# ---- design 1 ----
design_1/clocks.png
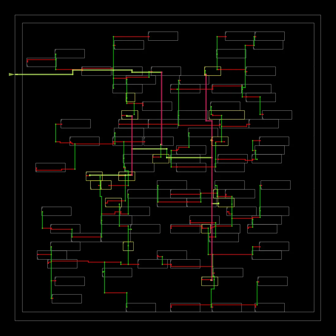

`config.mk`:
```
export PLATFORM = sky130hd
export DESIGN_NAME = bmem_burst_reader_flat
export DESIGN_NICKNAME = d
export VERILOG_FILES = /design/src/rtl/bmem_burst_reader_pkg.sv /design/src/rtl/bmem_burst_reader_if.sv /design/src/rtl/bmem_rsp_fifo.sv /design/src/rtl/bmem_burst_reader.sv /design/src/flat_wrapper.sv
export SDC_FILE = /design/constraint.sdc
export NUM_CORES = 1
export LEC_CHECK = 0
export CORE_MARGIN = 2
export CORE_UTILIZATION = 50
export DETAILED_ROUTE_END_ITERATION = 8
export PLACE_DENSITY = 0.78
export SYNTH_ARGS = -nofsm -noshare
export SYNTH_HDL_FRONTEND = slang
export SYNTH_SLANG_ARGS = --single-unit
```
`constraint.sdc`:
```
create_clock -name clk -period 6.85 [get_ports clk]
set_input_delay 1.0275 -clock clk [delete_from_list [all_inputs] [get_ports clk]]
set_output_delay 1.0275 -clock clk [all_outputs]
set_load 0.05 [all_outputs]
```
`src/rtl/bmem_burst_reader_pkg.sv`:
```
// Shared definitions for the wordline memory burst reader.
//
// Contents:
//   BSIZE / BSIZE_LOG2  - depth of the wordline memory and its address width
//   bmem_rd_req_t       - burst request {addr, len}
//   bmem_rd_rsp_t       - response beat {data, last, err} at the default word width
//   bmem_rd_state_t     - reader FSM states
//   wrap_inc()          - address increment that wraps at BSIZE
//   req_is_legal()      - request legality (addr < BSIZE, 1 <= len <= BSIZE)

package bmem_burst_reader_pkg;

    localparam int unsigned BSIZE      = 10;
    localparam int unsigned BSIZE_LOG2 = 4;
    localparam int unsigned RD_DATA_W  = 32;

    localparam logic [BSIZE_LOG2-1:0] ADDR_MAX = BSIZE_LOG2'(BSIZE - 1);
    localparam logic [BSIZE_LOG2-1:0] LEN_MAX  = BSIZE_LOG2'(BSIZE);

    typedef struct packed {
        logic [BSIZE_LOG2-1:0] addr;
        logic [BSIZE_LOG2-1:0] len;
    } bmem_rd_req_t;

    typedef struct packed {
        logic [RD_DATA_W-1:0] data;
        logic                 last;
        logic                 err;
    } bmem_rd_rsp_t;

    typedef enum logic [1:0] {
        StIdle,
        StBurst,
        StDrain,
        StErr
    } bmem_rd_state_t;

    // BSIZE is not a power of two, so the wrap has to be explicit.
    function automatic logic [BSIZE_LOG2-1:0] wrap_inc(input logic [BSIZE_LOG2-1:0] a);
        return (a == ADDR_MAX) ? '0 : a + BSIZE_LOG2'(1);
    endfunction

    function automatic logic req_is_legal(input bmem_rd_req_t req);
        return (req.addr <= ADDR_MAX) && (req.len != '0) && (req.len <= LEN_MAX);
    endfunction

endpackage

```
`src/rtl/bmem_burst_reader_if.sv`:
```
// Bus bundle for the burst reader: request channel, RAM read port and response channel.
//
// Signals:
//   req_valid/req_ready/req_addr/req_len       - burst request handshake
//   mem_rd_en/mem_rd_addr/mem_rd_data          - 1-cycle-latency synchronous RAM read port
//   rsp_valid/rsp_ready/rsp_data/rsp_last/rsp_err - response beat handshake
//
// Modports:
//   slave  - the reader engine (accepts requests, drives the RAM port, returns beats)
//   master - its environment (issues requests, supplies RAM data, consumes beats)

interface bmem_burst_reader_if #(
    parameter int unsigned DATA_W = 32
);
    import bmem_burst_reader_pkg::*;

    logic                  req_valid;
    logic                  req_ready;
    logic [BSIZE_LOG2-1:0] req_addr;
    logic [BSIZE_LOG2-1:0] req_len;

    logic                  mem_rd_en;
    logic [BSIZE_LOG2-1:0] mem_rd_addr;
    logic [DATA_W-1:0]     mem_rd_data;

    logic                  rsp_valid;
    logic                  rsp_ready;
    logic [DATA_W-1:0]     rsp_data;
    logic                  rsp_last;
    logic                  rsp_err;

    modport slave (
        input  req_valid, req_addr, req_len, mem_rd_data, rsp_ready,
        output req_ready, mem_rd_en, mem_rd_addr, rsp_valid, rsp_data, rsp_last, rsp_err
    );

    modport master (
        output req_valid, req_addr, req_len, mem_rd_data, rsp_ready,
        input  req_ready, mem_rd_en, mem_rd_addr, rsp_valid, rsp_data, rsp_last, rsp_err
    );

endinterface

```
`src/rtl/bmem_rsp_fifo.sv`:
```
// Small synchronous FIFO holding response beats for the burst reader.
//
// Parameters:
//   RSP_DEPTH - number of entries (>= 2, need not be a power of two)
//   WIDTH     - entry width
//
// Ports:
//   clk, rst  - clock, asynchronous active-high reset (clears pointers, count and storage)
//   push      - write push_data (ignored when full unless a pop happens in the same cycle)
//   pop       - drop the head entry (ignored when empty)
//   pop_data  - head entry
//   full, empty, count - occupancy

module bmem_rsp_fifo #(
    parameter  int unsigned RSP_DEPTH = 2,
    parameter  int unsigned WIDTH     = 34,
    localparam int unsigned CNT_W     = $clog2(RSP_DEPTH + 1)
) (
    input  logic             clk,
    input  logic             rst,
    input  logic             push,
    input  logic [WIDTH-1:0] push_data,
    input  logic             pop,
    output logic [WIDTH-1:0] pop_data,
    output logic             full,
    output logic             empty,
    output logic [CNT_W-1:0] count
);

    localparam int unsigned PTR_W = $clog2(RSP_DEPTH);

    logic [WIDTH-1:0] mem_q [RSP_DEPTH];
    logic [PTR_W-1:0] wr_ptr_q;
    logic [PTR_W-1:0] rd_ptr_q;
    logic [CNT_W-1:0] count_q;
    logic             do_push;
    logic             do_pop;

    function automatic logic [PTR_W-1:0] ptr_inc(input logic [PTR_W-1:0] p);
        return (p == PTR_W'(RSP_DEPTH - 1)) ? '0 : p + PTR_W'(1);
    endfunction

    assign full     = (count_q == CNT_W'(RSP_DEPTH));
    assign empty    = (count_q == '0);
    assign count    = count_q;
    assign pop_data = mem_q[rd_ptr_q];

    // A pop frees the head slot in the same cycle, so push into a full FIFO is fine then.
    assign do_pop  = pop && !empty;
    assign do_push = push && (!full || do_pop);

    always_ff @(posedge clk or posedge rst) begin
        if (rst) begin
            for (int i = 0; i < int'(RSP_DEPTH); i++) begin
                mem_q[i] <= '0;
            end
            wr_ptr_q <= '0;
            rd_ptr_q <= '0;
            count_q  <= '0;
        end else begin
            if (do_push) begin
                mem_q[wr_ptr_q] <= push_data;
                wr_ptr_q        <= ptr_inc(wr_ptr_q);
            end
            if (do_pop) begin
                rd_ptr_q <= ptr_inc(rd_ptr_q);
            end
            if (do_push && !do_pop) begin
                count_q <= count_q + CNT_W'(1);
            end else if (do_pop && !do_push) begin
                count_q <= count_q - CNT_W'(1);
            end
        end
    end

endmodule

```
`src/rtl/bmem_burst_reader.sv`:
```
// Read-side engine for the BSIZE-deep wordline memory.
//
// Accepts burst requests (start address, length) and issues one read per beat to a
// 1-cycle-latency synchronous RAM, wrapping addresses modulo BSIZE. Returned words pass
// through a small response FIFO; the final beat carries last=1. An illegal request
// (addr >= BSIZE, len == 0 or len > BSIZE) yields a single beat {data=0, last=1, err=1}.
//
// Parameters:
//   DATA_W    - memory word / response data width
//   RSP_DEPTH - response FIFO entries (>= 2)
//
// Ports:
//   clk, rst   - sole clock, asynchronous active-high reset
//   bus        - bmem_burst_reader_if.slave (request, RAM read port, response)
//   stat_beats - popped non-error beats, saturating (only with BMEM_BURST_READER_STATS_EN)
//   stat_errs  - accepted illegal requests, saturating (only with BMEM_BURST_READER_STATS_EN)
//
// Optional feature: define BMEM_BURST_READER_STATS_EN to add the two statistics counters.

module bmem_burst_reader
    import bmem_burst_reader_pkg::*;
#(
    parameter int unsigned DATA_W    = 32,
    parameter int unsigned RSP_DEPTH = 2
) (
    input  logic               clk,
    input  logic               rst,
    bmem_burst_reader_if.slave bus
`ifdef BMEM_BURST_READER_STATS_EN
    ,
    output logic [15:0]        stat_beats,
    output logic [15:0]        stat_errs
`endif
);

    localparam int unsigned CNT_W = $clog2(RSP_DEPTH + 1);
    localparam int unsigned ENT_W = DATA_W + 2;

    bmem_rd_state_t        state_q, state_d;
    logic [BSIZE_LOG2-1:0] cur_addr_q, cur_addr_d;
    logic [BSIZE_LOG2-1:0] remaining_q, remaining_d;
    logic                  inflight_q;
    logic                  last_pending_q;

    bmem_rd_req_t          req;
    logic                  req_legal;
    logic                  issue;
    logic                  err_push;
    logic                  credit_ok;
    logic [31:0]           credit_used;

    logic                  push;
    logic                  pop;
    logic [ENT_W-1:0]      push_data;
    logic [ENT_W-1:0]      head;
    logic                  fifo_full;
    logic                  fifo_empty;
    logic [CNT_W-1:0]      fifo_count;

    assign req.addr  = bus.req_addr;
    assign req.len   = bus.req_len;
    assign req_legal = req_is_legal(req);

    // Slots already taken or promised. The beat leaving this cycle is not counted: its slot
    // is free before the word read now lands, which keeps one beat per cycle at depth 2.
    assign credit_used = 32'(fifo_count) + 32'(inflight_q) - 32'(pop);
    assign credit_ok   = (credit_used < RSP_DEPTH);

    always_comb begin
        state_d     = state_q;
        cur_addr_d  = cur_addr_q;
        remaining_d = remaining_q;
        issue       = 1'b0;
        err_push    = 1'b0;
        unique case (state_q)
            StIdle: begin
                if (bus.req_valid) begin
                    if (req_legal) begin
                        cur_addr_d  = req.addr;
                        remaining_d = req.len;
                        state_d     = StBurst;
                    end else begin
                        state_d = StErr;
                    end
                end
            end
            StBurst: begin
                if (credit_ok) begin
                    issue       = 1'b1;
                    cur_addr_d  = wrap_inc(cur_addr_q);
                    remaining_d = remaining_q - BSIZE_LOG2'(1);
                    if (remaining_q == BSIZE_LOG2'(1)) begin
                        state_d = StDrain;
                    end
                end
            end
            StDrain: begin
                if (!inflight_q) begin
                    state_d = StIdle;
                end
            end
            StErr: begin
                if (!fifo_full) begin
                    err_push = 1'b1;
                    state_d  = StIdle;
                end
            end
            default: state_d = StIdle;
        endcase
    end

    always_ff @(posedge clk or posedge rst) begin
        if (rst) begin
            state_q        <= StIdle;
            cur_addr_q     <= '0;
            remaining_q    <= '0;
            inflight_q     <= 1'b0;
            last_pending_q <= 1'b0;
        end else begin
            state_q        <= state_d;
            cur_addr_q     <= cur_addr_d;
            remaining_q    <= remaining_d;
            inflight_q     <= issue;
            last_pending_q <= issue && (remaining_q == BSIZE_LOG2'(1));
        end
    end

    // Held low during reset even though the state register already reads idle.
    assign bus.req_ready   = (state_q == StIdle) && !rst;
    assign bus.mem_rd_en   = issue;
    assign bus.mem_rd_addr = issue ? cur_addr_q : '0;

    // Error beats only occur in StErr, which is never entered with a read in flight.
    assign push      = inflight_q || err_push;
    assign push_data = inflight_q ? {bus.mem_rd_data, last_pending_q, 1'b0}
                                  : {{DATA_W{1'b0}}, 2'b11};
    assign pop       = !fifo_empty && bus.rsp_ready;

    bmem_rsp_fifo #(
        .RSP_DEPTH (RSP_DEPTH),
        .WIDTH     (ENT_W)
    ) u_rsp_fifo (
        .clk       (clk),
        .rst       (rst),
        .push      (push),
        .push_data (push_data),
        .pop       (pop),
        .pop_data  (head),
        .full      (fifo_full),
        .empty     (fifo_empty),
        .count     (fifo_count)
    );

    assign bus.rsp_valid = !fifo_empty;
    assign {bus.rsp_data, bus.rsp_last, bus.rsp_err} = fifo_empty ? '0 : head;

`ifdef BMEM_BURST_READER_STATS_EN
    logic [15:0] stat_beats_q;
    logic [15:0] stat_errs_q;
    logic        err_accept;

    assign err_accept = (state_q == StIdle) && bus.req_valid && !req_legal;

    always_ff @(posedge clk or posedge rst) begin
        if (rst) begin
            stat_beats_q <= '0;
            stat_errs_q  <= '0;
        end else begin
            if (pop && !head[0] && (stat_beats_q != 16'hFFFF)) begin
                stat_beats_q <= stat_beats_q + 16'd1;
            end
            if (err_accept && (stat_errs_q != 16'hFFFF)) begin
                stat_errs_q <= stat_errs_q + 16'd1;
            end
        end
    end

    assign stat_beats = stat_beats_q;
    assign stat_errs  = stat_errs_q;
`endif

endmodule

```
`src/flat_wrapper.sv`:
```
// flat-port wrapper written by rule: the top's interface ports become plain ports
module bmem_burst_reader_flat import bmem_burst_reader_pkg::*;
#(
    parameter int unsigned DATA_W    = 32,
    parameter int unsigned RSP_DEPTH = 2
)
  (clk, rst, bus_req_valid, bus_req_addr, bus_req_len, bus_mem_rd_data, bus_rsp_ready, bus_req_ready, bus_mem_rd_en, bus_mem_rd_addr, bus_rsp_valid, bus_rsp_data, bus_rsp_last, bus_rsp_err);
  bmem_burst_reader_if #(.DATA_W(DATA_W)) bus_i ();
  input  logic clk;
  input  logic rst;
  input wire logic [$bits(bus_i.req_valid)-1:0] bus_req_valid;
  input wire logic [$bits(bus_i.req_addr)-1:0] bus_req_addr;
  input wire logic [$bits(bus_i.req_len)-1:0] bus_req_len;
  input wire logic [$bits(bus_i.mem_rd_data)-1:0] bus_mem_rd_data;
  input wire logic [$bits(bus_i.rsp_ready)-1:0] bus_rsp_ready;
  output wire logic [$bits(bus_i.req_ready)-1:0] bus_req_ready;
  output wire logic [$bits(bus_i.mem_rd_en)-1:0] bus_mem_rd_en;
  output wire logic [$bits(bus_i.mem_rd_addr)-1:0] bus_mem_rd_addr;
  output wire logic [$bits(bus_i.rsp_valid)-1:0] bus_rsp_valid;
  output wire logic [$bits(bus_i.rsp_data)-1:0] bus_rsp_data;
  output wire logic [$bits(bus_i.rsp_last)-1:0] bus_rsp_last;
  output wire logic [$bits(bus_i.rsp_err)-1:0] bus_rsp_err;
  assign bus_i.req_valid = bus_req_valid;
  assign bus_i.req_addr = bus_req_addr;
  assign bus_i.req_len = bus_req_len;
  assign bus_i.mem_rd_data = bus_mem_rd_data;
  assign bus_i.rsp_ready = bus_rsp_ready;
  assign bus_req_ready = bus_i.req_ready;
  assign bus_mem_rd_en = bus_i.mem_rd_en;
  assign bus_mem_rd_addr = bus_i.mem_rd_addr;
  assign bus_rsp_valid = bus_i.rsp_valid;
  assign bus_rsp_data = bus_i.rsp_data;
  assign bus_rsp_last = bus_i.rsp_last;
  assign bus_rsp_err = bus_i.rsp_err;
  bmem_burst_reader #(.DATA_W(DATA_W), .RSP_DEPTH(RSP_DEPTH)) u_core (.clk(clk), .rst(rst), .bus(bus_i));
endmodule
```
# ---- design 2 ----
`src/rtl/stream_mux_pkg.sv`:
```
// Purpose: shared constants and types for the stream_mux_rr block.
// Latency: n/a (declarations only).
// Backpressure: n/a.
// Contents: mode encodings, output-register state enum, beat counter width.
// Optional feature macro: STREAM_MUX_BEAT_CNT_EN (beat counter in stream_mux_rr).
package stream_mux_pkg;

  localparam logic MODE_FIXED = 1'b0;
  localparam logic MODE_RR    = 1'b1;

  typedef enum logic {
    EMPTY = 1'b0,
    FULL  = 1'b1
  } out_state_t;

  localparam int BEAT_CNT_W = 16;

endpackage

```
`src/rtl/stream_mux_rr_arbiter.sv`:
```
// Purpose: round-robin arbiter over NUM_CH requests; owns the last_grant pointer.
// Latency: grant is combinational from req and last_grant; pointer updates on the next edge.
// Backpressure: none internally; caller asserts advance only when the grant is consumed.
// Ports:
//   clk, rst_n    clock, async active-low reset (pointer resets to NUM_CH-1)
//   req           per-channel request
//   advance       grant was consumed this cycle; pointer moves to gnt_idx
//   last_grant    current pointer (most recently served channel)
//   gnt, gnt_idx  one-hot grant and its index; gnt_vld high when any request won
module rr_arbiter #(
  parameter  int NUM_CH = 4,
  localparam int CH_W   = $clog2(NUM_CH)
) (
  input  logic              clk,
  input  logic              rst_n,
  input  logic [NUM_CH-1:0] req,
  input  logic              advance,
  output logic [CH_W-1:0]   last_grant,
  output logic [NUM_CH-1:0] gnt,
  output logic [CH_W-1:0]   gnt_idx,
  output logic              gnt_vld
);

  localparam logic [CH_W-1:0] PTR_RST = CH_W'(NUM_CH - 1);

  // Search starts one past the last served channel and wraps, so the channel
  // just served has the lowest priority next time.
  always_comb begin
    gnt     = '0;
    gnt_idx = '0;
    gnt_vld = 1'b0;
    for (int i = 1; i <= NUM_CH; i++) begin
      if (!gnt_vld && req[(int'(last_grant) + i) % NUM_CH]) begin
        gnt_vld = 1'b1;
        gnt_idx = CH_W'((int'(last_grant) + i) % NUM_CH);
        gnt[(int'(last_grant) + i) % NUM_CH] = 1'b1;
      end
    end
  end

  always_ff @(posedge clk or negedge rst_n) begin
    if (!rst_n) begin
      last_grant <= PTR_RST;
    end else if (advance && gnt_vld) begin
      last_grant <= gnt_idx;
    end
  end

endmodule

```
`src/rtl/stream_mux_rr.sv`:
```
// Purpose: NUM_CH:1 valid/ready stream mux, fixed-select or round-robin, registered output.
// Latency: 1 cycle from input transfer to out_*; 1 beat/cycle sustained while out_ready=1.
// Backpressure: while the output register is FULL and out_ready=0 all in_ready are 0 and out_* hold.
// Ports:
//   clk, rst_n          clock, async active-low reset
//   mode, sel           0 = fixed channel sel, 1 = round-robin
//   in_valid/in_data    per-channel streams, channel k at in_data[k*WIDTH +: WIDTH]
//   in_ready            one-hot or zero, combinational from in_valid/sel/mode/state/out_ready
//   out_valid/out_data/out_ch/out_ready  registered output stream and its source channel
//   beat_cnt            saturating count of output handshakes (only with STREAM_MUX_BEAT_CNT_EN)
module stream_mux_rr
  import stream_mux_pkg::*;
#(
  parameter  int WIDTH  = 8,
  parameter  int NUM_CH = 4,
  localparam int CH_W   = $clog2(NUM_CH)
) (
  input  logic                    clk,
  input  logic                    rst_n,
  input  logic                    mode,
  input  logic [CH_W-1:0]         sel,
  input  logic [NUM_CH-1:0]       in_valid,
  input  logic [NUM_CH*WIDTH-1:0] in_data,
  output logic [NUM_CH-1:0]       in_ready,
  output logic                    out_valid,
  output logic [WIDTH-1:0]        out_data,
  output logic [CH_W-1:0]         out_ch,
`ifdef STREAM_MUX_BEAT_CNT_EN
  output logic [BEAT_CNT_W-1:0]   beat_cnt,
`endif
  input  logic                    out_ready
);

  out_state_t state;

  logic [NUM_CH-1:0] rr_gnt;
  logic [CH_W-1:0]   rr_idx;
  logic              rr_vld;
  logic [CH_W-1:0]   last_grant;

  logic [NUM_CH-1:0] fix_gnt;
  logic              fix_vld;

  logic [NUM_CH-1:0] gnt;
  logic [CH_W-1:0]   gnt_idx;
  logic              gnt_vld;
  logic [WIDTH-1:0]  gnt_data;

  logic load_en;
  logic xfer;
  logic rr_advance;

  // Pointer only moves on a round-robin transfer; fixed-mode traffic leaves it alone.
  assign rr_advance = xfer && (mode == MODE_RR);

  rr_arbiter #(
    .NUM_CH (NUM_CH)
  ) u_arb (
    .clk        (clk),
    .rst_n      (rst_n),
    .req        (in_valid),
    .advance    (rr_advance),
    .last_grant (last_grant),
    .gnt        (rr_gnt),
    .gnt_idx    (rr_idx),
    .gnt_vld    (rr_vld)
  );

  // Fixed select: compare against each legal index, so a sel value at or
  // above NUM_CH (possible when NUM_CH is not a power of two) never grants.
  always_comb begin
    fix_gnt = '0;
    fix_vld = 1'b0;
    for (int k = 0; k < NUM_CH; k++) begin
      if (sel == CH_W'(k) && in_valid[k]) begin
        fix_gnt[k] = 1'b1;
        fix_vld    = 1'b1;
      end
    end
  end

  always_comb begin
    if (mode == MODE_RR) begin
      gnt     = rr_gnt;
      gnt_idx = rr_idx;
      gnt_vld = rr_vld;
    end else begin
      gnt     = fix_gnt;
      gnt_idx = sel;
      gnt_vld = fix_vld;
    end
  end

  // AND-OR data select driven by the one-hot grant.
  always_comb begin
    gnt_data = '0;
    for (int k = 0; k < NUM_CH; k++) begin
      if (gnt[k]) begin
        gnt_data = gnt_data | in_data[k*WIDTH +: WIDTH];
      end
    end
  end

  // Register may load when empty, or when its current beat leaves this cycle.
  assign load_en  = (state == EMPTY) || out_ready;
  assign in_ready = load_en ? gnt : '0;
  assign xfer     = load_en && gnt_vld;

  always_ff @(posedge clk or negedge rst_n) begin
    if (!rst_n) begin
      state     <= EMPTY;
      out_valid <= 1'b0;
      out_data  <= '0;
      out_ch    <= '0;
    end else begin
      case (state)
        EMPTY: begin
          if (xfer) begin
            state     <= FULL;
            out_valid <= 1'b1;
            out_data  <= gnt_data;
            out_ch    <= gnt_idx;
          end
        end
        FULL: begin
          if (xfer) begin
            // Replace in place: consumer takes the old beat as the new one lands.
            out_data <= gnt_data;
            out_ch   <= gnt_idx;
          end else if (out_ready) begin
            state     <= EMPTY;
            out_valid <= 1'b0;
          end
        end
        default: begin
          state     <= EMPTY;
          out_valid <= 1'b0;
        end
      endcase
    end
  end

`ifdef STREAM_MUX_BEAT_CNT_EN
  always_ff @(posedge clk or negedge rst_n) begin
    if (!rst_n) begin
      beat_cnt <= '0;
    end else if (out_valid && out_ready && (beat_cnt != {BEAT_CNT_W{1'b1}})) begin
      beat_cnt <= beat_cnt + 1'b1;
    end
  end
`endif

endmodule

```
`config.mk`:
```
export PLATFORM = sky130hd
export DESIGN_NAME = stream_mux_rr
export DESIGN_NICKNAME = d
export VERILOG_FILES = /design/src/rtl/stream_mux_pkg.sv /design/src/rtl/stream_mux_rr_arbiter.sv /design/src/rtl/stream_mux_rr.sv
export SDC_FILE = /design/constraint.sdc
export NUM_CORES = 1
export LEC_CHECK = 0
export ABC_AREA = 1
export CAP_MARGIN = 30
export CORE_ASPECT_RATIO = 0.7
export CORE_MARGIN = 8
export CORE_UTILIZATION = 57
export DETAILED_ROUTE_END_ITERATION = 8
export DONT_BUFFER_PORTS = 1
export GPL_TIMING_DRIVEN = 0
export PLACE_DENSITY = 0.75
export SLEW_MARGIN = 25
export SYNTH_ARGS = -nofsm -noshare
export SYNTH_HDL_FRONTEND = slang
export SYNTH_SLANG_ARGS = --single-unit
export TNS_END_PERCENT = 30
```
`constraint.sdc`:
```
create_clock -name clk -period 2.1 [get_ports clk]
set_clock_uncertainty 0.1 [all_clocks]
set_input_delay 0.21 -clock clk [delete_from_list [all_inputs] [get_ports clk]]
set_output_delay 0.21 -clock clk [all_outputs]
set_load 0.01 [all_outputs]
```
# ---- design 3 ----
--- config.mk ---
export PLATFORM = sky130hd
export DESIGN_NAME = rgb_led_fader
export DESIGN_NICKNAME = d
export VERILOG_FILES = /design/src/rtl/rgb_led_fader.sv
export SDC_FILE = /design/constraint.sdc
export NUM_CORES = 1
export LEC_CHECK = 0
export CORE_MARGIN = 10
export CORE_UTILIZATION = 40
export CTS_CLUSTER_SIZE = 24
export DETAILED_ROUTE_END_ITERATION = 6
export GPL_TIMING_DRIVEN = 0
export HOLD_SLACK_MARGIN = 0.03
export PLACE_DENSITY = 0.55
export SYNTH_ARGS = -nofsm -noshare
export SYNTH_HDL_FRONTEND = slang
export SYNTH_SLANG_ARGS = --single-unit
--- constraint.sdc ---
create_clock -name CLK_IN -period 4.85 [get_ports CLK_IN]
set_clock_uncertainty 0.2 [all_clocks]
set_input_delay 0.97 -clock CLK_IN [delete_from_list [all_inputs] [get_ports CLK_IN]]
set_output_delay 0.97 -clock CLK_IN [all_outputs]
set_load 0.05 [all_outputs]
--- src/rtl/rgb_led_fader.sv ---
// RGB LED output stage: per-channel linear brightness fades driven out as active-low PWM.
// Optional macro RGB_LED_FADER_GAMMA_EN squares the level (>>8) before the PWM compare.
module rgb_led_fader #(
   parameter int PWM_DIV  = 47,
   parameter int FADE_DIV = 46875
) (
   input  logic       CLK_IN,
   input  logic       RST,
   input  logic [2:0] PATTERN_IN,
   input  logic [7:0] BRIGHT,
   output logic [2:0] RGB_LED,
   output logic       BUSY
);

   localparam int PW = (PWM_DIV  > 1) ? $clog2(PWM_DIV)  : 1;
   localparam int FW = (FADE_DIV > 1) ? $clog2(FADE_DIV) : 1;
   localparam logic [PW-1:0] PWM_LAST  = PW'(PWM_DIV - 1);
   localparam logic [FW-1:0] FADE_LAST = FW'(FADE_DIV - 1);

   typedef enum logic [1:0] {HOLD = 2'd0, UP = 2'd1, DOWN = 2'd2} ch_state_t;

   logic [PW-1:0] pwm_pre;
   logic [FW-1:0] fade_pre;
   logic          pwm_tick;
   logic          fade_tick;
   logic [7:0]    pwm_cnt;
   logic [2:0]    pat_q;
   logic [7:0]    target     [3];
   logic [7:0]    level      [3];
   logic [7:0]    level_next [3];
   logic [7:0]    duty       [3];
   ch_state_t     state      [3];
   ch_state_t     state_next [3];
   logic [2:0]    led_next;
   logic          busy_next;

   assign pwm_tick  = (pwm_pre == PWM_LAST);
   assign fade_tick = (fade_pre == FADE_LAST);

   // Prescalers, PWM counter and the input pattern register
   always_ff @(posedge CLK_IN) begin
      if (RST) begin
         pwm_pre  <= '0;
         fade_pre <= '0;
         pwm_cnt  <= 8'd0;
         pat_q    <= 3'b111;
      end else begin
         pwm_pre  <= pwm_tick  ? '0 : pwm_pre + PW'(1);
         fade_pre <= fade_tick ? '0 : fade_pre + FW'(1);
         pwm_cnt  <= pwm_tick  ? pwm_cnt + 8'd1 : pwm_cnt;
         pat_q    <= PATTERN_IN;
      end
   end

   // Channel FSMs: the level only moves toward target, so it can never overshoot or wrap
   always_comb begin
      for (int i = 0; i < 3; i++) begin
         target[i]     = pat_q[i] ? 8'd0 : BRIGHT;
         state_next[i] = state[i];
         level_next[i] = level[i];
         case (state[i])
            HOLD: begin
               if (target[i] > level[i]) begin
                  state_next[i] = UP;
               end else if (target[i] < level[i]) begin
                  state_next[i] = DOWN;
               end else begin
                  state_next[i] = HOLD;
               end
            end
            UP: begin
               if (target[i] < level[i]) begin
                  state_next[i] = DOWN;
               end else if (target[i] == level[i]) begin
                  state_next[i] = HOLD;
               end else begin
                  state_next[i] = UP;
                  level_next[i] = fade_tick ? level[i] + 8'd1 : level[i];
               end
            end
            DOWN: begin
               if (target[i] > level[i]) begin
                  state_next[i] = UP;
               end else if (target[i] == level[i]) begin
                  state_next[i] = HOLD;
               end else begin
                  state_next[i] = DOWN;
                  level_next[i] = fade_tick ? level[i] - 8'd1 : level[i];
               end
            end
            default: begin
               state_next[i] = HOLD;
            end
         endcase
      end
   end

   // Channel state and level registers
   always_ff @(posedge CLK_IN) begin
      for (int i = 0; i < 3; i++) begin
         if (RST) begin
            state[i] <= HOLD;
            level[i] <= 8'd0;
         end else begin
            state[i] <= state_next[i];
            level[i] <= level_next[i];
         end
      end
   end

`ifdef RGB_LED_FADER_GAMMA_EN
   // Gamma stage: registered square of the level, upper byte kept
   always_ff @(posedge CLK_IN) begin
      for (int i = 0; i < 3; i++) begin
         if (RST) begin
            duty[i] <= 8'd0;
         end else begin
            duty[i] <= 8'(({8'd0, level[i]} * {8'd0, level[i]}) >> 8);
         end
      end
   end
`else
   // Linear mapping: duty follows the level directly
   always_comb begin
      for (int i = 0; i < 3; i++) begin
         duty[i] = level[i];
      end
   end
`endif

   // PWM compare and busy summary feeding the output registers
   always_comb begin
      led_next  = 3'b111;
      busy_next = 1'b0;
      for (int i = 0; i < 3; i++) begin
         led_next[i] = ~(pwm_cnt < duty[i]);
         busy_next   = busy_next | (state_next[i] != HOLD);
      end
   end

   // Output registers; BUSY is aligned with the registered channel states
   always_ff @(posedge CLK_IN) begin
      if (RST) begin
         RGB_LED <= 3'b111;
         BUSY    <= 1'b0;
      end else begin
         RGB_LED <= led_next;
         BUSY    <= busy_next;
      end
   end

endmodule

design_3/flops_by_reg.png
Other sequential cells in the stronger gray, the rest of the logic in the fainter gray.
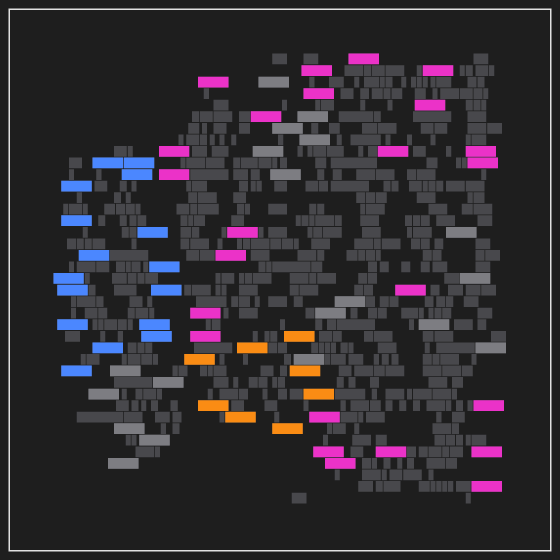
color	signal	sequential cells
blue	fade_pre	16
magenta	level	24
orange	pwm_cnt	8
not colored	19

==> results.txt, design 3 <==
Latest figures from synthesis and place and route.

The flow ran to the end, and the final reports show no timing, DRC or antenna violations. The post-DP HPWL is 8.04 mm. The clock period could shrink to 3.46 ns. Routing resource usage on met3 recorded by global route was 3.39%. The final hold violation count recorded for this run is 0. The CTS log lists the clock sinks for this run as 67. Counting along the longest clock path gives a buffer depth of 2. The setup slack of the critical path after layout is 1.39 ns. The logs give a warning total of 28. The clock root buffer is sky130_fd_sc_hd__clkbuf_16.

The core area is 11,300 µm². The critical hold path startpoint is fade_pre[0]$_SDFF_PP0_. The relative area change from synthesis to final layout is 14.5%. The global routing report lists met1 layer usage as 16.3%. The worst-case setup slack after placement is 1.04 ns. The worst-path maximum fanout is 9.

The main area contributors are sky130_fd_sc_hd__dfxtp_1 (29%), sky130_fd_sc_hd__ha_1 (19%), sky130_fd_sc_hd__nor2_1 (5.6%), sky130_fd_sc_hd__nor2b_1 (4.0%), sky130_fd_sc_hd__inv_1 (3.6%). STA classifies the critical path endpoint as a flip-flop.
==> design 3: cell type report <==
class | instances | area (µm²) | share of cell area [%]
inverter | 44 | 165 | 3.14
multi-input combinational | 421 | 3050 | 58.0
clock buffer | 10 | 239 | 4.55
sequential | 67 | 1340 | 25.5
timing repair buffer | 16 | 160 | 3.05
clock inverter | 6 | 88.8 | 1.69
tap | 143 | 179 | 3.40
buffer | 9 | 33.8 | 0.643
==> design 3: through the flow <==
stage	area (µm²)	power, mW
detailed placement	4930	0.741
finish	5260	1.45
CTS	5260	1.47
floorplan	4590	0.697
global route	5260	1.52
global placement	4930	0.736
==> design 3: registers in the layout (all words and copies together) (netlist names) <==
signal	count
pwm_pre	6
state	6
BUSY	1
pwm_cnt	8
pat_q	3
level	24
fade_pre	16
RGB_LED	3
==> design 3: report_power, final <==
| group | switching, mW | total, mW | internal [mW] |
|---|---|---|---|
| Combinational | 0.0876 | 0.154 | 0.0661 |
| Clock | 0.256 | 0.720 | 0.464 |
| Sequential | 0.0134 | 0.576 | 0.562 |
| Total | 0.357 | 1.45 | 1.09 |
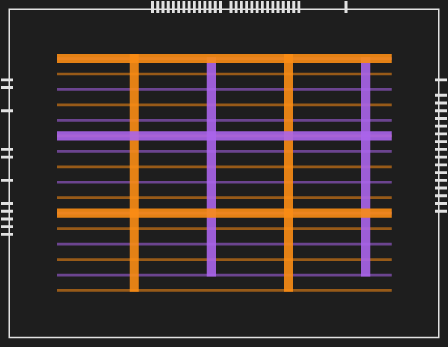
design_2/power_grid.png
Pins as bars on the die edge.
color	net
purple	VDD
orange	VSS
met4 straps	4
met1 rails	16
signal pins	57
met5 straps	3
rows	15

==> results.txt, design 2 <==
Latest figures from synthesis and place and route.

The wire length after detailed routing is 5.00 mm. The required time at the endpoint of the critical path is 1.79 ns. The largest delay contributor family on the critical path is simple AND/OR/NAND/NOR gates. The area of the multi-input gates is 1160 µm². The worst-case setup slack after placement is -0.318 ns. The pin count of the biggest net entering global routing is 15. The number of endpoints failing setup at the final stage is 18.

The number of global-route vias before repair is 1,558. Detailed routing placed a total of 2.38 mm of wire on met2. The number of cells reported by Yosys stat comes to 213. Once routing completed, OpenROAD measured the worst setup slack at -0.444 ns. The internal power is 1.47 mW. The leading power group is combinational logic. The final period utilization is 121%. The cell leakage power is 0.849 nW. The run finished, with violations left. Counting flops with an async set or reset pin after synthesis yields a share of 100%. The clock root buffer is sky130_fd_sc_hd__clkbuf_4.

In the log, the iteration count for the first detailed-route pass is 5. The flop count is 14. Per the detail_route report, the via count comes to 1,682. The timing report gives the clock slew at the launch and capture registers of the worst setup and hold paths as 0.09 ns. The count of nets left with antenna violations once routing finished came out at 0. The final reports fail on negative setup slack. Multi-input logic gates represent a cell area share of 62.8%.
==> design 2: placed cells by master, fill, tap and decap left out, drive strengths merged <==
master       count
and2             1
a21oi            8
buf             19
clkbuf           4
o31ai            2
inv             14
ha               6
nand3           57
nor2            39
o21ai            3
dlygate4sd3      1
nand2           58
dfstp            2
nand4            6
dfrtp           12
==> design 2: sequential cells by signal (all words and copies together) (netlist names) <==
register and cells:
out_ch 2, out_data 8, out_valid 1, state 1
u_arb.last_grant 2
==> design 2: metal layers <==
metal / track usage (%) / vias to the layer above
met5: 0 / -
met1: 27.4 / 783
met3: 9.62 / 18
met4: 4.36 / 0
li1: - / 754
met2: 36.0 / 127
==> design 2: logic make-up (layout without fill, tap and decap cells) <==
family | count (synthesis) | count (layout) | share of synthesized area [%]
and+or+nand+nor | 161 | 161 | 56.5
AOI/OAI and AO/OA | 13 | 13 | 5.98
DFF | 14 | 14 | 25.2
adders and majority gates | 6 | 6 | 5.35
buffers and inverters | 19 | 38 | 7.05
==> design 2: what timing repair did <==
action	CTS	global route
hold endpoints to repair	14	0
resized	30	18
pin swaps	16	12
buffers inserted	14	1
endpoints found under the setup margin	18	18
cloned	1	0
hold buffers	1	0
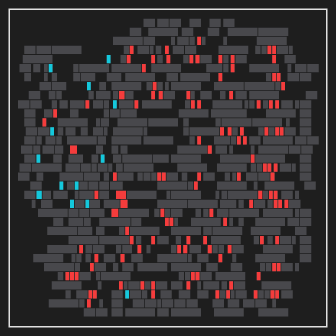
design_1/logic_types.png
color	family	cells
cyan	inv cells	13
red	nand cells	111

Notes on design_1/clocks.png above:
clk sink count: 84
number of clock buffers in the layout: 10
clock network latency to the later pin of the worst-skew pair: 0.35 ns
Post-Route Skew: 0.0139 ns

==> results.txt, design 1 <==
Latest figures from synthesis and place and route.

In this run the post-CTS setup repair buffer count came out at 0. The biggest area contributor in the post-synthesis netlist is sky130_fd_sc_hd__dfrtp_1. The site row count is 33. Leaving out buffers and inverters, the combinational logic in the layout accounts for 1850 µm².

The worst VDD IR drop from the latest analysis is 266 µV. Summing over the stages, the warning tally comes to 32. Across every metal layer, demand over resource in global routing totals 21.9%.

In this run the remaining antenna-violating nets after routing total 0. The required time at the endpoint of the critical path is 5.82 ns. The worst flop-to-flop path endpoint is u_core.cur_addr_q[2]$_DFFE_PP0P_. The type of origin of the critical path is a flip-flop. The final weighted congestion in routability-driven placement is 0.780. The cell resize tally after clock tree synthesis is 0. In this run the worst setup path begins at u_core.inflight_q$_DFF_PP0_. On met2, the global router reports a usage of 36.9%. For reference, compound AND-OR and OR-AND cells occupy 14.5% of the area reported after synthesis. The run finished with clean final reports.

The detail-routed via count per cell is 5.29. The routed wire length on met2 is 4.42 mm. The detailed router put a total of 4.18 mm of wire on met1.

The final period demand of the worst path is 5.12 ns. For this run, the leading register cell type out of synthesis is sky130_fd_sc_hd__dfrtp_1. Hold repair after CTS inserted 0 buffers.

The number of warning messages in the yosys log is 0.
design 1: power by group:
group / internal [mW] / total (mW) / switching, mW / leakage [nW]
Sequential: 0.631 / 0.783 / 0.151 / 1.12
Combinational: 0.376 / 1.05 / 0.675 / 1.08
Clock: 0.172 / 0.358 / 0.187 / 0.0935
Total: 1.18 / 2.19 / 1.01 / 2.30
design 1: sequential cells by signal, summed over array words and instances, names as in the netlist:
name / count
u_core.cur_addr_q: 4
u_core.inflight_q: 1
u_core.last_pending_q: 1
u_core.remaining_q: 4
u_core.state_q: 2
u_core.u_rsp_fifo.count: 2
u_core.u_rsp_fifo.mem_q: 68
u_core.u_rsp_fifo.rd_ptr_q: 1
u_core.u_rsp_fifo.wr_ptr_q: 1
design 1: critical path, delay by kind of cell, from the launching register on:
family | cells | cell delay, ns
buf+inv | 4 | 1.32
fa+ha+maj | 4 | 0.91
compound gates | 2 | 0.76
simple gates | 2 | 0.42
flops | 1 | 0.33

# ---- design 4 ----
design_4/logic_types.png
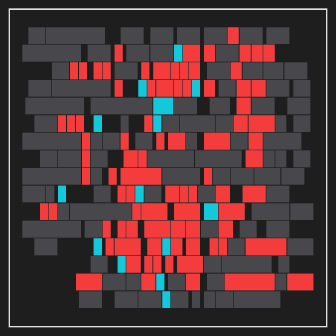

File: config.mk
export PLATFORM = sky130hd
export DESIGN_NAME = mux_4to1_rr_arb
export DESIGN_NICKNAME = d
export VERILOG_FILES = /design/src/rtl/mux_4to1_rr_arb.sv
export SDC_FILE = /design/constraint.sdc
export NUM_CORES = 1
export LEC_CHECK = 0
export ABC_AREA = 1
export CAP_MARGIN = 20
export CORE_MARGIN = 1.5
export CORE_UTILIZATION = 43
export CTS_CLUSTER_SIZE = 20
export DETAILED_ROUTE_END_ITERATION = 7
export PLACE_DENSITY = 0.78
export RECOVER_POWER = 100
export SLEW_MARGIN = 30
export SYNTH_ARGS = -nofsm -noshare
export SYNTH_HDL_FRONTEND = slang
export SYNTH_SLANG_ARGS = --single-unit
File: constraint.sdc
create_clock -name clk -period 2.1 [get_ports clk]
set_clock_uncertainty 0.05 [all_clocks]
set_input_delay 0.315 -clock clk [delete_from_list [all_inputs] [get_ports clk]]
set_output_delay 0.315 -clock clk [all_outputs]
set_load 0.01 [all_outputs]
File: src/rtl/mux_4to1_rr_arb.sv
// 4:1 registered data mux with round-robin arbitration; 1-cycle grant-to-output latency, one word/cycle when drained.
// Holds o/sel and withholds grants while o_ready=0 in FULL. Define MUX_ARB_FIXED_PRIO_EN for fixed priority (0>1>2>3).
module mux_4to1_rr_arb #(
  parameter int width  = 4,
  parameter int swidth = 2
) (
  input  logic              clk,
  input  logic              rst_n,
  input  logic [width-1:0]  i0,
  input  logic [width-1:0]  i1,
  input  logic [width-1:0]  i2,
  input  logic [width-1:0]  i3,
  input  logic [3:0]        req,
  output logic [3:0]        gnt,
  output logic [width-1:0]  o,
  output logic              o_valid,
  input  logic              o_ready,
  output logic [swidth-1:0] sel
);

  typedef enum logic {EMPTY = 1'b0, FULL = 1'b1} state_t;

  state_t             r_state;
  state_t             w_next_state;
  logic [1:0]         r_ptr;
  logic [width-1:0]   r_o;
  logic [swidth-1:0]  r_sel;
  logic               w_load;
  logic               w_any;
  logic               w_grant;
  logic               w_found;
  logic [1:0]         w_win_idx;
  logic [1:0]         w_cand;
  logic [width-1:0]   w_win_dat;

  assign w_load  = (r_state == EMPTY) || o_ready;
  assign w_any   = |req;
  assign w_grant = w_load && w_any;

`ifdef MUX_ARB_FIXED_PRIO_EN
  always_comb begin
    w_win_idx = 2'd0;
    w_found   = 1'b0;
    w_cand    = 2'd0;
    for (int i = 0; i < 4; i++) begin
      if (!w_found && req[i]) begin
        w_win_idx = 2'(i);
        w_found   = 1'b1;
      end
    end
  end
`else
  // Search starts just past the last winner so every requester gets a turn.
  always_comb begin
    w_win_idx = 2'd0;
    w_found   = 1'b0;
    w_cand    = 2'd0;
    for (int k = 1; k <= 4; k++) begin
      w_cand = r_ptr + 2'(k);
      if (!w_found && req[w_cand]) begin
        w_win_idx = w_cand;
        w_found   = 1'b1;
      end
    end
  end
`endif

  always_comb begin
    w_win_dat = i0;
    case (w_win_idx)
      2'd0:    w_win_dat = i0;
      2'd1:    w_win_dat = i1;
      2'd2:    w_win_dat = i2;
      default: w_win_dat = i3;
    endcase
  end

  always_ff @(posedge clk or negedge rst_n) begin
    if (!rst_n) begin
      r_state <= EMPTY;
    end else begin
      r_state <= w_next_state;
    end
  end

  always_comb begin
    w_next_state = r_state;
    if (w_load) begin
      w_next_state = w_any ? FULL : EMPTY;
    end
  end

  always_comb begin
    gnt = 4'b0000;
    if (w_grant && rst_n) begin
      gnt[w_win_idx] = 1'b1;
    end
    o_valid = (r_state == FULL);
    o       = r_o;
    sel     = r_sel;
  end

  always_ff @(posedge clk or negedge rst_n) begin
    if (!rst_n) begin
      r_o   <= '0;
      r_sel <= '0;
      r_ptr <= 2'd3;
    end else if (w_grant) begin
      r_o   <= w_win_dat;
      r_sel <= swidth'(w_win_idx);
      r_ptr <= w_win_idx;
    end
  end

endmodule

# ---- design 5 ----
===== config.mk =====
export PLATFORM = sky130hd
export DESIGN_NAME = display_timing_gen
export DESIGN_NICKNAME = d
export VERILOG_FILES = /design/src/rtl/display_timing_gen.sv
export SDC_FILE = /design/constraint.sdc
export NUM_CORES = 1
export LEC_CHECK = 0
export CAP_MARGIN = 20
export CORE_ASPECT_RATIO = 1.25
export CORE_UTILIZATION = 55
export DETAILED_ROUTE_END_ITERATION = 10
export PLACE_DENSITY = 0.78
export SYNTH_ARGS = -nofsm -noshare
export SYNTH_HDL_FRONTEND = slang
export SYNTH_SLANG_ARGS = --single-unit

===== constraint.sdc =====
create_clock -name clk -period 4.54 [get_ports clk]
set_clock_uncertainty 0.2 [all_clocks]
set_input_delay 1.362 -clock clk [delete_from_list [all_inputs] [get_ports clk]]
set_output_delay 1.362 -clock clk [all_outputs]
set_load 0.01 [all_outputs]

===== src/rtl/display_timing_gen.sv =====
// Raster timing generator: hsync/vsync/de plus sequential frame-store reads.
// Geometry is captured at frame boundaries so mid-frame writes cannot tear.
module display_timing_gen #(
   parameter int CNT_W  = 10,
   parameter int ADDR_W = 16,
   parameter int PIX_W  = 8
) (
   input  logic              clk,
   input  logic              reset,
   input  logic              enable,
   input  logic [CNT_W-1:0]  HBOut_PD,
   input  logic [CNT_W-1:0]  VBOut_PD,
   input  logic [CNT_W-1:0]  AIPOut_PD,
   input  logic [CNT_W-1:0]  AILOut_PD,
   input  logic [PIX_W-1:0]  FrameDataIn,
   output logic              frame_rd,
   output logic [ADDR_W-1:0] FrameRInd,
   output logic              hsync,
   output logic              vsync,
   output logic              de,
   output logic [PIX_W-1:0]  PixelOut,
   output logic              frame_done,
   output logic              cfg_err
);

   localparam int LW = CNT_W + 1;
   localparam int MW = (2 * CNT_W > ADDR_W) ? 2 * CNT_W + 1 : ADDR_W + 1;

   typedef enum logic [1:0] {
      S_IDLE,
      S_VBLANK,
      S_HBLANK,
      S_ACTIVE
   } state_t;

   state_t              r_state;
   logic [CNT_W-1:0]    r_hb;
   logic [CNT_W-1:0]    r_vb;
   logic [CNT_W-1:0]    r_aip;
   logic [CNT_W-1:0]    r_ail;
   logic [LW-1:0]       r_h;
   logic [LW-1:0]       r_v;
   logic [ADDR_W-1:0]   r_rd_ind;
   logic                r_hsync;
   logic                r_vsync;
   logic                r_de;
   logic                r_cfg_err;

   logic [LW-1:0]       w_h_max;
   logic [LW-1:0]       w_v_max;
   logic [LW-1:0]       w_h_nxt;
   logic [LW-1:0]       w_v_nxt;
   logic                w_run;
   logic                w_h_last;
   logic                w_v_last;
   logic                w_frame_end;
   logic [MW-1:0]       w_prod;
   logic                w_cfg_bad;
   state_t              w_start_state;
   state_t              w_run_state;

   assign w_h_max     = LW'(r_hb) + LW'(r_aip) - LW'(1);
   assign w_v_max     = LW'(r_vb) + LW'(r_ail) - LW'(1);
   assign w_run       = (r_state != S_IDLE);
   assign w_h_last    = (r_h == w_h_max);
   assign w_v_last    = (r_v == w_v_max);
   assign w_frame_end = w_run & w_h_last & w_v_last;
   assign w_h_nxt     = w_h_last ? '0 : r_h + LW'(1);
   assign w_v_nxt     = w_h_last ? r_v + LW'(1) : r_v;

   // Legality is judged on the live inputs, which are what gets latched.
   assign w_prod    = MW'(AIPOut_PD) * MW'(AILOut_PD);
   assign w_cfg_bad = (AIPOut_PD == '0) | (AILOut_PD == '0) |
                      (w_prod > (MW'(1) << ADDR_W));

   always_comb begin
      w_start_state = S_ACTIVE;
      if (VBOut_PD != '0)
         w_start_state = S_VBLANK;
      else if (HBOut_PD != '0)
         w_start_state = S_HBLANK;
   end

   always_comb begin
      w_run_state = S_ACTIVE;
      if (w_v_nxt < LW'(r_vb))
         w_run_state = S_VBLANK;
      else if (w_h_nxt < LW'(r_hb))
         w_run_state = S_HBLANK;
   end

   always_ff @(posedge clk or negedge reset) begin
      if (!reset) begin
         r_state   <= S_IDLE;
         r_hb      <= '0;
         r_vb      <= '0;
         r_aip     <= '0;
         r_ail     <= '0;
         r_h       <= '0;
         r_v       <= '0;
         r_rd_ind  <= '0;
         r_hsync   <= 1'b0;
         r_vsync   <= 1'b0;
         r_de      <= 1'b0;
         r_cfg_err <= 1'b0;
      end else begin
         r_hsync <= w_run & (r_h < LW'(r_hb));
         r_vsync <= w_run & (r_v < LW'(r_vb));
         r_de    <= (r_state == S_ACTIVE);
         if (r_state == S_ACTIVE)
            r_rd_ind <= r_rd_ind + ADDR_W'(1);

         unique case (r_state)
            S_IDLE: begin
               if (enable && !r_cfg_err) begin
                  r_hb  <= HBOut_PD;
                  r_vb  <= VBOut_PD;
                  r_aip <= AIPOut_PD;
                  r_ail <= AILOut_PD;
                  if (w_cfg_bad) begin
                     r_cfg_err <= 1'b1;
                  end else begin
                     r_h      <= '0;
                     r_v      <= '0;
                     r_rd_ind <= '0;
                     r_state  <= w_start_state;
                  end
               end
            end
            default: begin
               if (w_frame_end) begin
                  r_h      <= '0;
                  r_v      <= '0;
                  r_rd_ind <= '0;
                  r_state  <= S_IDLE;
                  if (enable) begin
                     r_hb  <= HBOut_PD;
                     r_vb  <= VBOut_PD;
                     r_aip <= AIPOut_PD;
                     r_ail <= AILOut_PD;
                     if (w_cfg_bad)
                        r_cfg_err <= 1'b1;
                     else
                        r_state <= w_start_state;
                  end
               end else begin
                  r_h     <= w_h_nxt;
                  r_v     <= w_v_nxt;
                  r_state <= w_run_state;
               end
            end
         endcase
      end
   end

   assign frame_rd   = (r_state == S_ACTIVE);
   assign FrameRInd  = r_rd_ind;
   assign frame_done = w_frame_end;
   assign hsync      = r_hsync;
   assign vsync      = r_vsync;
   assign de         = r_de;
   assign PixelOut   = r_de ? FrameDataIn : '0;
   assign cfg_err    = r_cfg_err;

endmodule

# ---- design 6 ----
File: src/rtl/ram512_arbiter_pkg.sv
// Shared constants and state encoding for the two-port RAM arbiter.
package ram512_arbiter_pkg;

    localparam int RAM_AW = 9;
    localparam int RAM_DW = 16;

    typedef enum logic [1:0] {
        ST_ARB   = 2'd0,
        ST_LOCK0 = 2'd1,
        ST_LOCK1 = 2'd2
    } arb_state_e;

    // Lock state owned by the given port.
    function automatic arb_state_e lock_state(input logic port);
        return port ? ST_LOCK1 : ST_LOCK0;
    endfunction

endpackage

File: src/rtl/ram512_arbiter_rr_arb2.sv
// Two-input grant logic: round-robin or fixed priority while arbitrating,
// owner-only while a lock is held. Grants only ever go to valid ports.
module ram512_arbiter_rr_arb2
    import ram512_arbiter_pkg::*;
(
    input  logic [1:0] valid,
    input  logic       last_grant,
    input  logic       mode,
    input  arb_state_e state,
    output logic [1:0] grant
);

    // Pick at most one valid port according to the current ownership state.
    always_comb begin
        grant = 2'b00;
        case (state)
            ST_ARB: begin
                if (valid == 2'b11) begin
                    // Contention: fixed mode favours port 0, round-robin
                    // favours the port that did not win last.
                    grant = (mode || last_grant) ? 2'b01 : 2'b10;
                end else begin
                    grant = valid;
                end
            end
            ST_LOCK0: grant = {1'b0, valid[0]};
            ST_LOCK1: grant = {valid[1], 1'b0};
            default:  grant = 2'b00;
        endcase
    end

endmodule

File: src/rtl/ram512_arbiter.sv
// Shares one 512x16 RAM (sync write, combinational read) between two
// requesters with per-cycle arbitration, bounded lock and registered reads.
//
// Handshake: a transfer on port k happens at a rising edge where
// reqk_valid && reqk_ready. Ready is combinational from valid, the lock
// state and last_grant; it never asserts without valid and at most one
// port is ready per cycle. A read answers with respk_valid high for one
// cycle after the transfer edge; writes produce no response.
module ram512_arbiter
    import ram512_arbiter_pkg::*;
#(
    parameter int PRIORITY_MODE = 0,
    parameter int LOCK_MAX      = 16
) (
    input  logic              clk,
    input  logic              reset,
    input  logic              req0_valid,
    output logic              req0_ready,
    input  logic              req0_we,
    input  logic              req0_lock,
    input  logic [RAM_AW-1:0] req0_addr,
    input  logic [RAM_DW-1:0] req0_wdata,
    output logic              resp0_valid,
    output logic [RAM_DW-1:0] resp0_rdata,
    input  logic              req1_valid,
    output logic              req1_ready,
    input  logic              req1_we,
    input  logic              req1_lock,
    input  logic [RAM_AW-1:0] req1_addr,
    input  logic [RAM_DW-1:0] req1_wdata,
    output logic              resp1_valid,
    output logic [RAM_DW-1:0] resp1_rdata,
    output logic [RAM_DW-1:0] mem_in,
    output logic              mem_load,
    output logic [RAM_AW-1:0] mem_address,
    input  logic [RAM_DW-1:0] mem_out
);

    localparam logic       MODE_FIXED = (PRIORITY_MODE != 0);
    localparam logic [7:0] LOCK_LAST  = 8'(LOCK_MAX - 1);

    arb_state_e        state_q, state_d;
    logic              last_grant_q, last_grant_d;
    logic [7:0]        lock_cnt_q, lock_cnt_d;
    logic              resp0_valid_q, resp0_valid_d;
    logic              resp1_valid_q, resp1_valid_d;
    logic [RAM_DW-1:0] resp0_rdata_q, resp0_rdata_d;
    logic [RAM_DW-1:0] resp1_rdata_q, resp1_rdata_d;

    logic [1:0] grant_raw;
    logic [1:0] grant;
    logic       lock_owner;
    logic       owner_lock;
    logic       owner_xfer;

    ram512_arbiter_rr_arb2 u_arb (
        .valid      ({req1_valid, req0_valid}),
        .last_grant (last_grant_q),
        .mode       (MODE_FIXED),
        .state      (state_q),
        .grant      (grant_raw)
    );

    // Nothing is granted while reset is asserted.
    always_comb begin
        grant = reset ? 2'b00 : grant_raw;
    end

    assign lock_owner = (state_q == ST_LOCK1);
    assign owner_lock = lock_owner ? req1_lock : req0_lock;
    assign owner_xfer = lock_owner ? grant[1] : grant[0];

    // State register plus registered read responses.
    always_ff @(posedge clk) begin
        if (reset) begin
            state_q       <= ST_ARB;
            last_grant_q  <= 1'b1;
            lock_cnt_q    <= 8'd0;
            resp0_valid_q <= 1'b0;
            resp1_valid_q <= 1'b0;
            resp0_rdata_q <= '0;
            resp1_rdata_q <= '0;
        end else begin
            state_q       <= state_d;
            last_grant_q  <= last_grant_d;
            lock_cnt_q    <= lock_cnt_d;
            resp0_valid_q <= resp0_valid_d;
            resp1_valid_q <= resp1_valid_d;
            resp0_rdata_q <= resp0_rdata_d;
            resp1_rdata_q <= resp1_rdata_d;
        end
    end

    // Next state: enter a lock on a locking transfer, leave on an unlocking
    // owner transfer or when the lock has been held LOCK_MAX cycles.
    always_comb begin
        state_d      = state_q;
        last_grant_d = last_grant_q;
        lock_cnt_d   = lock_cnt_q;
        if (grant[0]) last_grant_d = 1'b0;
        if (grant[1]) last_grant_d = 1'b1;
        case (state_q)
            ST_ARB: begin
                lock_cnt_d = 8'd0;
                if (grant[0] && req0_lock) begin
                    state_d = lock_state(1'b0);
                end else if (grant[1] && req1_lock) begin
                    state_d = lock_state(1'b1);
                end
            end
            ST_LOCK0, ST_LOCK1: begin
                if (lock_cnt_q == LOCK_LAST) begin
                    state_d      = ST_ARB;
                    lock_cnt_d   = 8'd0;
                    last_grant_d = lock_owner;
                end else if (owner_xfer && !owner_lock) begin
                    state_d    = ST_ARB;
                    lock_cnt_d = 8'd0;
                end else begin
                    lock_cnt_d = lock_cnt_q + 8'd1;
                end
            end
            default: begin
                state_d    = ST_ARB;
                lock_cnt_d = 8'd0;
            end
        endcase
    end

    // Read responses: capture RAM data on a read transfer, hold otherwise.
    always_comb begin
        resp0_valid_d = grant[0] && !req0_we;
        resp1_valid_d = grant[1] && !req1_we;
        resp0_rdata_d = resp0_valid_d ? mem_out : resp0_rdata_q;
        resp1_rdata_d = resp1_valid_d ? mem_out : resp1_rdata_q;
    end

    // Outputs: ready flags and RAM drive from the granted port, zero if idle.
    always_comb begin
        req0_ready  = grant[0];
        req1_ready  = grant[1];
        mem_address = '0;
        mem_in      = '0;
        mem_load    = 1'b0;
        if (grant[0]) begin
            mem_address = req0_addr;
            mem_in      = req0_wdata;
            mem_load    = req0_we;
        end else if (grant[1]) begin
            mem_address = req1_addr;
            mem_in      = req1_wdata;
            mem_load    = req1_we;
        end
    end

    assign resp0_valid = resp0_valid_q;
    assign resp1_valid = resp1_valid_q;
    assign resp0_rdata = resp0_rdata_q;
    assign resp1_rdata = resp1_rdata_q;

endmodule

File: config.mk
export PLATFORM = sky130hd
export DESIGN_NAME = ram512_arbiter
export DESIGN_NICKNAME = d
export VERILOG_FILES = /design/src/rtl/ram512_arbiter_pkg.sv /design/src/rtl/ram512_arbiter_rr_arb2.sv /design/src/rtl/ram512_arbiter.sv
export SDC_FILE = /design/constraint.sdc
export NUM_CORES = 1
export LEC_CHECK = 0
export CAP_MARGIN = 15
export CORE_ASPECT_RATIO = 0.7
export CORE_MARGIN = 2
export CORE_UTILIZATION = 28
export CTS_CLUSTER_SIZE = 12
export DETAILED_ROUTE_END_ITERATION = 10
export DONT_BUFFER_PORTS = 1
export SETUP_SLACK_MARGIN = 0.3
export SLEW_MARGIN = 20
export SYNTH_ARGS = -nofsm -noshare
export SYNTH_HDL_FRONTEND = slang
export SYNTH_SLANG_ARGS = --single-unit
File: constraint.sdc
create_clock -name clk -period 4.4 [get_ports clk]
set_input_delay 0.44 -clock clk [delete_from_list [all_inputs] [get_ports clk]]
set_output_delay 0.44 -clock clk [all_outputs]
set_load 0.05 [all_outputs]
# ---- design 7 ----
<file path="src/rtl/sync_fifo_reader.sv">
// sync_fifo_reader
//   Read-side drain for a sync_fifo. Pops words through the FIFO's registered
//   read port and presents them as a valid/ready stream. A 2-entry output
//   buffer hides the 1-cycle FIFO read latency so a continuously ready
//   consumer receives one word per cycle.
//
// Ports
//   clk_i         in   clock, rising edge
//   rst_ni        in   synchronous reset, active-low
//   fifo_re_o     out  FIFO read enable (pop)
//   fifo_data_i   in   FIFO read data, valid one cycle after fifo_re_o
//   fifo_empty_i  in   FIFO empty flag
//   m_valid_o     out  stream word available
//   m_ready_i     in   consumer accepts word
//   m_data_o      out  stream word (buffer head)
//   flush_i       in   discard buffered and in-flight words
//   occupancy_o   out  words held in output buffer (0..2)
//   words_o       out  completed handshake count, wraps at 16 bits
//                      (present only with SYNC_FIFO_READER_STATS_EN)
//
// Optional feature macro: SYNC_FIFO_READER_STATS_EN
//
// state   | meaning
// --------+---------------------------------------
// S_EMPTY | output buffer holds no word
// S_ONE   | head entry valid
// S_TWO   | head and tail entries valid

module sync_fifo_reader #(
  parameter int DATA_WIDTH = 8
) (
  input  logic                  clk_i,
  input  logic                  rst_ni,
  output logic                  fifo_re_o,
  input  logic [DATA_WIDTH-1:0] fifo_data_i,
  input  logic                  fifo_empty_i,
  output logic                  m_valid_o,
  input  logic                  m_ready_i,
  output logic [DATA_WIDTH-1:0] m_data_o,
  input  logic                  flush_i,
  output logic [1:0]            occupancy_o
`ifdef SYNC_FIFO_READER_STATS_EN
  ,
  output logic [15:0]           words_o
`endif
);

  // Encoding equals the number of buffered words.
  typedef enum logic [1:0] {
    S_EMPTY = 2'd0,
    S_ONE   = 2'd1,
    S_TWO   = 2'd2
  } state_t;

  state_t                  state_q, state_d;
  logic                    pend_q;
  logic                    valid_q;
  logic [DATA_WIDTH-1:0]   head_q, tail_q;
  logic                    pop;
  logic                    capture;
  logic [2:0]              level;

  // State register
  always_ff @(posedge clk_i) begin
    if (!rst_ni) begin
      state_q <= S_EMPTY;
      pend_q  <= 1'b0;
      valid_q <= 1'b0;
    end else begin
      state_q <= state_d;
      // fifo_re_o is already low during flush, so pend clears with it.
      pend_q  <= fifo_re_o;
      valid_q <= (state_d != S_EMPTY);
    end
  end

  // Next-state logic
  always_comb begin
    state_d = state_q;
    if (flush_i) begin
      state_d = S_EMPTY;
    end else begin
      case (state_q)
        S_EMPTY: if (capture) state_d = S_ONE;
        S_ONE: begin
          if (capture && !pop)      state_d = S_TWO;
          else if (pop && !capture) state_d = S_EMPTY;
        end
        S_TWO:   if (pop && !capture) state_d = S_ONE;
        default: state_d = S_EMPTY;
      endcase
    end
  end

  // Output logic
  always_comb begin
    pop     = valid_q & m_ready_i;
    // A word arriving during a flush is dropped.
    capture = pend_q & ~flush_i;
    // Words committed after this edge: buffered + in flight - leaving now.
    // pop implies state_q != S_EMPTY, so this cannot underflow.
    level     = {1'b0, state_q} + {2'b00, pend_q} - {2'b00, pop};
    fifo_re_o = rst_ni & ~fifo_empty_i & ~flush_i & (level < 3'd2);
  end

  assign m_valid_o   = valid_q;
  assign m_data_o    = head_q;
  assign occupancy_o = state_q;

  // Two-entry buffer, head is always the oldest word.
  always_ff @(posedge clk_i) begin
    if (!rst_ni) begin
      head_q <= '0;
      tail_q <= '0;
    end else if (!flush_i) begin
      case ({pop, capture})
        2'b11: begin
          if (state_q == S_TWO) begin
            head_q <= tail_q;
            tail_q <= fifo_data_i;
          end else begin
            head_q <= fifo_data_i;
          end
        end
        2'b10: head_q <= tail_q;
        2'b01: begin
          if (state_q == S_EMPTY) head_q <= fifo_data_i;
          else                    tail_q <= fifo_data_i;
        end
        default: ;
      endcase
    end
  end

`ifdef SYNC_FIFO_READER_STATS_EN
  // Counts every completed handshake, including one taken in a flush cycle.
  always_ff @(posedge clk_i) begin
    if (!rst_ni)  words_o <= 16'h0000;
    else if (pop) words_o <= words_o + 16'h0001;
  end
`endif

endmodule

</file>
<file path="config.mk">
export PLATFORM = sky130hd
export DESIGN_NAME = sync_fifo_reader
export DESIGN_NICKNAME = d
export VERILOG_FILES = /design/src/rtl/sync_fifo_reader.sv
export SDC_FILE = /design/constraint.sdc
export NUM_CORES = 1
export LEC_CHECK = 0
export ABC_AREA = 1
export CELL_PAD_IN_SITES_DETAIL_PLACEMENT = 2
export CELL_PAD_IN_SITES_GLOBAL_PLACEMENT = 2
export CORE_AREA = 3 3 65 67
export CTS_CLUSTER_DIAMETER = 120
export CTS_CLUSTER_SIZE = 25
export DETAILED_ROUTE_END_ITERATION = 7
export DIE_AREA = 0 0 68 70
export HOLD_SLACK_MARGIN = 0.08
export PLACE_DENSITY_LB_ADDON = 0.1
export SKIP_LAST_GASP = 1
export SLEW_MARGIN = 25
export SYNTH_ARGS = -nofsm -noshare
export SYNTH_HDL_FRONTEND = slang
export SYNTH_SLANG_ARGS = --single-unit
export TNS_END_PERCENT = 20
</file>
<file path="constraint.sdc">
create_clock -name clk_i -period 4.3 [get_ports clk_i]
set_clock_uncertainty 0.05 [all_clocks]
set_input_delay 0.86 -clock clk_i [delete_from_list [all_inputs] [get_ports clk_i]]
set_output_delay 0.86 -clock clk_i [all_outputs]
set_load 0.02 [all_outputs]
</file>
design_5/power_grid.png
Pins as bars on the die edge.
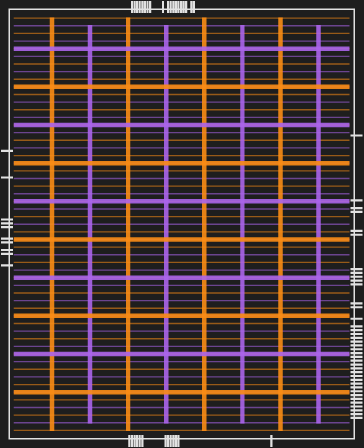
color	net
orange	VSS
purple	VDD
met1 rails	55
signal pins	81
y dimension of the die: 153 µm
total core area: 17,600 µm²
largest voltage drop on the vdd net: 739 µV
width of the die: 122 µm

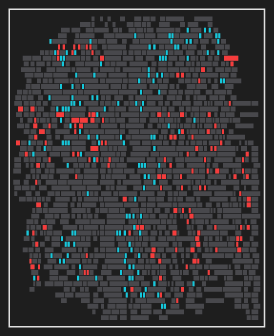
design_5/logic_types.png
color	family	cells
cyan	inv cells	144
red	nand cells	134
filler-free cell count of the finished design: 1,531
top logic cell by instance count in the layout: sky130_fd_sc_hd__buf_4
combinational share of cell area: 57.9%

==> results.txt, design 5 <==
Latest figures from synthesis and place and route.

The required time at the endpoint of the critical path is 4.55 ns. The synthesis report lists the most area-consuming cells as sky130_fd_sc_hd__dfrtp_1 (21%), sky130_fd_sc_hd__ha_1 (17%), sky130_fd_sc_hd__fa_1 (13%), sky130_fd_sc_hd__mux2_4 (5.9%), sky130_fd_sc_hd__inv_1 (5.4%). The hold buffer count at cts is 0. The async set or reset register ratio after synthesis is 100%. In this run the biggest area consumer among cell types represents 21.1% of the synthesized area. The number of warning messages in the yosys log is 0.

The iteration tally of the first detailed-router pass is 5. The script parses the final routing iteration and logs DRC violations as 0. In the final layout, the clock buffer count is 10.

The flip-flop and latch count after synthesis is 84. The floorplan core density is 56.7%. The checks that failed: negative setup slack.

In the final design, more cell area goes to combinational gates than to any other class. CTS reports a maximum clock tree buffer depth of 2. The dominant register cell in the synthesized netlist is sky130_fd_sc_hd__dfrtp_1. The setup slack of the critical path after layout is -2.23 ns.

The area taken by flip-flops and latches is 2100 µm². The layout has 144 inverters outside the clock class. After layout, the minimum clock period comes to 6.77 ns. The placement summary gives the final routability congestion estimate as 0.986. The routed design shows a via density per instance of 5.74.

Post-route period utilization is reported as 149%. The net count reported at finish is 1,549. The clock tree synthesis step divided the H-tree into 3 levels. The number of endpoints failing setup at the final stage is 42.

The slowest cell on the critical path is sky130_fd_sc_hd__fa_1. In this run the critical register-to-register path is launched from r_aip[1]$_DFFE_PN0P_. The mapped netlist covers 9970 µm². The capturing element type of the critical path is a flip-flop. The register share after synthesis is 21.1%.

Setup repair after global routing could not meet its margin everywhere. The CTS log lists the clock sinks for this run as 84. The biggest cell delay along the critical path is 0.57 ns.

The biggest area consumer among synthesized cells is sky130_fd_sc_hd__dfrtp_1. The run finished, with violations left. Of all the cell area in the finished design, the clock network holds 2.40%.
design 5: cell families (layout without fill, tap and decap cells):
group	count (synthesis)	in the layout
AND/OR/NAND/NOR	332	332
AND-OR/OR-AND	174	174
multiplexers	45	45
flip-flops	84	84
buffers and inverters	189	410
adder cells (fa/ha/maj)	196	196
XOR/XNOR	66	66
design 5: critical path, delay by kind of cell:
family	cells	cell delay, ns
adder cells (fa/ha/maj)	6	2.79
AND/OR/NAND/NOR	5	1.04
buffers and inverters	7	0.59
AND-OR/OR-AND	5	0.98
design 5: routing by layer:
metal	global-route usage, %	part of all wire [%]
met1	34.1	37
met3	2.58	4.2
met2	53.6	53
met4	16.1	5.6
met5	0	0
design 5: flip-flops by register name (all words and copies together), names as in the netlist:
register   count
r_ail         10
r_state        2
r_aip         10
r_hb          10
de             1
hsync          1
cfg_err        1
r_vb          10
FrameRInd     16
vsync          1
r_h           11
r_v           11
design 5: where the power goes:
part	switching [mW]	internal [mW]
sequential	0.248	1.01
combinational	3.52	3.54
clock	0.322	0.446
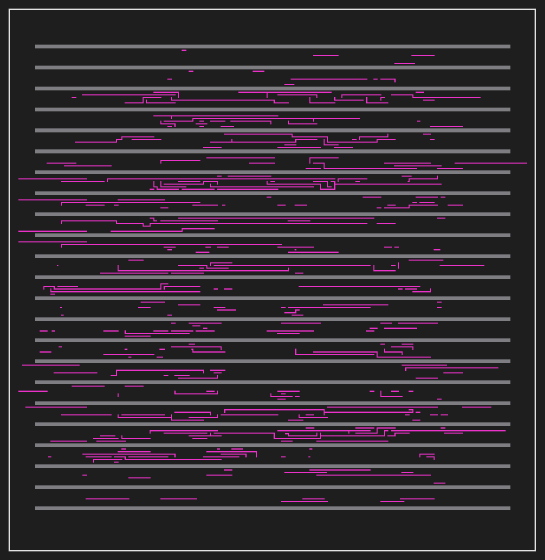
design_7/layer_met1.png
Supply wires on this layer in gray.
main direction	horizontal
longest straight run	29.4 µm
share of all routed wire	47%
wire length on this layer	1,420 µm
nets with wire on the layer	162

==> results.txt, design 7 <==
Latest figures from synthesis and place and route.

Detailed-route iteration 0 reported a violation count of 24. The part of the power in combinational logic is 11.5%. The slack of the worst reg-to-reg path is 2.59 ns. The remaining global-route overflow is 0. The detailed route wirelength on metal3 is 123 µm. Synthesis produced a netlist whose cell count is 143. Summing all multiplexer cells gives an area fraction of 0%. The die boundary height is 70 µm.

The chip area is 4760 µm². The number of endpoints failing setup at the final stage is 0. The script logs the mean routed wire length per placed instance as 14.1 µm. Looking at the power breakdown, the clock network takes 37.9% of the total. The routed design has 3.05 mm of wire.

The setup slack of the critical path after layout is 0.602 ns. The flow ran to the end, and the final reports show no timing, DRC or antenna violations. The detail-routed via count per cell is 4.70. The final weighted congestion in routability-driven placement is 0.803. The final layout reports a setup TNS of 0 ns. The leakage power in the latest report is 0.569 nW. In the Yosys stats the netlist draws on 23 distinct library cells. The fraction of power spent switching nets is 22.9%. The synthesized netlist devotes 16.5% of its cell area to compound gates.
[design 7: worst paths after layout]
path                                from                endpoint  depth (start not counted)
setup reg to reg    m_valid_o$_SDFF_PN0_       pend_q$_SDFF_PN0_                          6
setup / recovery               m_ready_i               fifo_re_o                          8
hold / removal    tail_q[7]$_SDFFE_PN0P_  tail_q[7]$_SDFFE_PN0P_                          2
hold reg to reg   tail_q[7]$_SDFFE_PN0P_  tail_q[7]$_SDFFE_PN0P_                          2
[design 7: power groups by stage]
stage	Combinational, mW	Sequential [mW]	Clock [mW]
after detailed placement	0.0440	0.196	0
after global placement	0.0432	0.196	0
after CTS	0.0444	0.192	0.153
after floorplan	0.0161	0.200	0
final	0.0436	0.192	0.144
after global routing	0.0482	0.193	0.159
[design 7: layout make-up]
type | count | area, µm² | area share (%)
Sequential cell | 20 | 400 | 29.8
Clock buffer | 4 | 55.1 | 4.09
Multi-Input combinational cell | 100 | 508 | 37.8
Tap cell | 48 | 60.1 | 4.47
Inverter | 19 | 71.3 | 5.30
Timing Repair Buffer | 25 | 250 | 18.6
[design 7: state kept, by name, indices dropped and copies added (netlist names)]
signal and count:
m_data_o 8, tail_q 8, pend_q 1, occupancy_o 2, m_valid_o 1
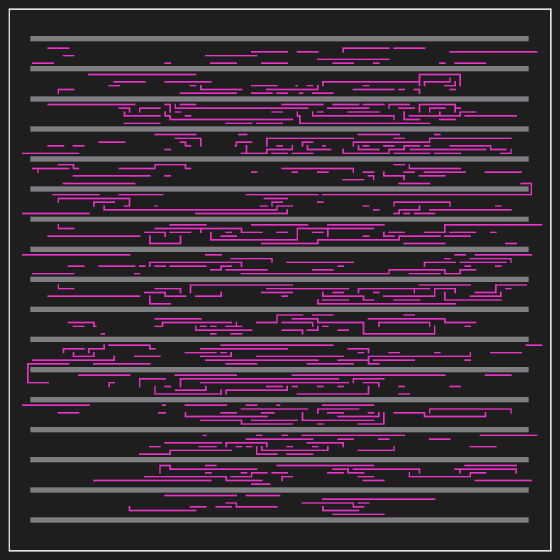
design_4/layer_met1.png
Supply wires on this layer in gray.
longest straight run	18.9 µm
nets with wire on the layer	201
main direction	horizontal
wire length on this layer	1,340 µm

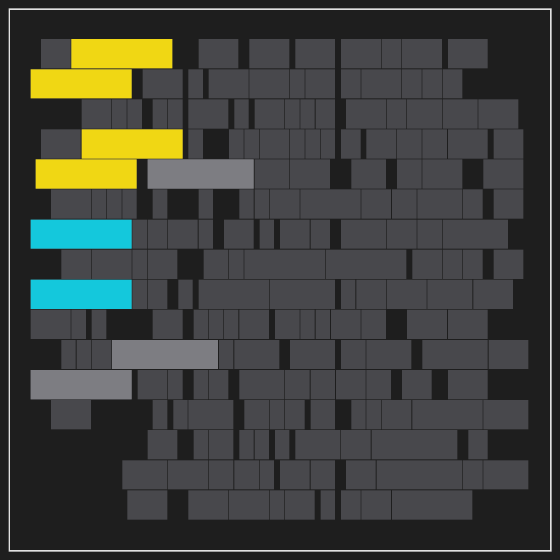
design_4/flops_by_reg.png
Other sequential cells in the stronger gray, the rest of the logic in the fainter gray.
color	signal	sequential cells
cyan	sel	2
yellow	o	4
not colored	3
flip-flop and latch share of the layout cell area: 14.2%
FF/Latch Area: 228 µm²
total sequential power: 0.321 mW

Notes on design_4/logic_types.png above:
color	family	cells
red	nand cells	84
cyan	inv cells	14

==> results.txt, design 4 <==
Latest figures from synthesis and place and route.

Setup repair after global routing could not meet its margin everywhere. The pre-antenna-repair detailed-routing pass consisted of 4 iterations. In the final report, the number of endpoints failing setup comes to 8. The share of cells above drive strength 1 is 39.1%. The DRC violation total left in the routed layout is recorded as 0. Per the timing report, the most critical flop-to-flop path finishes at o[3]$_DFFE_PN0P_. The fraction of synthesized area in multiplexers is 0%.

The final reports fail on negative setup slack. The critical path goes through buf_12 > buf_8 > nand2_4 > nand3_4 > nand2_4 > nor2_8 > nand4_4 > nand2_4 > inv_4 > nor3_2 > buf_2. The final timing report gives a worst setup slack of -0.321 ns. For this design, the CTS-stage hold fixing added 0 buffers.

The commonest non-fill, non-tap cell in the layout is sky130_fd_sc_hd__nand2_1. The register share after synthesis is 25.2%. The first routing iteration left 21 violations. The number of warnings reported in the stage logs is 28. The worst setup path is of the flip-flop to output pin kind. The type of origin of the critical path is a flip-flop.

The async set or reset register ratio after synthesis is 100%. The largest delay contributor family on the critical path is simple AND/OR/NAND/NOR gates. The detail-routed via count per cell is 5.25. The flow ran to the end, but the final reports show violations. The worst setup path endpoint is gnt[1].
==> design 4: metrics by stage <==
| step | cells | TNS, ns | setup WS, ns |
|---|---|---|---|
| floorplan | 130 | 0 | 0.0288 |
| global placement | 206 | -2.47 | -0.536 |
| detailed placement | 206 | -2.82 | -0.683 |
| CTS | 219 | -1.23 | -0.285 |
| global route | 219 | -2.25 | -0.408 |
| finish | 219 | -1.38 | -0.321 |
==> design 4: layout make-up <==
cell class / instances / share of cell area [%]
clock buffer: 4 / 1.63
timing repair buffer: 61 / 34.1
inverter: 14 / 3.73
multi-input combinational: 104 / 44.2
sequential: 9 / 14.2
tap: 27 / 2.10
==> design 4: registers in the layout (all words and copies together), names as in the netlist <==
signal,count
o,4
r_ptr,2
sel,2
o_valid,1
==> design 4: power by group through the flow <==
stage	logic [mW]	clock network (mW)	registers, mW
after floorplan	1.32	0	0.349
after global placement	1.91	0	0.320
after detailed placement	1.96	0	0.321
after CTS	2.42	0.133	0.319
after global routing	2.74	0.140	0.330
final	2.55	0.125	0.321
==> design 4: what timing repair did <==
action	4_1_cts	5_1_grt
resized	47	8
pin swaps	16	10
endpoints found under the hold margin	0	0
setup buffers	9	2
endpoints found under the setup margin	4	10
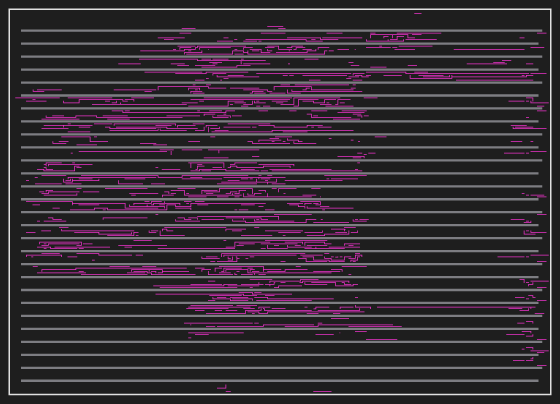
design_6/layer_met1.png
Supply wires on this layer in gray.
longest straight run	33.1 µm
wire length on this layer	3,110 µm
nets with wire on the layer	292
main direction	horizontal
share of all routed wire	43%

==> results.txt, design 6 <==
Latest figures from synthesis and place and route.

For the worst setup path, the data arrival time is 3.06 ns. In this run, the combinational gates consume 19.9% of the power. The cell count after synthesis is 263.

The first global-routing pass estimated 10.8 mm of wire. The internal power is 0.693 mW. The slowest cell on the critical path is sky130_fd_sc_hd__nor2_4. The placement report lists the number of port buffers as 0.

The leading power group is sequential cells. Clock latency on the worst-skew pair, taken at its later pin, is 0.28 ns. In this run the power density over the cells is 426 nW/µm². The worst setup path endpoint is mem_address[4]. Per Yosys stat, the portion of area used by sequential elements is 38.5%.

The buffer depth of the longest clock path is 2. The flow ran to the end, and the final reports show no timing, DRC or antenna violations. The hold buffer count at cts is 0.

The number of warning messages in the yosys log is 0. The portion of total power attributed to the clock network is 35.8%. sky130_fd_sc_hd__dfxtp_1 is the most common cell in the netlist. For this run, the final setup violation count is recorded as 0. The total CTS buffers is 5.
## design 6: layer usage
layer	GRT usage (%)	wire [µm]	vias to the layer above
li1	-	-	979
met1	19.6	3110	978
met2	25.0	3440	107
met3	4.60	616	5
met4	4.63	75	0
met5	0	0	-
## design 6: kinds of logic after synthesis
group | synth area share, %
adder cells (fa/ha/maj) | 2.67
flip-flops | 38.5
AND-OR/OR-AND | 31.5
AND/OR/NAND/NOR | 17.6
XOR/XNOR | 2.24
buffers and inverters | 7.54
## design 6: through the flow
stage | cells | power [mW] | utilization (%) | setup WS, ns | cell area [µm²]
6_report | 351 | 1.06 | 31.3 | 0.901 | 2490
5_1_grt | 351 | 1.10 | 31.3 | 0.772 | 2490
4_1_cts | 351 | 1.07 | 31.3 | 0.915 | 2490
3_5_place_dp | 343 | 0.691 | 29.3 | 1.21 | 2340
3_3_place_gp | 343 | 0.688 | 29.3 | 1.29 | 2340
2_1_floorplan | 263 | 0.680 | - | 1.96 | 2340
## design 6: final cells by class
class	instances	area [µm²]	share of cell area (%)
timing repair buffer	3	22.5	0.904
sequential	45	901	36.1
inverter	7	26.3	1.05
clock inverter	2	13.8	0.552
multi-input combinational	187	1260	50.7
tap	101	126	5.07
clock buffer	6	139	5.57

## Gallery

Clock nets.
Plate I
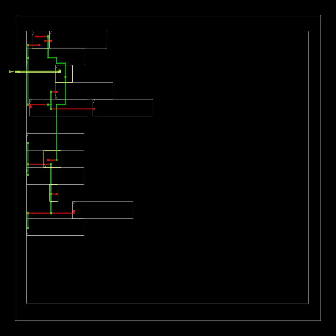
Plate II
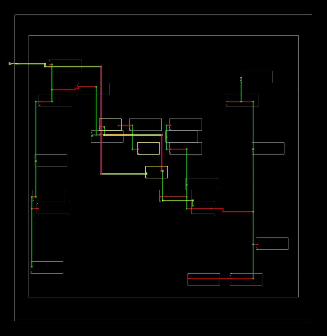
Plate III
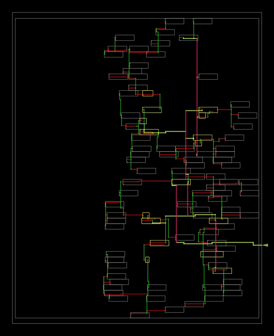
Plate IV
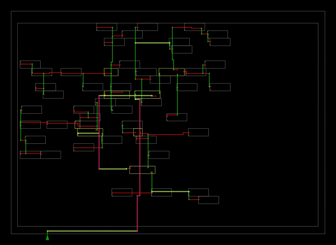
Of these, most sequential cells: Plate III
Of these, most clock buffers: Plate III
- design 5 = Plate III
- design 4 = Plate I
- design 6 = Plate IV
- design 7 = Plate II


# ---- design 8 ----
[src/rtl/debug_loader.sv]
// debug_loader: UART command front end that loads program words into instruction memory and
// gates the CPU in run/single-step mode. Define DEBUG_PC_REPORT_EN to append the PC to RUN/STEP acks.
module debug_loader #(
    parameter int         ADDR_WIDTH = 10,
    parameter int         DATA_WIDTH = 32,
    parameter logic [7:0] CMD_LOAD   = 8'h4C,
    parameter logic [7:0] CMD_RUN    = 8'h52,
    parameter logic [7:0] CMD_STEP   = 8'h53,
    parameter logic [7:0] CMD_HALT   = 8'h48,
    parameter logic [7:0] ACK_BYTE   = 8'h06
) (
    input  logic                  clock,
    input  logic                  reset,
    input  logic [7:0]            rx_data,
    input  logic                  rx_valid,
    output logic [7:0]            tx_data,
    output logic                  tx_start,
    input  logic                  tx_busy,
    output logic [ADDR_WIDTH-1:0] imem_addr,
    output logic [DATA_WIDTH-1:0] imem_wdata,
    output logic                  imem_we,
    output logic                  cpu_enable,
    output logic                  cpu_reset,
    input  logic                  cpu_halt,
    input  logic [ADDR_WIDTH-1:0] pc_current,
    output logic                  busy
);
    typedef enum logic [2:0] {IDLE, LEN_HI, LEN_LO, WORD, RUN, STEP, SEND} state_t;
    state_t state, state_nx;

    logic [7:0]            len_hi;
    logic [15:0]           words_left;
    logic [ADDR_WIDTH-1:0] addr;
    logic [1:0]            byte_cnt;
    logic [DATA_WIDTH-9:0] asm_reg;
    logic                  last_wr;
    logic [1:0]            send_left;
    logic [1:0]            send_total;
    logic [7:0]            tx_byte;
    logic                  word_byte;
    logic                  word_done;
    logic                  enter_send;
    logic                  cpu_reset_nx;
    logic                  tx_start_nx;

    // last_wr blocks further bytes during the cycle the final word is being written
    assign word_byte  = (state == WORD) && rx_valid && !last_wr;
    assign word_done  = word_byte && (byte_cnt == 2'd3);
    assign enter_send = (state_nx == SEND) && (state != SEND);
    assign cpu_enable = (state == RUN) || (state == STEP);
    assign busy       = (state != IDLE);

`ifdef DEBUG_PC_REPORT_EN
    logic       pc_rep;
    logic [9:0] pc_snap;

    assign send_total = cpu_enable ? 2'd3 : 2'd1;

    always_ff @(posedge clock) begin
        if (reset) begin
            pc_rep  <= 1'b0;
            pc_snap <= '0;
        end else if (enter_send) begin
            pc_rep  <= cpu_enable;
            pc_snap <= 10'(pc_current);
        end
    end

    always_comb begin
        tx_byte = ACK_BYTE;
        if (pc_rep && send_left == 2'd2)
            tx_byte = {6'b0, pc_snap[9:8]};
        else if (pc_rep && send_left == 2'd1)
            tx_byte = pc_snap[7:0];
    end
`else
    logic unused_pc;
    assign unused_pc  = ^pc_current;
    assign send_total = 2'd1;
    assign tx_byte    = ACK_BYTE;
`endif

    always_ff @(posedge clock) begin
        if (reset)
            state <= IDLE;
        else
            state <= state_nx;
    end

    always_comb begin
        state_nx     = state;
        cpu_reset_nx = 1'b0;
        tx_start_nx  = 1'b0;
        case (state)
            IDLE: begin
                if (rx_valid) begin
                    if (rx_data == CMD_LOAD)
                        state_nx = LEN_HI;
                    else if (rx_data == CMD_RUN)
                        state_nx = RUN;
                    else if (rx_data == CMD_STEP)
                        state_nx = STEP;
                end
            end
            LEN_HI: if (rx_valid) state_nx = LEN_LO;
            LEN_LO: if (rx_valid) state_nx = ({len_hi, rx_data} == 16'd0) ? SEND : WORD;
            WORD: begin
                if (last_wr) begin
                    cpu_reset_nx = 1'b1;
                    state_nx     = SEND;
                end
            end
            RUN:  if (cpu_halt || (rx_valid && rx_data == CMD_HALT)) state_nx = SEND;
            STEP: state_nx = SEND;
            SEND: begin
                // one idle cycle after each pulse gives the transmitter time to raise tx_busy
                if (!tx_busy && !tx_start) begin
                    tx_start_nx = 1'b1;
                    if (send_left == 2'd1)
                        state_nx = IDLE;
                end
            end
            default: state_nx = IDLE;
        endcase
    end

    always_ff @(posedge clock) begin
        if (reset) begin
            len_hi     <= '0;
            words_left <= '0;
            addr       <= '0;
            byte_cnt   <= '0;
            asm_reg    <= '0;
            last_wr    <= 1'b0;
            send_left  <= '0;
            imem_we    <= 1'b0;
            imem_addr  <= '0;
            imem_wdata <= '0;
            cpu_reset  <= 1'b0;
            tx_start   <= 1'b0;
            tx_data    <= '0;
        end else begin
            imem_we   <= word_done;
            cpu_reset <= cpu_reset_nx;
            tx_start  <= tx_start_nx;
            last_wr   <= word_done && (words_left == 16'd1);
            if (state == LEN_HI && rx_valid)
                len_hi <= rx_data;
            if (state == LEN_LO && rx_valid) begin
                words_left <= {len_hi, rx_data};
                addr       <= '0;
                byte_cnt   <= '0;
            end
            if (word_byte) begin
                asm_reg  <= {asm_reg[DATA_WIDTH-17:0], rx_data};
                byte_cnt <= byte_cnt + 2'd1;
            end
            // address wraps naturally, so oversize loads overwrite from the bottom
            if (word_done) begin
                imem_addr  <= addr;
                imem_wdata <= {asm_reg, rx_data};
                addr       <= addr + ADDR_WIDTH'(1);
                words_left <= words_left - 16'd1;
            end
            if (enter_send)
                send_left <= send_total;
            else if (tx_start_nx)
                send_left <= send_left - 2'd1;
            if (tx_start_nx)
                tx_data <= tx_byte;
        end
    end
endmodule

[config.mk]
export PLATFORM = sky130hd
export DESIGN_NAME = debug_loader
export DESIGN_NICKNAME = d
export VERILOG_FILES = /design/src/rtl/debug_loader.sv
export SDC_FILE = /design/constraint.sdc
export NUM_CORES = 1
export LEC_CHECK = 0
export CORE_MARGIN = 2
export CORE_UTILIZATION = 53
export DETAILED_ROUTE_END_ITERATION = 12
export PLACE_DENSITY = 0.79
export SLEW_MARGIN = 40
export SYNTH_ARGS = -nofsm -noshare
export SYNTH_HDL_FRONTEND = slang
export SYNTH_SLANG_ARGS = --single-unit
[constraint.sdc]
create_clock -name clock -period 1.9 [get_ports clock]
set_input_delay 0.285 -clock clock [delete_from_list [all_inputs] [get_ports clock]]
set_output_delay 0.285 -clock clock [all_outputs]
set_load 0.005 [all_outputs]
# ---- design 9 ----
File: config.mk
export PLATFORM = sky130hd
export DESIGN_NAME = cmult_pipe
export DESIGN_NICKNAME = d
export VERILOG_FILES = /design/src/rtl/cmult_pkg.sv /design/src/rtl/cmult_round_sat.sv /design/src/rtl/cmult_pipe.sv
export SDC_FILE = /design/constraint.sdc
export NUM_CORES = 2
export LEC_CHECK = 0
export ABC_CLOCK_PERIOD_IN_PS = 17150
export CAP_MARGIN = 20
export CORE_ASPECT_RATIO = 1.1
export CORE_MARGIN = 2
export CORE_UTILIZATION = 38
export CTS_BUF_LIST = sky130_fd_sc_hd__clkbuf_2 sky130_fd_sc_hd__clkbuf_4 sky130_fd_sc_hd__clkbuf_8
export DETAILED_ROUTE_END_ITERATION = 8
export PLACE_DENSITY = 0.51
export SLEW_MARGIN = 10
export SYNTH_ARGS = -nofsm -noshare
export SYNTH_HDL_FRONTEND = slang
export SYNTH_SLANG_ARGS = --single-unit
File: constraint.sdc
create_clock -name clk -period 17.15 [get_ports clk]
set_input_delay 3.43 -clock clk [delete_from_list [all_inputs] [get_ports clk]]
set_output_delay 3.43 -clock clk [all_outputs]
set_load 0.02 [all_outputs]
File: src/rtl/cmult_pkg.sv
// cmult_pipe shared package: width defaults, packed-complex slice indices
// and the generic saturation helper.
package cmult_pkg;

  localparam int DATA_W_DEF = 16;
  localparam int OUT_W_DEF  = 32;

  // Working width of the saturation helper; callers sign-extend into it.
  localparam int CLIP_W = 128;

  // Slice index of each half of a packed {real, imag} word.
  localparam int CPLX_RE = 1;
  localparam int CPLX_IM = 0;

  // Returns {over, under} for a signed value against a w-bit signed range.
  function automatic logic [1:0] sat_clip(
    input logic signed [CLIP_W-1:0] v,
    input int                       w
  );
    logic signed [CLIP_W-1:0] one;
    logic signed [CLIP_W-1:0] hi;
    logic signed [CLIP_W-1:0] lo;
    one    = '0;
    one[0] = 1'b1;
    hi     = (one <<< (w - 1)) - one;
    lo     = ~hi;
    return {v > hi, v < lo};
  endfunction

endpackage

File: src/rtl/cmult_round_sat.sv
// One complex component: optional round (CMULT_ROUND_EN), arithmetic
// shift by SHIFT, then saturation to OUT_W bits.
module cmult_round_sat
  import cmult_pkg::*;
#(
  parameter int IN_W  = 34,
  parameter int OUT_W = 32,
  parameter int SHIFT = 0
) (
  input  logic signed [IN_W-1:0] full_i,
  output logic [OUT_W-1:0]       val_o,
  output logic                   sat_o
);

  // One guard bit so the rounding increment cannot wrap.
  localparam int EW = IN_W + 1;

  logic signed [EW-1:0]     wide;
  logic signed [EW-1:0]     biased;
  logic signed [EW-1:0]     scaled;
  logic signed [CLIP_W-1:0] ext;
  logic [1:0]               clip;

  assign wide = {full_i[IN_W-1], full_i};

`ifdef CMULT_ROUND_EN
  if (SHIFT > 0) begin : g_rnd
    localparam logic [EW-1:0] HALF = EW'(1) << (SHIFT - 1);
    assign biased = wide + $signed(HALF);
  end else begin : g_nornd
    assign biased = wide;
  end
`else
  assign biased = wide;
`endif

  assign scaled = biased >>> SHIFT;
  assign ext    = {{(CLIP_W-EW){scaled[EW-1]}}, scaled};
  assign clip   = sat_clip(ext, OUT_W);
  assign sat_o  = |clip;

  // Clamp to the nearest representable bound on overflow.
  always_comb begin
    val_o = ext[OUT_W-1:0];
    if (clip[1]) begin
      val_o = {1'b0, {(OUT_W-1){1'b1}}};
    end else if (clip[0]) begin
      val_o = {1'b1, {(OUT_W-1){1'b0}}};
    end
  end

endmodule

File: src/rtl/cmult_pipe.sv
// Three-stage complex multiplier with global stall, flush and conjugate.
// Optional rounding before the shift is enabled by CMULT_ROUND_EN.
module cmult_pipe
  import cmult_pkg::*;
#(
  parameter int DATA_W = DATA_W_DEF,
  parameter int OUT_W  = OUT_W_DEF,
  parameter int SHIFT  = 0
) (
  input  logic                clk,
  input  logic                rst_n,
  input  logic                flush,
  input  logic                in_valid,
  output logic                in_ready,
  input  logic [2*DATA_W-1:0] a,
  input  logic [2*DATA_W-1:0] b,
  input  logic                conj_b,
  output logic                out_valid,
  input  logic                out_ready,
  output logic [2*OUT_W-1:0]  c,
  output logic                sat
);

  localparam int PW = 2*DATA_W + 1;
  localparam int FW = 2*DATA_W + 2;

  logic                     v1_q, v2_q, v3_q;
  logic                     advance, accept;
  logic signed [DATA_W-1:0] ar_q, ai_q, br_q, bi_q;
  logic                     cj_q;
  logic signed [DATA_W:0]   bin, bip;
  logic signed [PW-1:0]     rr_d, ii_d, ri_d, ir_d;
  logic signed [PW-1:0]     rr_q, ii_q, ri_q, ir_q;
  logic signed [FW-1:0]     cr_d, ci_d;
  logic [OUT_W-1:0]         re_d, im_d;
  logic                     sre_d, sim_d;
  logic [2*OUT_W-1:0]       c_d, c_q;
  logic                     sat_d, sat_q;

  assign advance  = !v3_q | out_ready;
  assign in_ready = advance & !flush;
  assign accept   = in_valid & in_ready;

  assign bin  = {bi_q[DATA_W-1], bi_q};
  assign bip  = cj_q ? -bin : bin;
  assign rr_d = PW'(ar_q) * PW'(br_q);
  assign ii_d = PW'(ai_q) * PW'(bip);
  assign ri_d = PW'(ar_q) * PW'(bip);
  assign ir_d = PW'(ai_q) * PW'(br_q);

  assign cr_d = FW'(rr_q) - FW'(ii_q);
  assign ci_d = FW'(ri_q) + FW'(ir_q);

  cmult_round_sat #(
    .IN_W  (FW),
    .OUT_W (OUT_W),
    .SHIFT (SHIFT)
  ) u_re (
    .full_i (cr_d),
    .val_o  (re_d),
    .sat_o  (sre_d)
  );

  cmult_round_sat #(
    .IN_W  (FW),
    .OUT_W (OUT_W),
    .SHIFT (SHIFT)
  ) u_im (
    .full_i (ci_d),
    .val_o  (im_d),
    .sat_o  (sim_d)
  );

  assign c_d   = {re_d, im_d};
  assign sat_d = sre_d | sim_d;

  // Stage valids: flush clears all, otherwise shift on advance.
  always_ff @(posedge clk or negedge rst_n) begin
    if (!rst_n) begin
      v1_q <= 1'b0;
      v2_q <= 1'b0;
      v3_q <= 1'b0;
    end else if (flush) begin
      v1_q <= 1'b0;
      v2_q <= 1'b0;
      v3_q <= 1'b0;
    end else if (advance) begin
      v1_q <= in_valid;
      v2_q <= v1_q;
      v3_q <= v2_q;
    end
  end

  // S1 operand capture on an accepted handshake.
  always_ff @(posedge clk or negedge rst_n) begin
    if (!rst_n) begin
      ar_q <= '0;
      ai_q <= '0;
      br_q <= '0;
      bi_q <= '0;
      cj_q <= 1'b0;
    end else if (accept) begin
      ar_q <= a[CPLX_RE*DATA_W +: DATA_W];
      ai_q <= a[CPLX_IM*DATA_W +: DATA_W];
      br_q <= b[CPLX_RE*DATA_W +: DATA_W];
      bi_q <= b[CPLX_IM*DATA_W +: DATA_W];
      cj_q <= conj_b;
    end
  end

  // S2 partial products; data only moves with a valid beat.
  always_ff @(posedge clk or negedge rst_n) begin
    if (!rst_n) begin
      rr_q <= '0;
      ii_q <= '0;
      ri_q <= '0;
      ir_q <= '0;
    end else if (advance && v1_q) begin
      rr_q <= rr_d;
      ii_q <= ii_d;
      ri_q <= ri_d;
      ir_q <= ir_d;
    end
  end

  // S3 scaled, saturated result held while back-pressured.
  always_ff @(posedge clk or negedge rst_n) begin
    if (!rst_n) begin
      c_q   <= '0;
      sat_q <= 1'b0;
    end else if (advance && v2_q) begin
      c_q   <= c_d;
      sat_q <= sat_d;
    end
  end

  assign out_valid = v3_q;
  assign c         = c_q;
  assign sat       = sat_q;

endmodule

# ---- design 10 ----
### src/rtl/fmdsp_pkg.sv
// Shared helpers for the fmdsp datapath blocks.
package fmdsp_pkg;

    // Bits needed to hold an occupancy value in the range 0..depth.
    function automatic int count_width(input int depth);
        return $clog2(depth + 1);
    endfunction

endpackage

### src/rtl/pipe_stage.sv
// One pipeline slot: a valid flag and a data word, loaded together on i_load.
module pipe_stage #(
    parameter int               WIDTH      = 16,
    parameter logic [WIDTH-1:0] RESET_DATA = '0
) (
    input  logic             clk,
    input  logic             reset,
    input  logic             i_load,
    input  logic             i_clear,
    input  logic             i_valid,
    input  logic [WIDTH-1:0] i_data,
    output logic             o_valid,
    output logic [WIDTH-1:0] o_data
);

    logic             r_valid;
    logic [WIDTH-1:0] r_data;

    // Data only moves with a valid word, so a bubble never overwrites what the slot holds.
    always_ff @(posedge clk or posedge reset) begin
        if (reset) begin
            r_valid <= 1'b0;
            r_data  <= RESET_DATA;
        end else if (i_clear) begin
            r_valid <= 1'b0;
        end else if (i_load) begin
            r_valid <= i_valid;
            if (i_valid) begin
                r_data <= i_data;
            end
        end
    end

    assign o_valid = r_valid;
    assign o_data  = r_data;

endmodule

### src/rtl/pipe_stage_chain.sv
// DEPTH-deep register pipeline with bubble collapsing and a combinational ready path.
// Handshake: a word moves on a port in any cycle where valid and ready are both high;
// valid never waits on ready, and a producer holds valid/data stable until the transfer.
module pipe_stage_chain
    import fmdsp_pkg::*;
#(
    parameter int               WIDTH      = 16,
    parameter int               DEPTH      = 3,
    parameter logic [WIDTH-1:0] RESET_DATA = '0
) (
    input  logic                          clk,
    input  logic                          reset,
    input  logic                          in_valid,
    output logic                          in_ready,
    input  logic [WIDTH-1:0]              in_data,
    output logic                          out_valid,
    input  logic                          out_ready,
    output logic [WIDTH-1:0]              out_data,
    input  logic                          flush,
    output logic [count_width(DEPTH)-1:0] count
);

    localparam int CW = count_width(DEPTH);

    logic [DEPTH-1:0] w_v;
    logic [DEPTH-1:0] w_adv;
    logic [WIDTH-1:0] w_d [DEPTH];
    logic             w_in_xfer;
    logic             w_out_xfer;
    logic [CW-1:0]    r_count;

    generate
        for (genvar gi = 0; gi < DEPTH; gi++) begin : g_stage
            logic             w_prev_v;
            logic [WIDTH-1:0] w_prev_d;

            // A stage may advance if it or any stage downstream of it is empty, or the sink drains.
            assign w_adv[gi] = ~(&w_v[DEPTH-1:gi]) | out_ready;

            if (gi == 0) begin : g_head
                assign w_prev_v = in_valid;
                assign w_prev_d = in_data;
            end else begin : g_body
                assign w_prev_v = w_v[gi-1];
                assign w_prev_d = w_d[gi-1];
            end

            pipe_stage #(
                .WIDTH      (WIDTH),
                .RESET_DATA (RESET_DATA)
            ) u_stage (
                .clk     (clk),
                .reset   (reset),
                .i_load  (w_adv[gi]),
                .i_clear (flush),
                .i_valid (w_prev_v),
                .i_data  (w_prev_d),
                .o_valid (w_v[gi]),
                .o_data  (w_d[gi])
            );
        end
    endgenerate

    assign in_ready   = w_adv[0] & ~flush;
    assign out_valid  = w_v[DEPTH-1];
    assign out_data   = w_d[DEPTH-1];
    assign w_in_xfer  = in_valid & in_ready;
    assign w_out_xfer = out_valid & out_ready;

    always_ff @(posedge clk or posedge reset) begin
        if (reset) begin
            r_count <= '0;
        end else if (flush) begin
            r_count <= '0;
        end else begin
            r_count <= r_count + CW'(w_in_xfer) - CW'(w_out_xfer);
        end
    end

    assign count = r_count;

endmodule

### config.mk
export PLATFORM = sky130hd
export DESIGN_NAME = pipe_stage_chain
export DESIGN_NICKNAME = d
export VERILOG_FILES = /design/src/rtl/fmdsp_pkg.sv /design/src/rtl/pipe_stage.sv /design/src/rtl/pipe_stage_chain.sv
export SDC_FILE = /design/constraint.sdc
export NUM_CORES = 1
export LEC_CHECK = 0
export CAP_MARGIN = 20
export CORE_AREA = 5 5 73 75
export DETAILED_ROUTE_END_ITERATION = 7
export DIE_AREA = 0 0 78 80
export PLACE_DENSITY = 0.78
export SYNTH_ARGS = -nofsm -noshare
export SYNTH_HDL_FRONTEND = slang
export SYNTH_HIERARCHICAL = 1
export SYNTH_SLANG_ARGS = --single-unit
### constraint.sdc
create_clock -name clk -period 2.22 [get_ports clk]
set_input_delay 0.444 -clock clk [delete_from_list [all_inputs] [get_ports clk]]
set_output_delay 0.444 -clock clk [all_outputs]
set_load 0.01 [all_outputs]
design_10/power_grid.png
Pins as bars on the die edge.
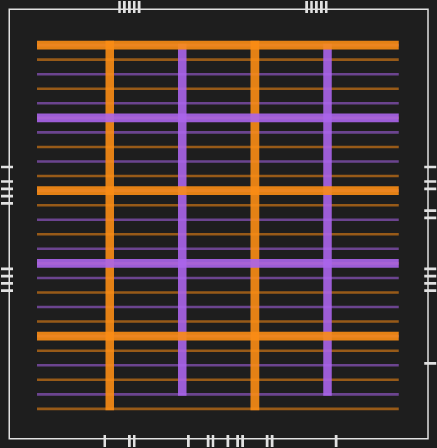
color	net
orange	VSS
purple	VDD
rows	25
signal pins	41
met1 rails	26
met5 straps	5
met4 straps	4
width of the die: 78 µm
total core area: 4600 µm²
y dimension of the die: 80 µm

==> results.txt, design 10 <==
Latest figures from synthesis and place and route.

The routed length per placed instance is 16.0 µm. The cell count after synthesis is 129. Across all checked pins, the minimum headroom to the slew limit is 57.6%. The clock tree from TritonCTS is done. The flow ran to the end, and the final reports show no timing, DRC or antenna violations. The detail-routed via count per cell is 4.98. The detailed-route via count is 1,141. Per STA, the startpoint of the critical path is out_ready. Subtracting the final worst setup slack from the clock period gives 1.98 ns. Each instance of the synthesized netlist takes up on average 17.3 µm². The share of the Yosys chip area taken by registers is 59.4%. STA lists the startpoint of the worst register-to-register path as g_stage[1].u_stage/o_valid$_DFFE_PP0P_. The report lists the number of standard-cell rows as 25. Endpoints failing hold in the final report were tallied at 0. According to the cell report, the number of logic gates is 68. The fraction of synthesized area in multiplexers is 30.6%. The transition time recorded at the tightest slew-check pin is 0.636 ns. After synthesis the cells add up to 2230 µm². In the finished design the tool counted flip-flops and latches totalling 53.

The total number of cells along the worst setup path is 4. The total tool warning count is 26.

CTS reports a maximum clock tree buffer depth of 2. In this run the critical path is formed by clkdlybuf4s50_1 > nand4b_1 > nor2b_1 > dlygate4sd2_1. The clock root buffer is sky130_fd_sc_hd__clkbuf_8. Among all stages on the critical path, the largest delay is contributed by sky130_fd_sc_hd__clkdlybuf4s50_1. The number of endpoints failing setup at the final stage is 0. Per the layout area report, the register area comes to 1330 µm². The insertion delay of the later-clocked pin in the worst-skew pair is 0.30 ns. For the final database, setup skew stands at 0.00563 ns. The initial antenna violation count is 0.

After detailed routing, the number of remaining DRC violations is 0.
## design 10: cell usage in the layout (no fill, tap or decap), drive strengths merged, types with 2 or more instances in the layout
cell type,instances
mux2,48
clkdlybuf4s50,39
nor2,4
dfrtp,53
inv,5
clkbuf,6
mux2i,3
nor2b,2
ha,2
nand3b,5
buf,2
## design 10: cell usage after synthesis (all sizes together)
library cell   n  share of area [%]
and2           1               0.28
xnor3          1                1.0
nand4b         1               0.39
nor2           4               0.67
ha             2                1.1
mux2          48                 29
mux2i          3                1.3
inv            5               0.84
nand2b         1               0.28
dfrtp         53                 59
nand3b         5                3.4
nor2b          2               0.56
buf            3                1.5
## design 10: routing by layer
layer	part of all wire, %	GRT usage [%]	wire [µm]	up-vias
li1	-	-	-	543
met1	46	16.6	1670	567
met2	48	20.8	1740	26
met3	5.0	3.05	183	5
met4	1.7	5.07	62	0
met5	0	0	0	-
## design 10: state kept, by name, summed over array words and instances, names as in the netlist
| signal | cells |
|---|---|
| count | 2 |
| g_stage.u_stage/o_data | 48 |
| g_stage.u_stage/o_valid | 3 |
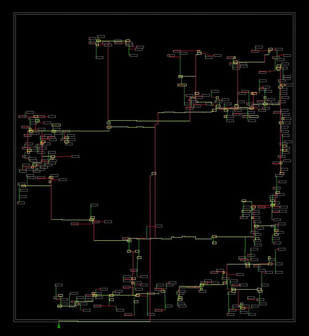
design_9/clocks.png
clk sink count: 263
number of clock buffers in the layout: 87
Post-Route Skew: 0.0340 ns

==> results.txt, design 9 <==
Latest figures from synthesis and place and route.

The post-detailed-route DRC marker count is 0. Setup repair after global routing left no endpoint under its margin. In the final layout, the share of cells above drive strength 1 is 5.41%.

The final period demand of the worst path is 8.54 ns. The count of flip-flops with a built-in enable after synthesis is 0. The core area is 142,000 µm². The floorplan report lists the tap cell count as 1,837. The final layout contains a sequential cell count of 263. The routed length per placed instance is 18.9 µm. Setup violations remaining at the end of the flow were counted as 0.

The flow ran to the end, and the final reports show no timing, DRC or antenna violations. The leading cell category by total area is combinational gates. The initialized floorplan defines 145 standard-cell rows. After layout, the worst setup slack is 8.61 ns. The worst register-to-register path has a setup slack of 8.61 ns. The worst setup path is launched from a flip-flop. The cell area after synthesis is 54,000 µm². Clock-pin slew was measured on the worst setup and hold paths at 0.06 ns. The cell depth of the worst flop-to-flop path is 25.

For this run, the number of standard cells in the final layout without fillers is 7,831. The worst hold path belongs to the class flip-flop to flip-flop. The number of pins exceeding their max-slew limit in the final report is 0. The pin count of the biggest net entering global routing is 68. In this run, CTS created clock tree buffers numbering 56.
## design 9: per-layer routing
layer  vias up  global-route usage [%]
li1      18000                       -
met1     20300                    30.4
met2       879                    35.0
met3       141                    2.58
met4         0                    4.56
met5         -                       0
## design 9: worst max-delay path by stage
stage	startpoint	to	slack (ns)	cells after the start
floorplan	bi_q[5]$_DFFE_PN0P_	ri_q[30]$_DFFE_PN0P_	9.51	29
global placement	bi_q[5]$_DFFE_PN0P_	ii_q[31]$_DFFE_PN0P_	8.79	25
detailed placement	bi_q[5]$_DFFE_PN0P_	ii_q[31]$_DFFE_PN0P_	8.62	25
CTS	bi_q[5]$_DFFE_PN0P_	ii_q[31]$_DFFE_PN0P_	8.61	25
global route	bi_q[6]$_DFFE_PN0P_	ii_q[31]$_DFFE_PN0P_	8.05	25
finish	bi_q[5]$_DFFE_PN0P_	ii_q[31]$_DFFE_PN0P_	8.61	25
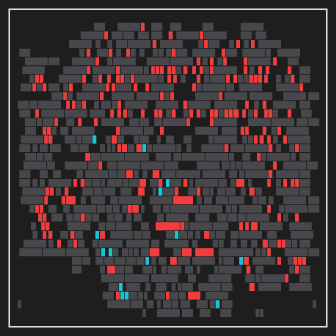
design_8/logic_types.png
color	family	cells
cyan	inv cells	14
red	nand cells	192

==> results.txt, design 8 <==
Latest figures from synthesis and place and route.

The flow ran to the end, and the final reports show no timing, DRC or antenna violations. The smallest clock period supported by the final layout is computed as 1.80 ns. The iteration tally of the first detailed-router pass is 5. The first global-routing pass estimated 19.2 mm of wire. The synthesis report lists the Yosys warning total as 0.

For reference, the critical path cell chain is buf_4 > nor2b_1 > clkdlybuf4s50_1. The critical path is of the flip-flop to output pin type. The worst slack on hold paths is 0.387 ns. Per the synthesis report, the simple-gate share of the synthesized area is 26.0%. The data arrival at the endpoint of the critical path is 1.51 ns. The startpoint of the worst-slack reg-to-reg timing path is words_left[9]$_SDFFE_PP0P_. Detailed placement finished with a half-perimeter wire length of 8.04 mm. The count of flip-flops with a built-in enable after synthesis is 0. For reference, the top cells by count after synthesis are sky130_fd_sc_hd__nand2_1 (166), sky130_fd_sc_hd__dfxtp_1 (112), sky130_fd_sc_hd__a21oi_1 (100).

The largest non-sequential cell family by area is simple AND/OR/NAND/NOR gates. Looking at the cell usage after synthesis, the top flip-flop cell is sky130_fd_sc_hd__dfxtp_1. Pin placement for this block handled 78 I/O pins. The worst hold path terminates at addr[7]$_SDFFE_PP0P_.

The worst flop-to-flop path endpoint is words_left[15]$_SDFFE_PP0P_. The remaining global-route overflow is 0. After filler insertion, the fill cell instance count of the layout stands at 731. The post-detailed-route DRC marker count is 0.

-- design 8: cell type report --
class / count / area, µm² / share of cell area, %
clock inverter: 6 / 75.1 / 1.27
multi-input combinational: 423 / 2300 / 39.0
inverter: 14 / 52.6 / 0.890
tap: 108 / 135 / 2.29
sequential: 112 / 2250 / 38.1
clock buffer: 9 / 124 / 2.10
timing repair buffer: 101 / 970 / 16.4
-- design 8: how the worst max path moves through the flow --
stage	from	endpoint	slack, ns	cells past startpoint
after detailed placement	rx_valid	addr[8]$_SDFFE_PP0P_	-0.23	5
after floorplan	byte_cnt[0]$_SDFFE_PP0P_	imem_wdata[0]$_SDFFE_PP0P_	0.14	8
after global placement	rx_valid	addr[9]$_SDFFE_PP0P_	-0.17	5
final	state[1]$_SDFF_PP0_	cpu_enable	0.10	3
after global routing	words_left[9]$_SDFFE_PP0P_	words_left[15]$_SDFFE_PP0P_	0.006	4
after CTS	state[2]$_SDFF_PP0_	cpu_enable	0.02	2

==> layout pictures side by side <==
M1 wires.
Supply wires on this layer in gray.
image #1
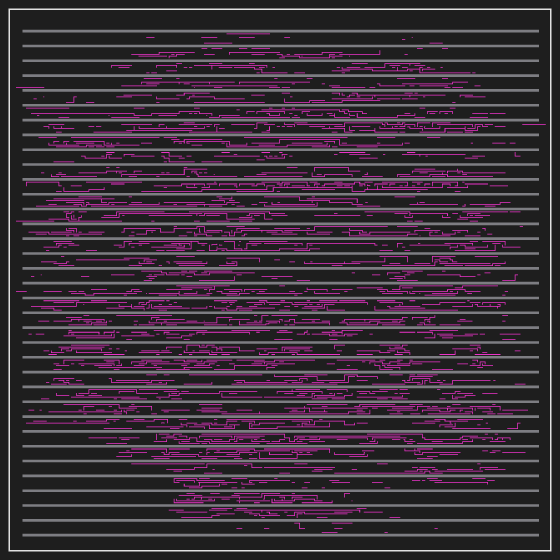
image #2
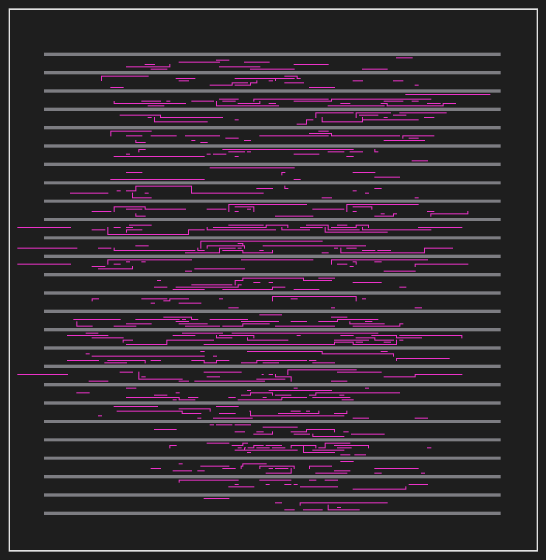
image #3
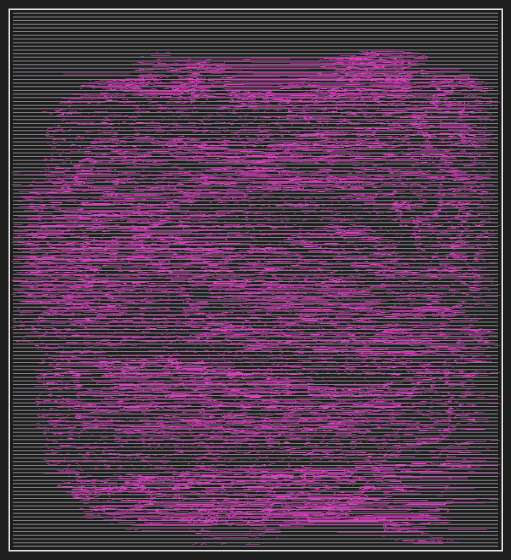
Image #3 comes from design 9.
Image #2 comes from design 10.
Image #1 comes from design 8.

Key to image #3:
main direction	horizontal
longest straight run	103 µm
wire length on this layer	68.6 mm


# ---- design 11 ----
design_11/power_grid.png
Pins as bars on the die edge.
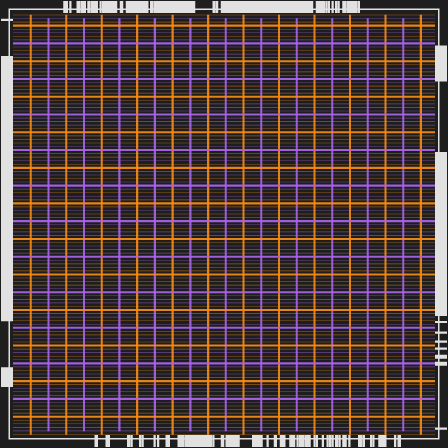

### config.mk
export PLATFORM = sky130hd
export DESIGN_NAME = divmod_select_seq
export DESIGN_NICKNAME = d
export VERILOG_FILES = /design/src/rtl/divmod_select_seq.sv
export SDC_FILE = /design/constraint.sdc
export NUM_CORES = 2
export LEC_CHECK = 0
export ABC_AREA = 1
export CORE_MARGIN = 2
export CORE_UTILIZATION = 45
export DETAILED_ROUTE_END_ITERATION = 16
export PLACE_DENSITY = 0.67
export SYNTH_ARGS = -nofsm -noshare
export SYNTH_HDL_FRONTEND = slang
export SYNTH_SLANG_ARGS = --single-unit
### constraint.sdc
create_clock -name Clk -period 6.3 [get_ports Clk]
set_input_delay 1.26 -clock Clk [delete_from_list [all_inputs] [get_ports Clk]]
set_output_delay 1.26 -clock Clk [all_outputs]
set_load 0.02 [all_outputs]
### src/rtl/divmod_select_seq.sv
// Multi-cycle divide/modulo/select: two lock-step radix-2 restoring dividers compute
// a/b, c/d and a%b, then z picks c/d when a%b equals the reference, else a/b.
module divmod_select_seq #(
    parameter int DATAWIDTH = 64
) (
    input  logic                 Clk,
    input  logic                 Rst,
    input  logic                 in_valid,
    output logic                 in_ready,
    input  logic [DATAWIDTH-1:0] a,
    input  logic [DATAWIDTH-1:0] b,
    input  logic [DATAWIDTH-1:0] c,
    input  logic [DATAWIDTH-1:0] d,
    input  logic [DATAWIDTH-1:0] zero,
    output logic                 out_valid,
    input  logic                 out_ready,
    output logic [DATAWIDTH-1:0] z,
    output logic [DATAWIDTH-1:0] q_e,
    output logic [DATAWIDTH-1:0] q_f,
    output logic [DATAWIDTH-1:0] r_g,
    output logic                 sel
);

    localparam int W  = DATAWIDTH;
    localparam int CW = (W > 1) ? $clog2(W) : 1;

    typedef enum logic [1:0] {S_IDLE, S_CALC, S_DONE} state_t;

    state_t         r_state, w_next;
    logic [W-1:0]   r_a, r_b, r_c, r_d, r_zero;
    logic [W-1:0]   r_rem_e, r_rem_f;
    logic [W-1:0]   r_qe, r_qf;
    logic [CW-1:0]  r_cnt;
    logic [W-1:0]   r_z, r_q_e, r_q_f, r_r_g;
    logic           r_sel;

    logic [W:0]     w_sh_e, w_sh_f;
    logic           w_ge_e, w_ge_f;
    logic [W-1:0]   w_rem_e_n, w_rem_f_n;
    logic [W-1:0]   w_qe_n, w_qf_n;
    logic           w_last, w_sel_n, w_accept;

    assign w_accept = (r_state == S_IDLE) && in_valid;
    assign w_last   = (r_cnt == '0);

    // One restoring step per divider; the extra shifted bit keeps the compare exact.
    always_comb begin
        w_sh_e    = {r_rem_e, r_a[r_cnt]};
        w_sh_f    = {r_rem_f, r_c[r_cnt]};
        w_ge_e    = (w_sh_e >= {1'b0, r_b});
        w_ge_f    = (w_sh_f >= {1'b0, r_d});
        w_rem_e_n = w_ge_e ? W'(w_sh_e - {1'b0, r_b}) : w_sh_e[W-1:0];
        w_rem_f_n = w_ge_f ? W'(w_sh_f - {1'b0, r_d}) : w_sh_f[W-1:0];
        w_qe_n         = r_qe;
        w_qe_n[r_cnt]  = w_ge_e;
        w_qf_n         = r_qf;
        w_qf_n[r_cnt]  = w_ge_f;
        w_sel_n   = (w_rem_e_n == r_zero);
    end

    always_ff @(posedge Clk or negedge Rst) begin
        if (!Rst) r_state <= S_IDLE;
        else      r_state <= w_next;
    end

    always_comb begin
        w_next = r_state;
        case (r_state)
            S_IDLE:  if (in_valid)  w_next = S_CALC;
            S_CALC:  if (w_last)    w_next = S_DONE;
            S_DONE:  if (out_ready) w_next = S_IDLE;
            default:                w_next = S_IDLE;
        endcase
    end

    always_comb begin
        in_ready  = (r_state == S_IDLE);
        out_valid = (r_state == S_DONE);
    end

    always_ff @(posedge Clk or negedge Rst) begin
        if (!Rst) begin
            r_a     <= '0;
            r_b     <= '0;
            r_c     <= '0;
            r_d     <= '0;
            r_zero  <= '0;
            r_rem_e <= '0;
            r_rem_f <= '0;
            r_qe    <= '0;
            r_qf    <= '0;
            r_cnt   <= '0;
            r_z     <= '0;
            r_q_e   <= '0;
            r_q_f   <= '0;
            r_r_g   <= '0;
            r_sel   <= 1'b0;
        end else if (w_accept) begin
            r_a     <= a;
            r_b     <= b;
            r_c     <= c;
            r_d     <= d;
            r_zero  <= zero;
            r_rem_e <= '0;
            r_rem_f <= '0;
            r_qe    <= '0;
            r_qf    <= '0;
            r_cnt   <= CW'(W - 1);
        end else if (r_state == S_CALC) begin
            r_rem_e <= w_rem_e_n;
            r_rem_f <= w_rem_f_n;
            r_qe    <= w_qe_n;
            r_qf    <= w_qf_n;
            r_cnt   <= r_cnt - 1'b1;
            if (w_last) begin
                r_q_e <= w_qe_n;
                r_q_f <= w_qf_n;
                r_r_g <= w_rem_e_n;
                r_sel <= w_sel_n;
                r_z   <= w_sel_n ? w_qf_n : w_qe_n;
            end
        end
    end

    assign z   = r_z;
    assign q_e = r_q_e;
    assign q_f = r_q_f;
    assign r_g = r_r_g;
    assign sel = r_sel;

endmodule

# ---- design 12 ----
$ cat src/rtl/fetch_unit.sv
// fetch_unit: instruction-fetch stage.
//   Owns the PC, runs a req/ack handshake with instruction memory and presents
//   {Instr, PC, Valid} to the F/D pipeline register. Handles stalls (FDEn_I low),
//   branch/jump redirects and exception redirects (exception has priority).
//
// Ports:
//   clk            clock, rising edge
//   reset          asynchronous active-low reset
//   FDEn_I         F/D register loads this cycle
//   Redirect_I     branch/jump taken, target on RedirectPC_I
//   RedirectPC_I   redirect target
//   Exc_I          exception/eret redirect to EXC_PC
//   imem_req_O     memory request, held until imem_ack_I
//   imem_addr_O    request address, stable while imem_req_O=1
//   imem_ack_I     memory completes the request this cycle
//   imem_rdata_I   instruction word returned with imem_ack_I
//   Instr_O        instruction to F/D register (0 when not valid)
//   PC_O           PC of Instr_O, or current pc when not valid
//   Valid_O        Instr_O/PC_O hold a fetched or faulted instruction
//   AddrErr_O      held PC is misaligned; Instr_O is 0
module fetch_unit #(
    parameter logic [31:0] RESET_PC = 32'h0000_3000,
    parameter logic [31:0] EXC_PC   = 32'h0000_4180
) (
    input  logic        clk,
    input  logic        reset,
    input  logic        FDEn_I,
    input  logic        Redirect_I,
    input  logic [31:0] RedirectPC_I,
    input  logic        Exc_I,
    output logic        imem_req_O,
    output logic [31:0] imem_addr_O,
    input  logic        imem_ack_I,
    input  logic [31:0] imem_rdata_I,
    output logic [31:0] Instr_O,
    output logic [31:0] PC_O,
    output logic        Valid_O,
    output logic        AddrErr_O
);

    typedef enum logic [1:0] {
        IDLE,
        REQ,
        FULL,
        DRAIN
    } state_t;

    state_t      r_state;
    state_t      w_state_nxt;
    logic [31:0] r_pc;
    logic [31:0] w_pc_nxt;
    logic [31:0] r_addr_q;
    logic [31:0] w_addr_nxt;
    logic [31:0] r_buf;
    logic [31:0] w_buf_nxt;
    logic        r_addr_err;
    logic        w_addr_err_nxt;

    logic        w_redir;
    logic [31:0] w_target;
    logic        w_misaligned;
    logic [31:0] w_pc_inc;

    assign w_redir      = Exc_I | Redirect_I;
    assign w_target     = Exc_I ? EXC_PC : RedirectPC_I;
    // addr_q equals pc whenever REQ is entered, so it stands in for pc here
    assign w_misaligned = (r_addr_q[1:0] != 2'b00);
    assign w_pc_inc     = r_pc + 32'd4;

    always_ff @(posedge clk or negedge reset) begin
        if (!reset) begin
            r_state    <= IDLE;
            r_pc       <= RESET_PC;
            r_addr_q   <= RESET_PC;
            r_buf      <= '0;
            r_addr_err <= 1'b0;
        end else begin
            r_state    <= w_state_nxt;
            r_pc       <= w_pc_nxt;
            r_addr_q   <= w_addr_nxt;
            r_buf      <= w_buf_nxt;
            r_addr_err <= w_addr_err_nxt;
        end
    end

    always_comb begin
        w_state_nxt    = r_state;
        w_pc_nxt       = r_pc;
        w_addr_nxt     = r_addr_q;
        w_buf_nxt      = r_buf;
        w_addr_err_nxt = r_addr_err;

        imem_req_O     = 1'b0;
        imem_addr_O    = r_addr_q;
        Valid_O        = 1'b0;
        AddrErr_O      = 1'b0;
        Instr_O        = '0;
        PC_O           = r_pc;

        case (r_state)
            IDLE: begin
                w_state_nxt = REQ;
            end

            REQ: begin
                if (w_misaligned) begin
                    // No request goes out, so a redirect can retarget
                    // directly instead of waiting in DRAIN for an ack.
                    if (w_redir) begin
                        w_pc_nxt   = w_target;
                        w_addr_nxt = w_target;
                    end else begin
                        w_buf_nxt      = '0;
                        w_addr_err_nxt = 1'b1;
                        w_state_nxt    = FULL;
                    end
                end else begin
                    imem_req_O = 1'b1;
                    if (w_redir) begin
                        w_pc_nxt = w_target;
                        if (imem_ack_I) begin
                            w_addr_nxt = w_target;
                        end else begin
                            w_state_nxt = DRAIN;
                        end
                    end else if (imem_ack_I) begin
                        w_buf_nxt      = imem_rdata_I;
                        w_addr_err_nxt = 1'b0;
                        w_state_nxt    = FULL;
                    end
                end
            end

            FULL: begin
                Valid_O   = 1'b1;
                Instr_O   = r_buf;
                AddrErr_O = r_addr_err;
                if (w_redir) begin
                    w_pc_nxt       = w_target;
                    w_addr_nxt     = w_target;
                    w_buf_nxt      = '0;
                    w_addr_err_nxt = 1'b0;
                    w_state_nxt    = REQ;
                end else if (FDEn_I) begin
                    w_pc_nxt    = w_pc_inc;
                    w_addr_nxt  = w_pc_inc;
                    w_state_nxt = REQ;
                end
            end

            DRAIN: begin
                imem_req_O = 1'b1;
                if (w_redir) begin
                    w_pc_nxt = w_target;
                end
                if (imem_ack_I) begin
                    // the latest redirect wins, including one in the ack cycle
                    w_addr_nxt  = w_redir ? w_target : r_pc;
                    w_state_nxt = REQ;
                end
            end

            default: begin
                w_state_nxt = IDLE;
            end
        endcase
    end

endmodule

$ cat config.mk
export PLATFORM = sky130hd
export DESIGN_NAME = fetch_unit
export DESIGN_NICKNAME = d
export VERILOG_FILES = /design/src/rtl/fetch_unit.sv
export SDC_FILE = /design/constraint.sdc
export NUM_CORES = 1
export LEC_CHECK = 0
export CORE_UTILIZATION = 30
export CTS_BUF_LIST = sky130_fd_sc_hd__clkbuf_8
export DETAILED_ROUTE_END_ITERATION = 6
export PLACE_DENSITY = 0.55
export SYNTH_ARGS = -nofsm -noshare
export SYNTH_HDL_FRONTEND = slang
export SYNTH_SLANG_ARGS = --single-unit
$ cat constraint.sdc
create_clock -name clk -period 2.35 [get_ports clk]
set_input_delay 0.47 -clock clk [delete_from_list [all_inputs] [get_ports clk]]
set_output_delay 0.47 -clock clk [all_outputs]
set_load 0.05 [all_outputs]

==> layout pictures side by side <==
M1 wires.
Supply wires on this layer in gray.
(a)
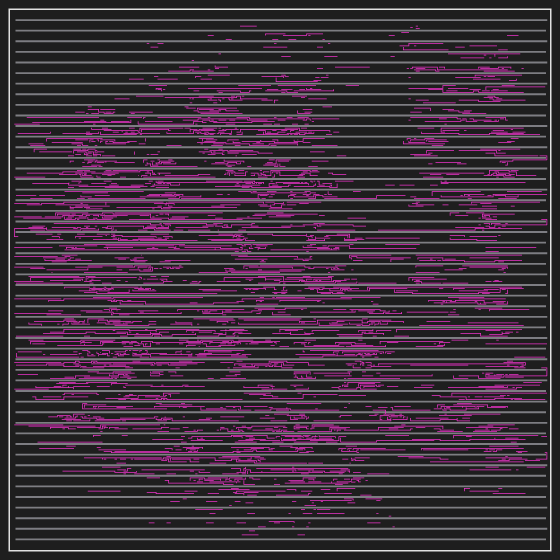
(b)
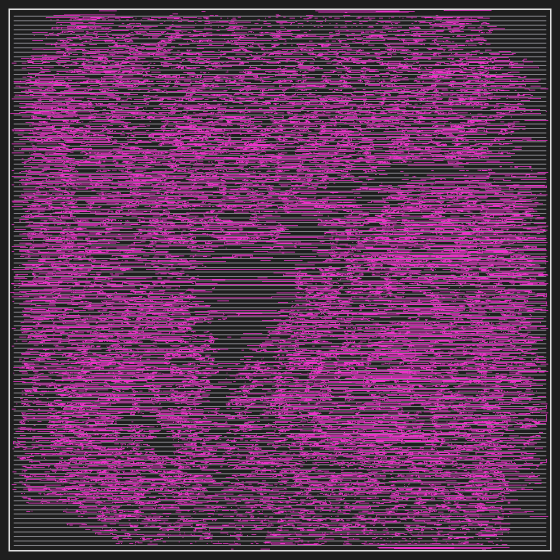
design 11: (b)
design 12: (a)

Key to (b):
share of all routed wire	44%
main direction	horizontal
nets with wire on the layer	7,143
longest straight run	90.6 µm

design_12/clocks.png
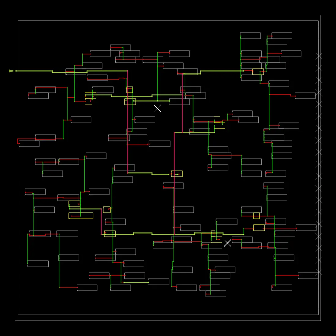
number of clock buffers in the layout: 9
Post-Route Skew: 0.0105 ns
clock network latency to the later pin of the worst-skew pair: 0.40 ns
registers: 99

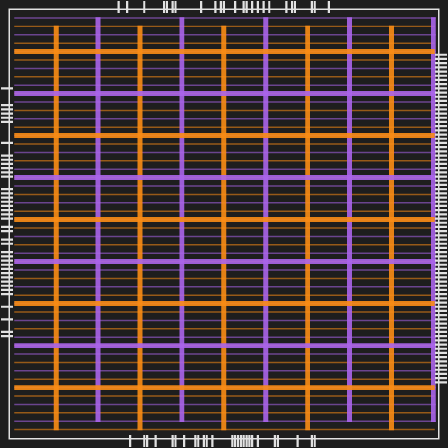
design_12/power_grid.png
Pins as bars on the die edge.
color	net
orange	VSS
purple	VDD
met4 straps	10
met5 straps	9
rows	49

==> results.txt, design 12 <==
Latest figures from synthesis and place and route.

The flow ran to the end, but the final reports show violations. The checks that failed: design-rule violations. The routed length on met1 is 8.94 mm. Logic depth along the worst register-to-register path is recorded as 5.

The area taken by sequential standard cells is reported as 2490 µm². The net count after synthesis is 692. The total CTS buffers is 9. In this run the cell area measured after placement is 8390 µm². The final period demand of the worst path is 2.28 ns.

The report puts the hold buffer count at CTS at 1. The deepest level of the CTS H-tree is 3. The total power consumption of the routed design is 7.85 mW. The net count reported at finish is 896. The fraction of the mapped netlist area in compound gates is 24.1%. The number of global-route vias before repair is 5,871. In this run the clock root is driven by a sky130_fd_sc_hd__clkbuf_8. The relative slew slack is 62.8%.

According to the timing report, the data required time at the worst endpoint equals 2.62 ns. The number of pins exceeding their max-slew limit in the final report is 0. The post-detailed-route DRC marker count is 26. Yosys printed 0 warnings. The share of cells above drive strength 1 is 18.1%. The cell count after synthesis is 621.
==> design 12: critical path, cell delays in order, from the launching register on <==
cell                       delay, ns
sky130_fd_sc_hd__dfstp_2        0.56
sky130_fd_sc_hd__nand3_2        0.11
sky130_fd_sc_hd__or4_1          0.70
sky130_fd_sc_hd__or3_1          0.50
sky130_fd_sc_hd__xor2_1         0.16
sky130_fd_sc_hd__o221ai_1       0.11
==> design 12: routing by layer <==
| layer | track usage [%] | vias to the layer above |
|---|---|---|
| li1 | - | 2708 |
| met1 | 29.1 | 2882 |
| met2 | 34.6 | 264 |
| met3 | 4.90 | 33 |
| met4 | 6.51 | 0 |
| met5 | 0 | - |
==> design 12: cell type report <==
class                   instances  area share [%]
multi-input cells             465            34.0
repair buffers                244            31.2
flip-flops and latches         99            28.9
well taps                     229            3.33
clock buffers                   9            1.44
clock inverters                 7           0.873
inverters                       6           0.262
==> design 12: power breakdown <==
group / switching (mW) / leakage (nW) / internal [mW]
combinational: 2.44 / 2.19 / 1.57
clock: 0.672 / 0.0923 / 0.498
sequential: 0.388 / 1.26 / 2.28
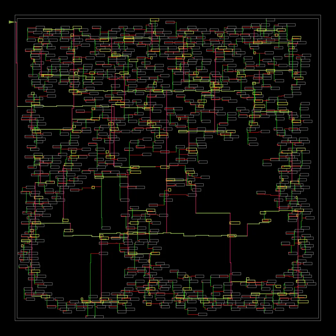
design_11/clocks.png
clk sink count: 841
Post-Route Skew: 0.0275 ns
number of clock buffers in the layout: 117

## Picture notes: design_11/power_grid.png
color	net
purple	VDD
orange	VSS
signal pins	583
met1 rails	119
rows	118
met5 straps	23
met4 straps	23
y dimension of the die: 327 µm
total core area: 104,000 µm²

==> results.txt, design 11 <==
Latest figures from synthesis and place and route.

The count of buffers from port buffering is 582. The remaining global-route overflow is 0. The synthesis report names the predominant flop master as sky130_fd_sc_hd__dfrtp_1.

The wire length after detailed routing is 165 mm. The run finished with clean final reports. Power attributed to sequential cells is 8.86 mW.

The count of flip-flops with a built-in enable after synthesis is 0. Hold analysis lists the worst path endpoint as q_e[30]$_DFFE_PN0P_. The count of buffering cells on the critical path with inverters included is 5. The arrival time of data at the worst endpoint is listed as 6.32 ns. The fraction of the mapped netlist area in compound gates is 12.5%. The placed standard-cell area is 54,700 µm². The script extracted a net switching power of 18.5 mW. For reference, the most critical setup path is categorized as flip-flop to flip-flop. For the pin with the worst max-slew slack, the measured transition is 1.06 ns.

The number of distinct standard cells referenced by the synthesized netlist is 47. The buffer depth of the longest clock path is 3. The global-route wire length before repair is 253 mm. The hold buffer count at cts is 0.

The most frequent cell after synthesis is sky130_fd_sc_hd__nand2_1. The class of the most critical hold timing path is flip-flop to flip-flop. The register fraction of the total cell area is 36.3%. The area fraction of the largest cell type after synthesis is 44.7%. The plain and repair buffers instantiated in the layout total 706. The post-synthesis chip area from yosys is 47,100 µm². The cell depth of the worst flop-to-flop path is 38. The slack of the worst reg-to-reg path is 0.55 ns. The worst register-to-register path begins at r_cnt[2]$_DFFE_PN0P_.

Per the detail_route report, DRC violations left total 0. The floorplan step set the die width to 327 µm.
-- design 11: kinds of logic after synthesis --
family / Yosys count
XOR/XNOR: 84
AND/OR/NAND/NOR: 3361
AND-OR/OR-AND: 1100
flip-flops: 841
buffers and inverters: 1139
adder cells (fa/ha/maj): 132
-- design 11: sequential cells by signal (all words and copies together) (netlist names), 6 cells and up --
name,flops
r_g,64
r_cnt,6
r_qf,64
q_f,64
r_b,64
r_qe,64
r_rem_e,64
r_c,64
q_e,64
r_a,64
r_d,64
r_zero,64
z,64
r_rem_f,64
-- design 11: worst reg2reg max path, delay by kind of cell (launching register included) --
kind / cells / cell delay, ns
adder cells (fa/ha/maj): 2 / 0.57
XOR/XNOR: 1 / 0.15
flip-flops: 1 / 0.54
AND/OR/NAND/NOR: 30 / 2.95
buffers and inverters: 5 / 1.42
-- design 11: routing by layer --
metal,up-vias,part of all wire (%),track usage [%]
met1,21300,44,40.8
met5,-,0.0043,0
met3,276,6.6,5.44
li1,22100,-,-
met2,1448,46,49.3
met4,2,3.2,9.29


==> gallery <==
Power grid.
Pins as bars on the die edge.
panel A
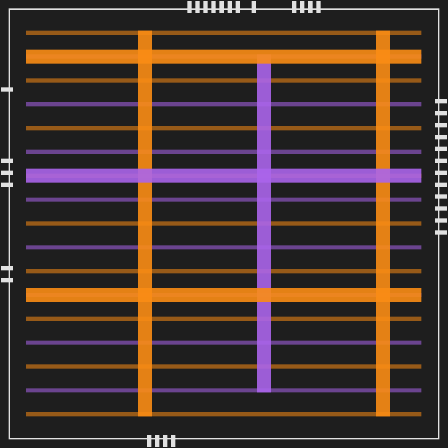
panel B
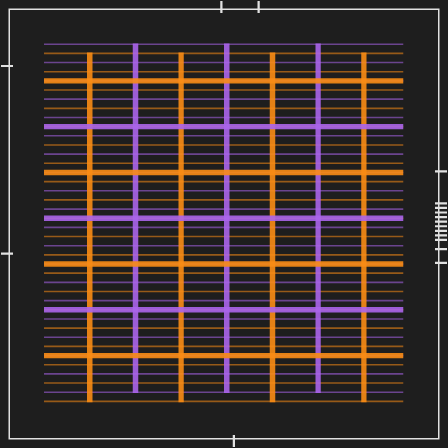
panel C
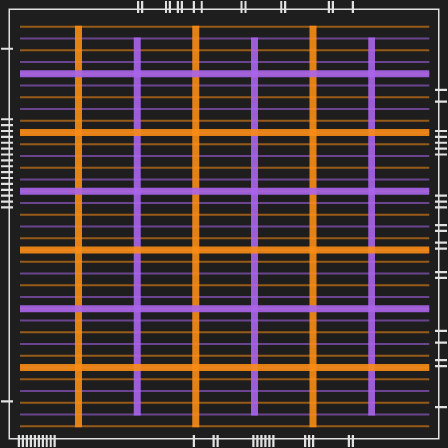
panel D
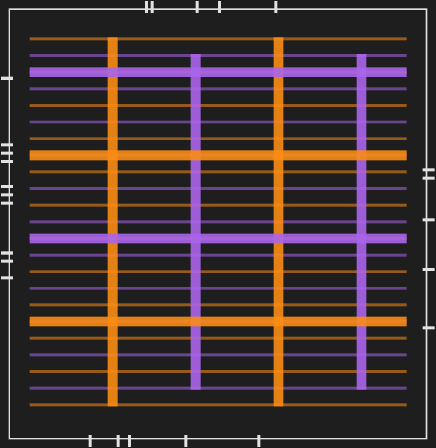
panel E
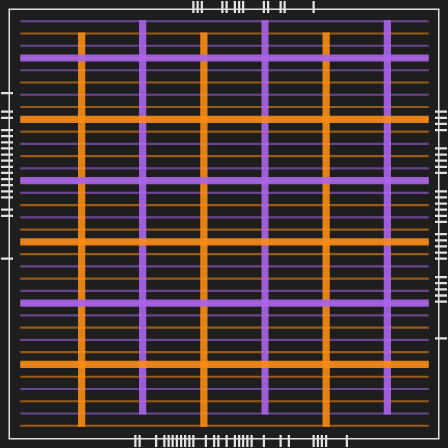
panel F
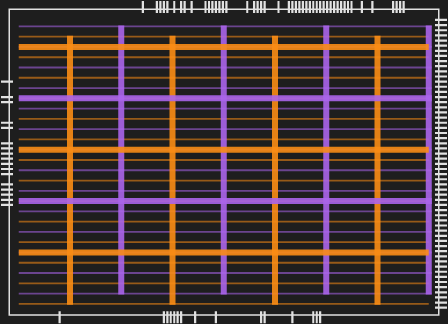
- smallest die: panel A
Panel F is design 6.
Panel C is design 8.
Panel A is design 4.
Panel D is design 7.
Panel E is design 1.
Panel B is design 3.

Key to panel B:
color	net
purple	VDD
orange	VSS
signal pins	17
met5 straps	7


==> notes/layouts.md <==
Pictures saved along the way, in no particular order.

Where the registers sit.
Other sequential cells in the stronger gray, the rest of the logic in the fainter gray.
picture 1
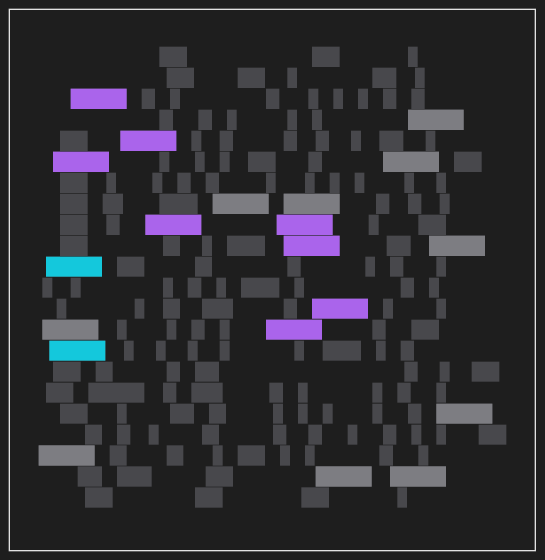
picture 2
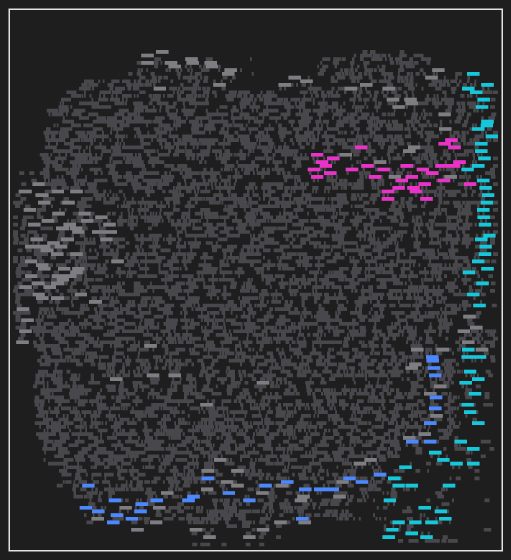
picture 3
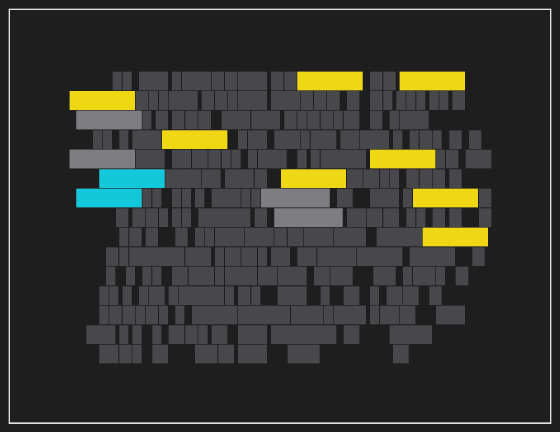
picture 4
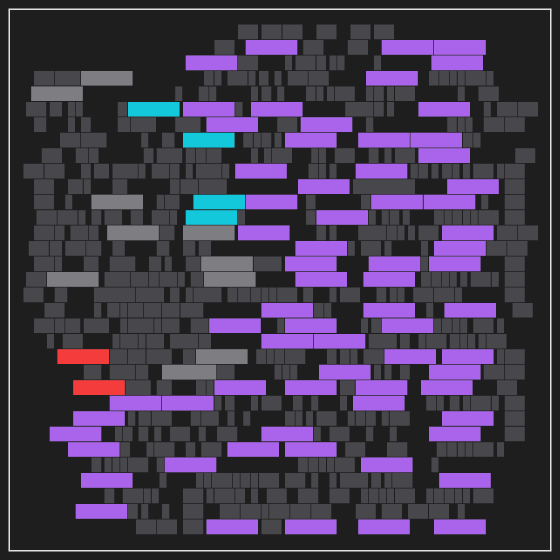
picture 5
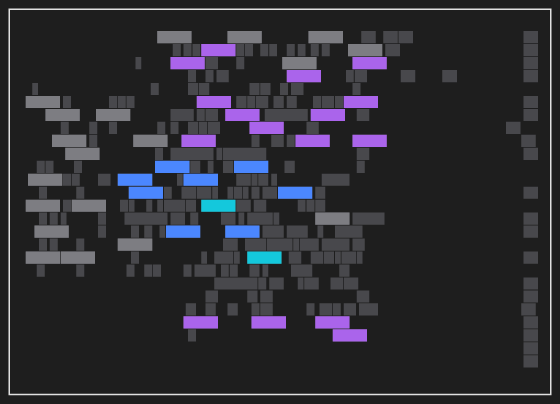
For design 6, see picture 5.
For design 1, see picture 4.
For design 9, see picture 2.
For design 2, see picture 3.
For design 7, see picture 1.
Of these, most cells: picture 2

Power is estimated from default activity; no workload was simulated.
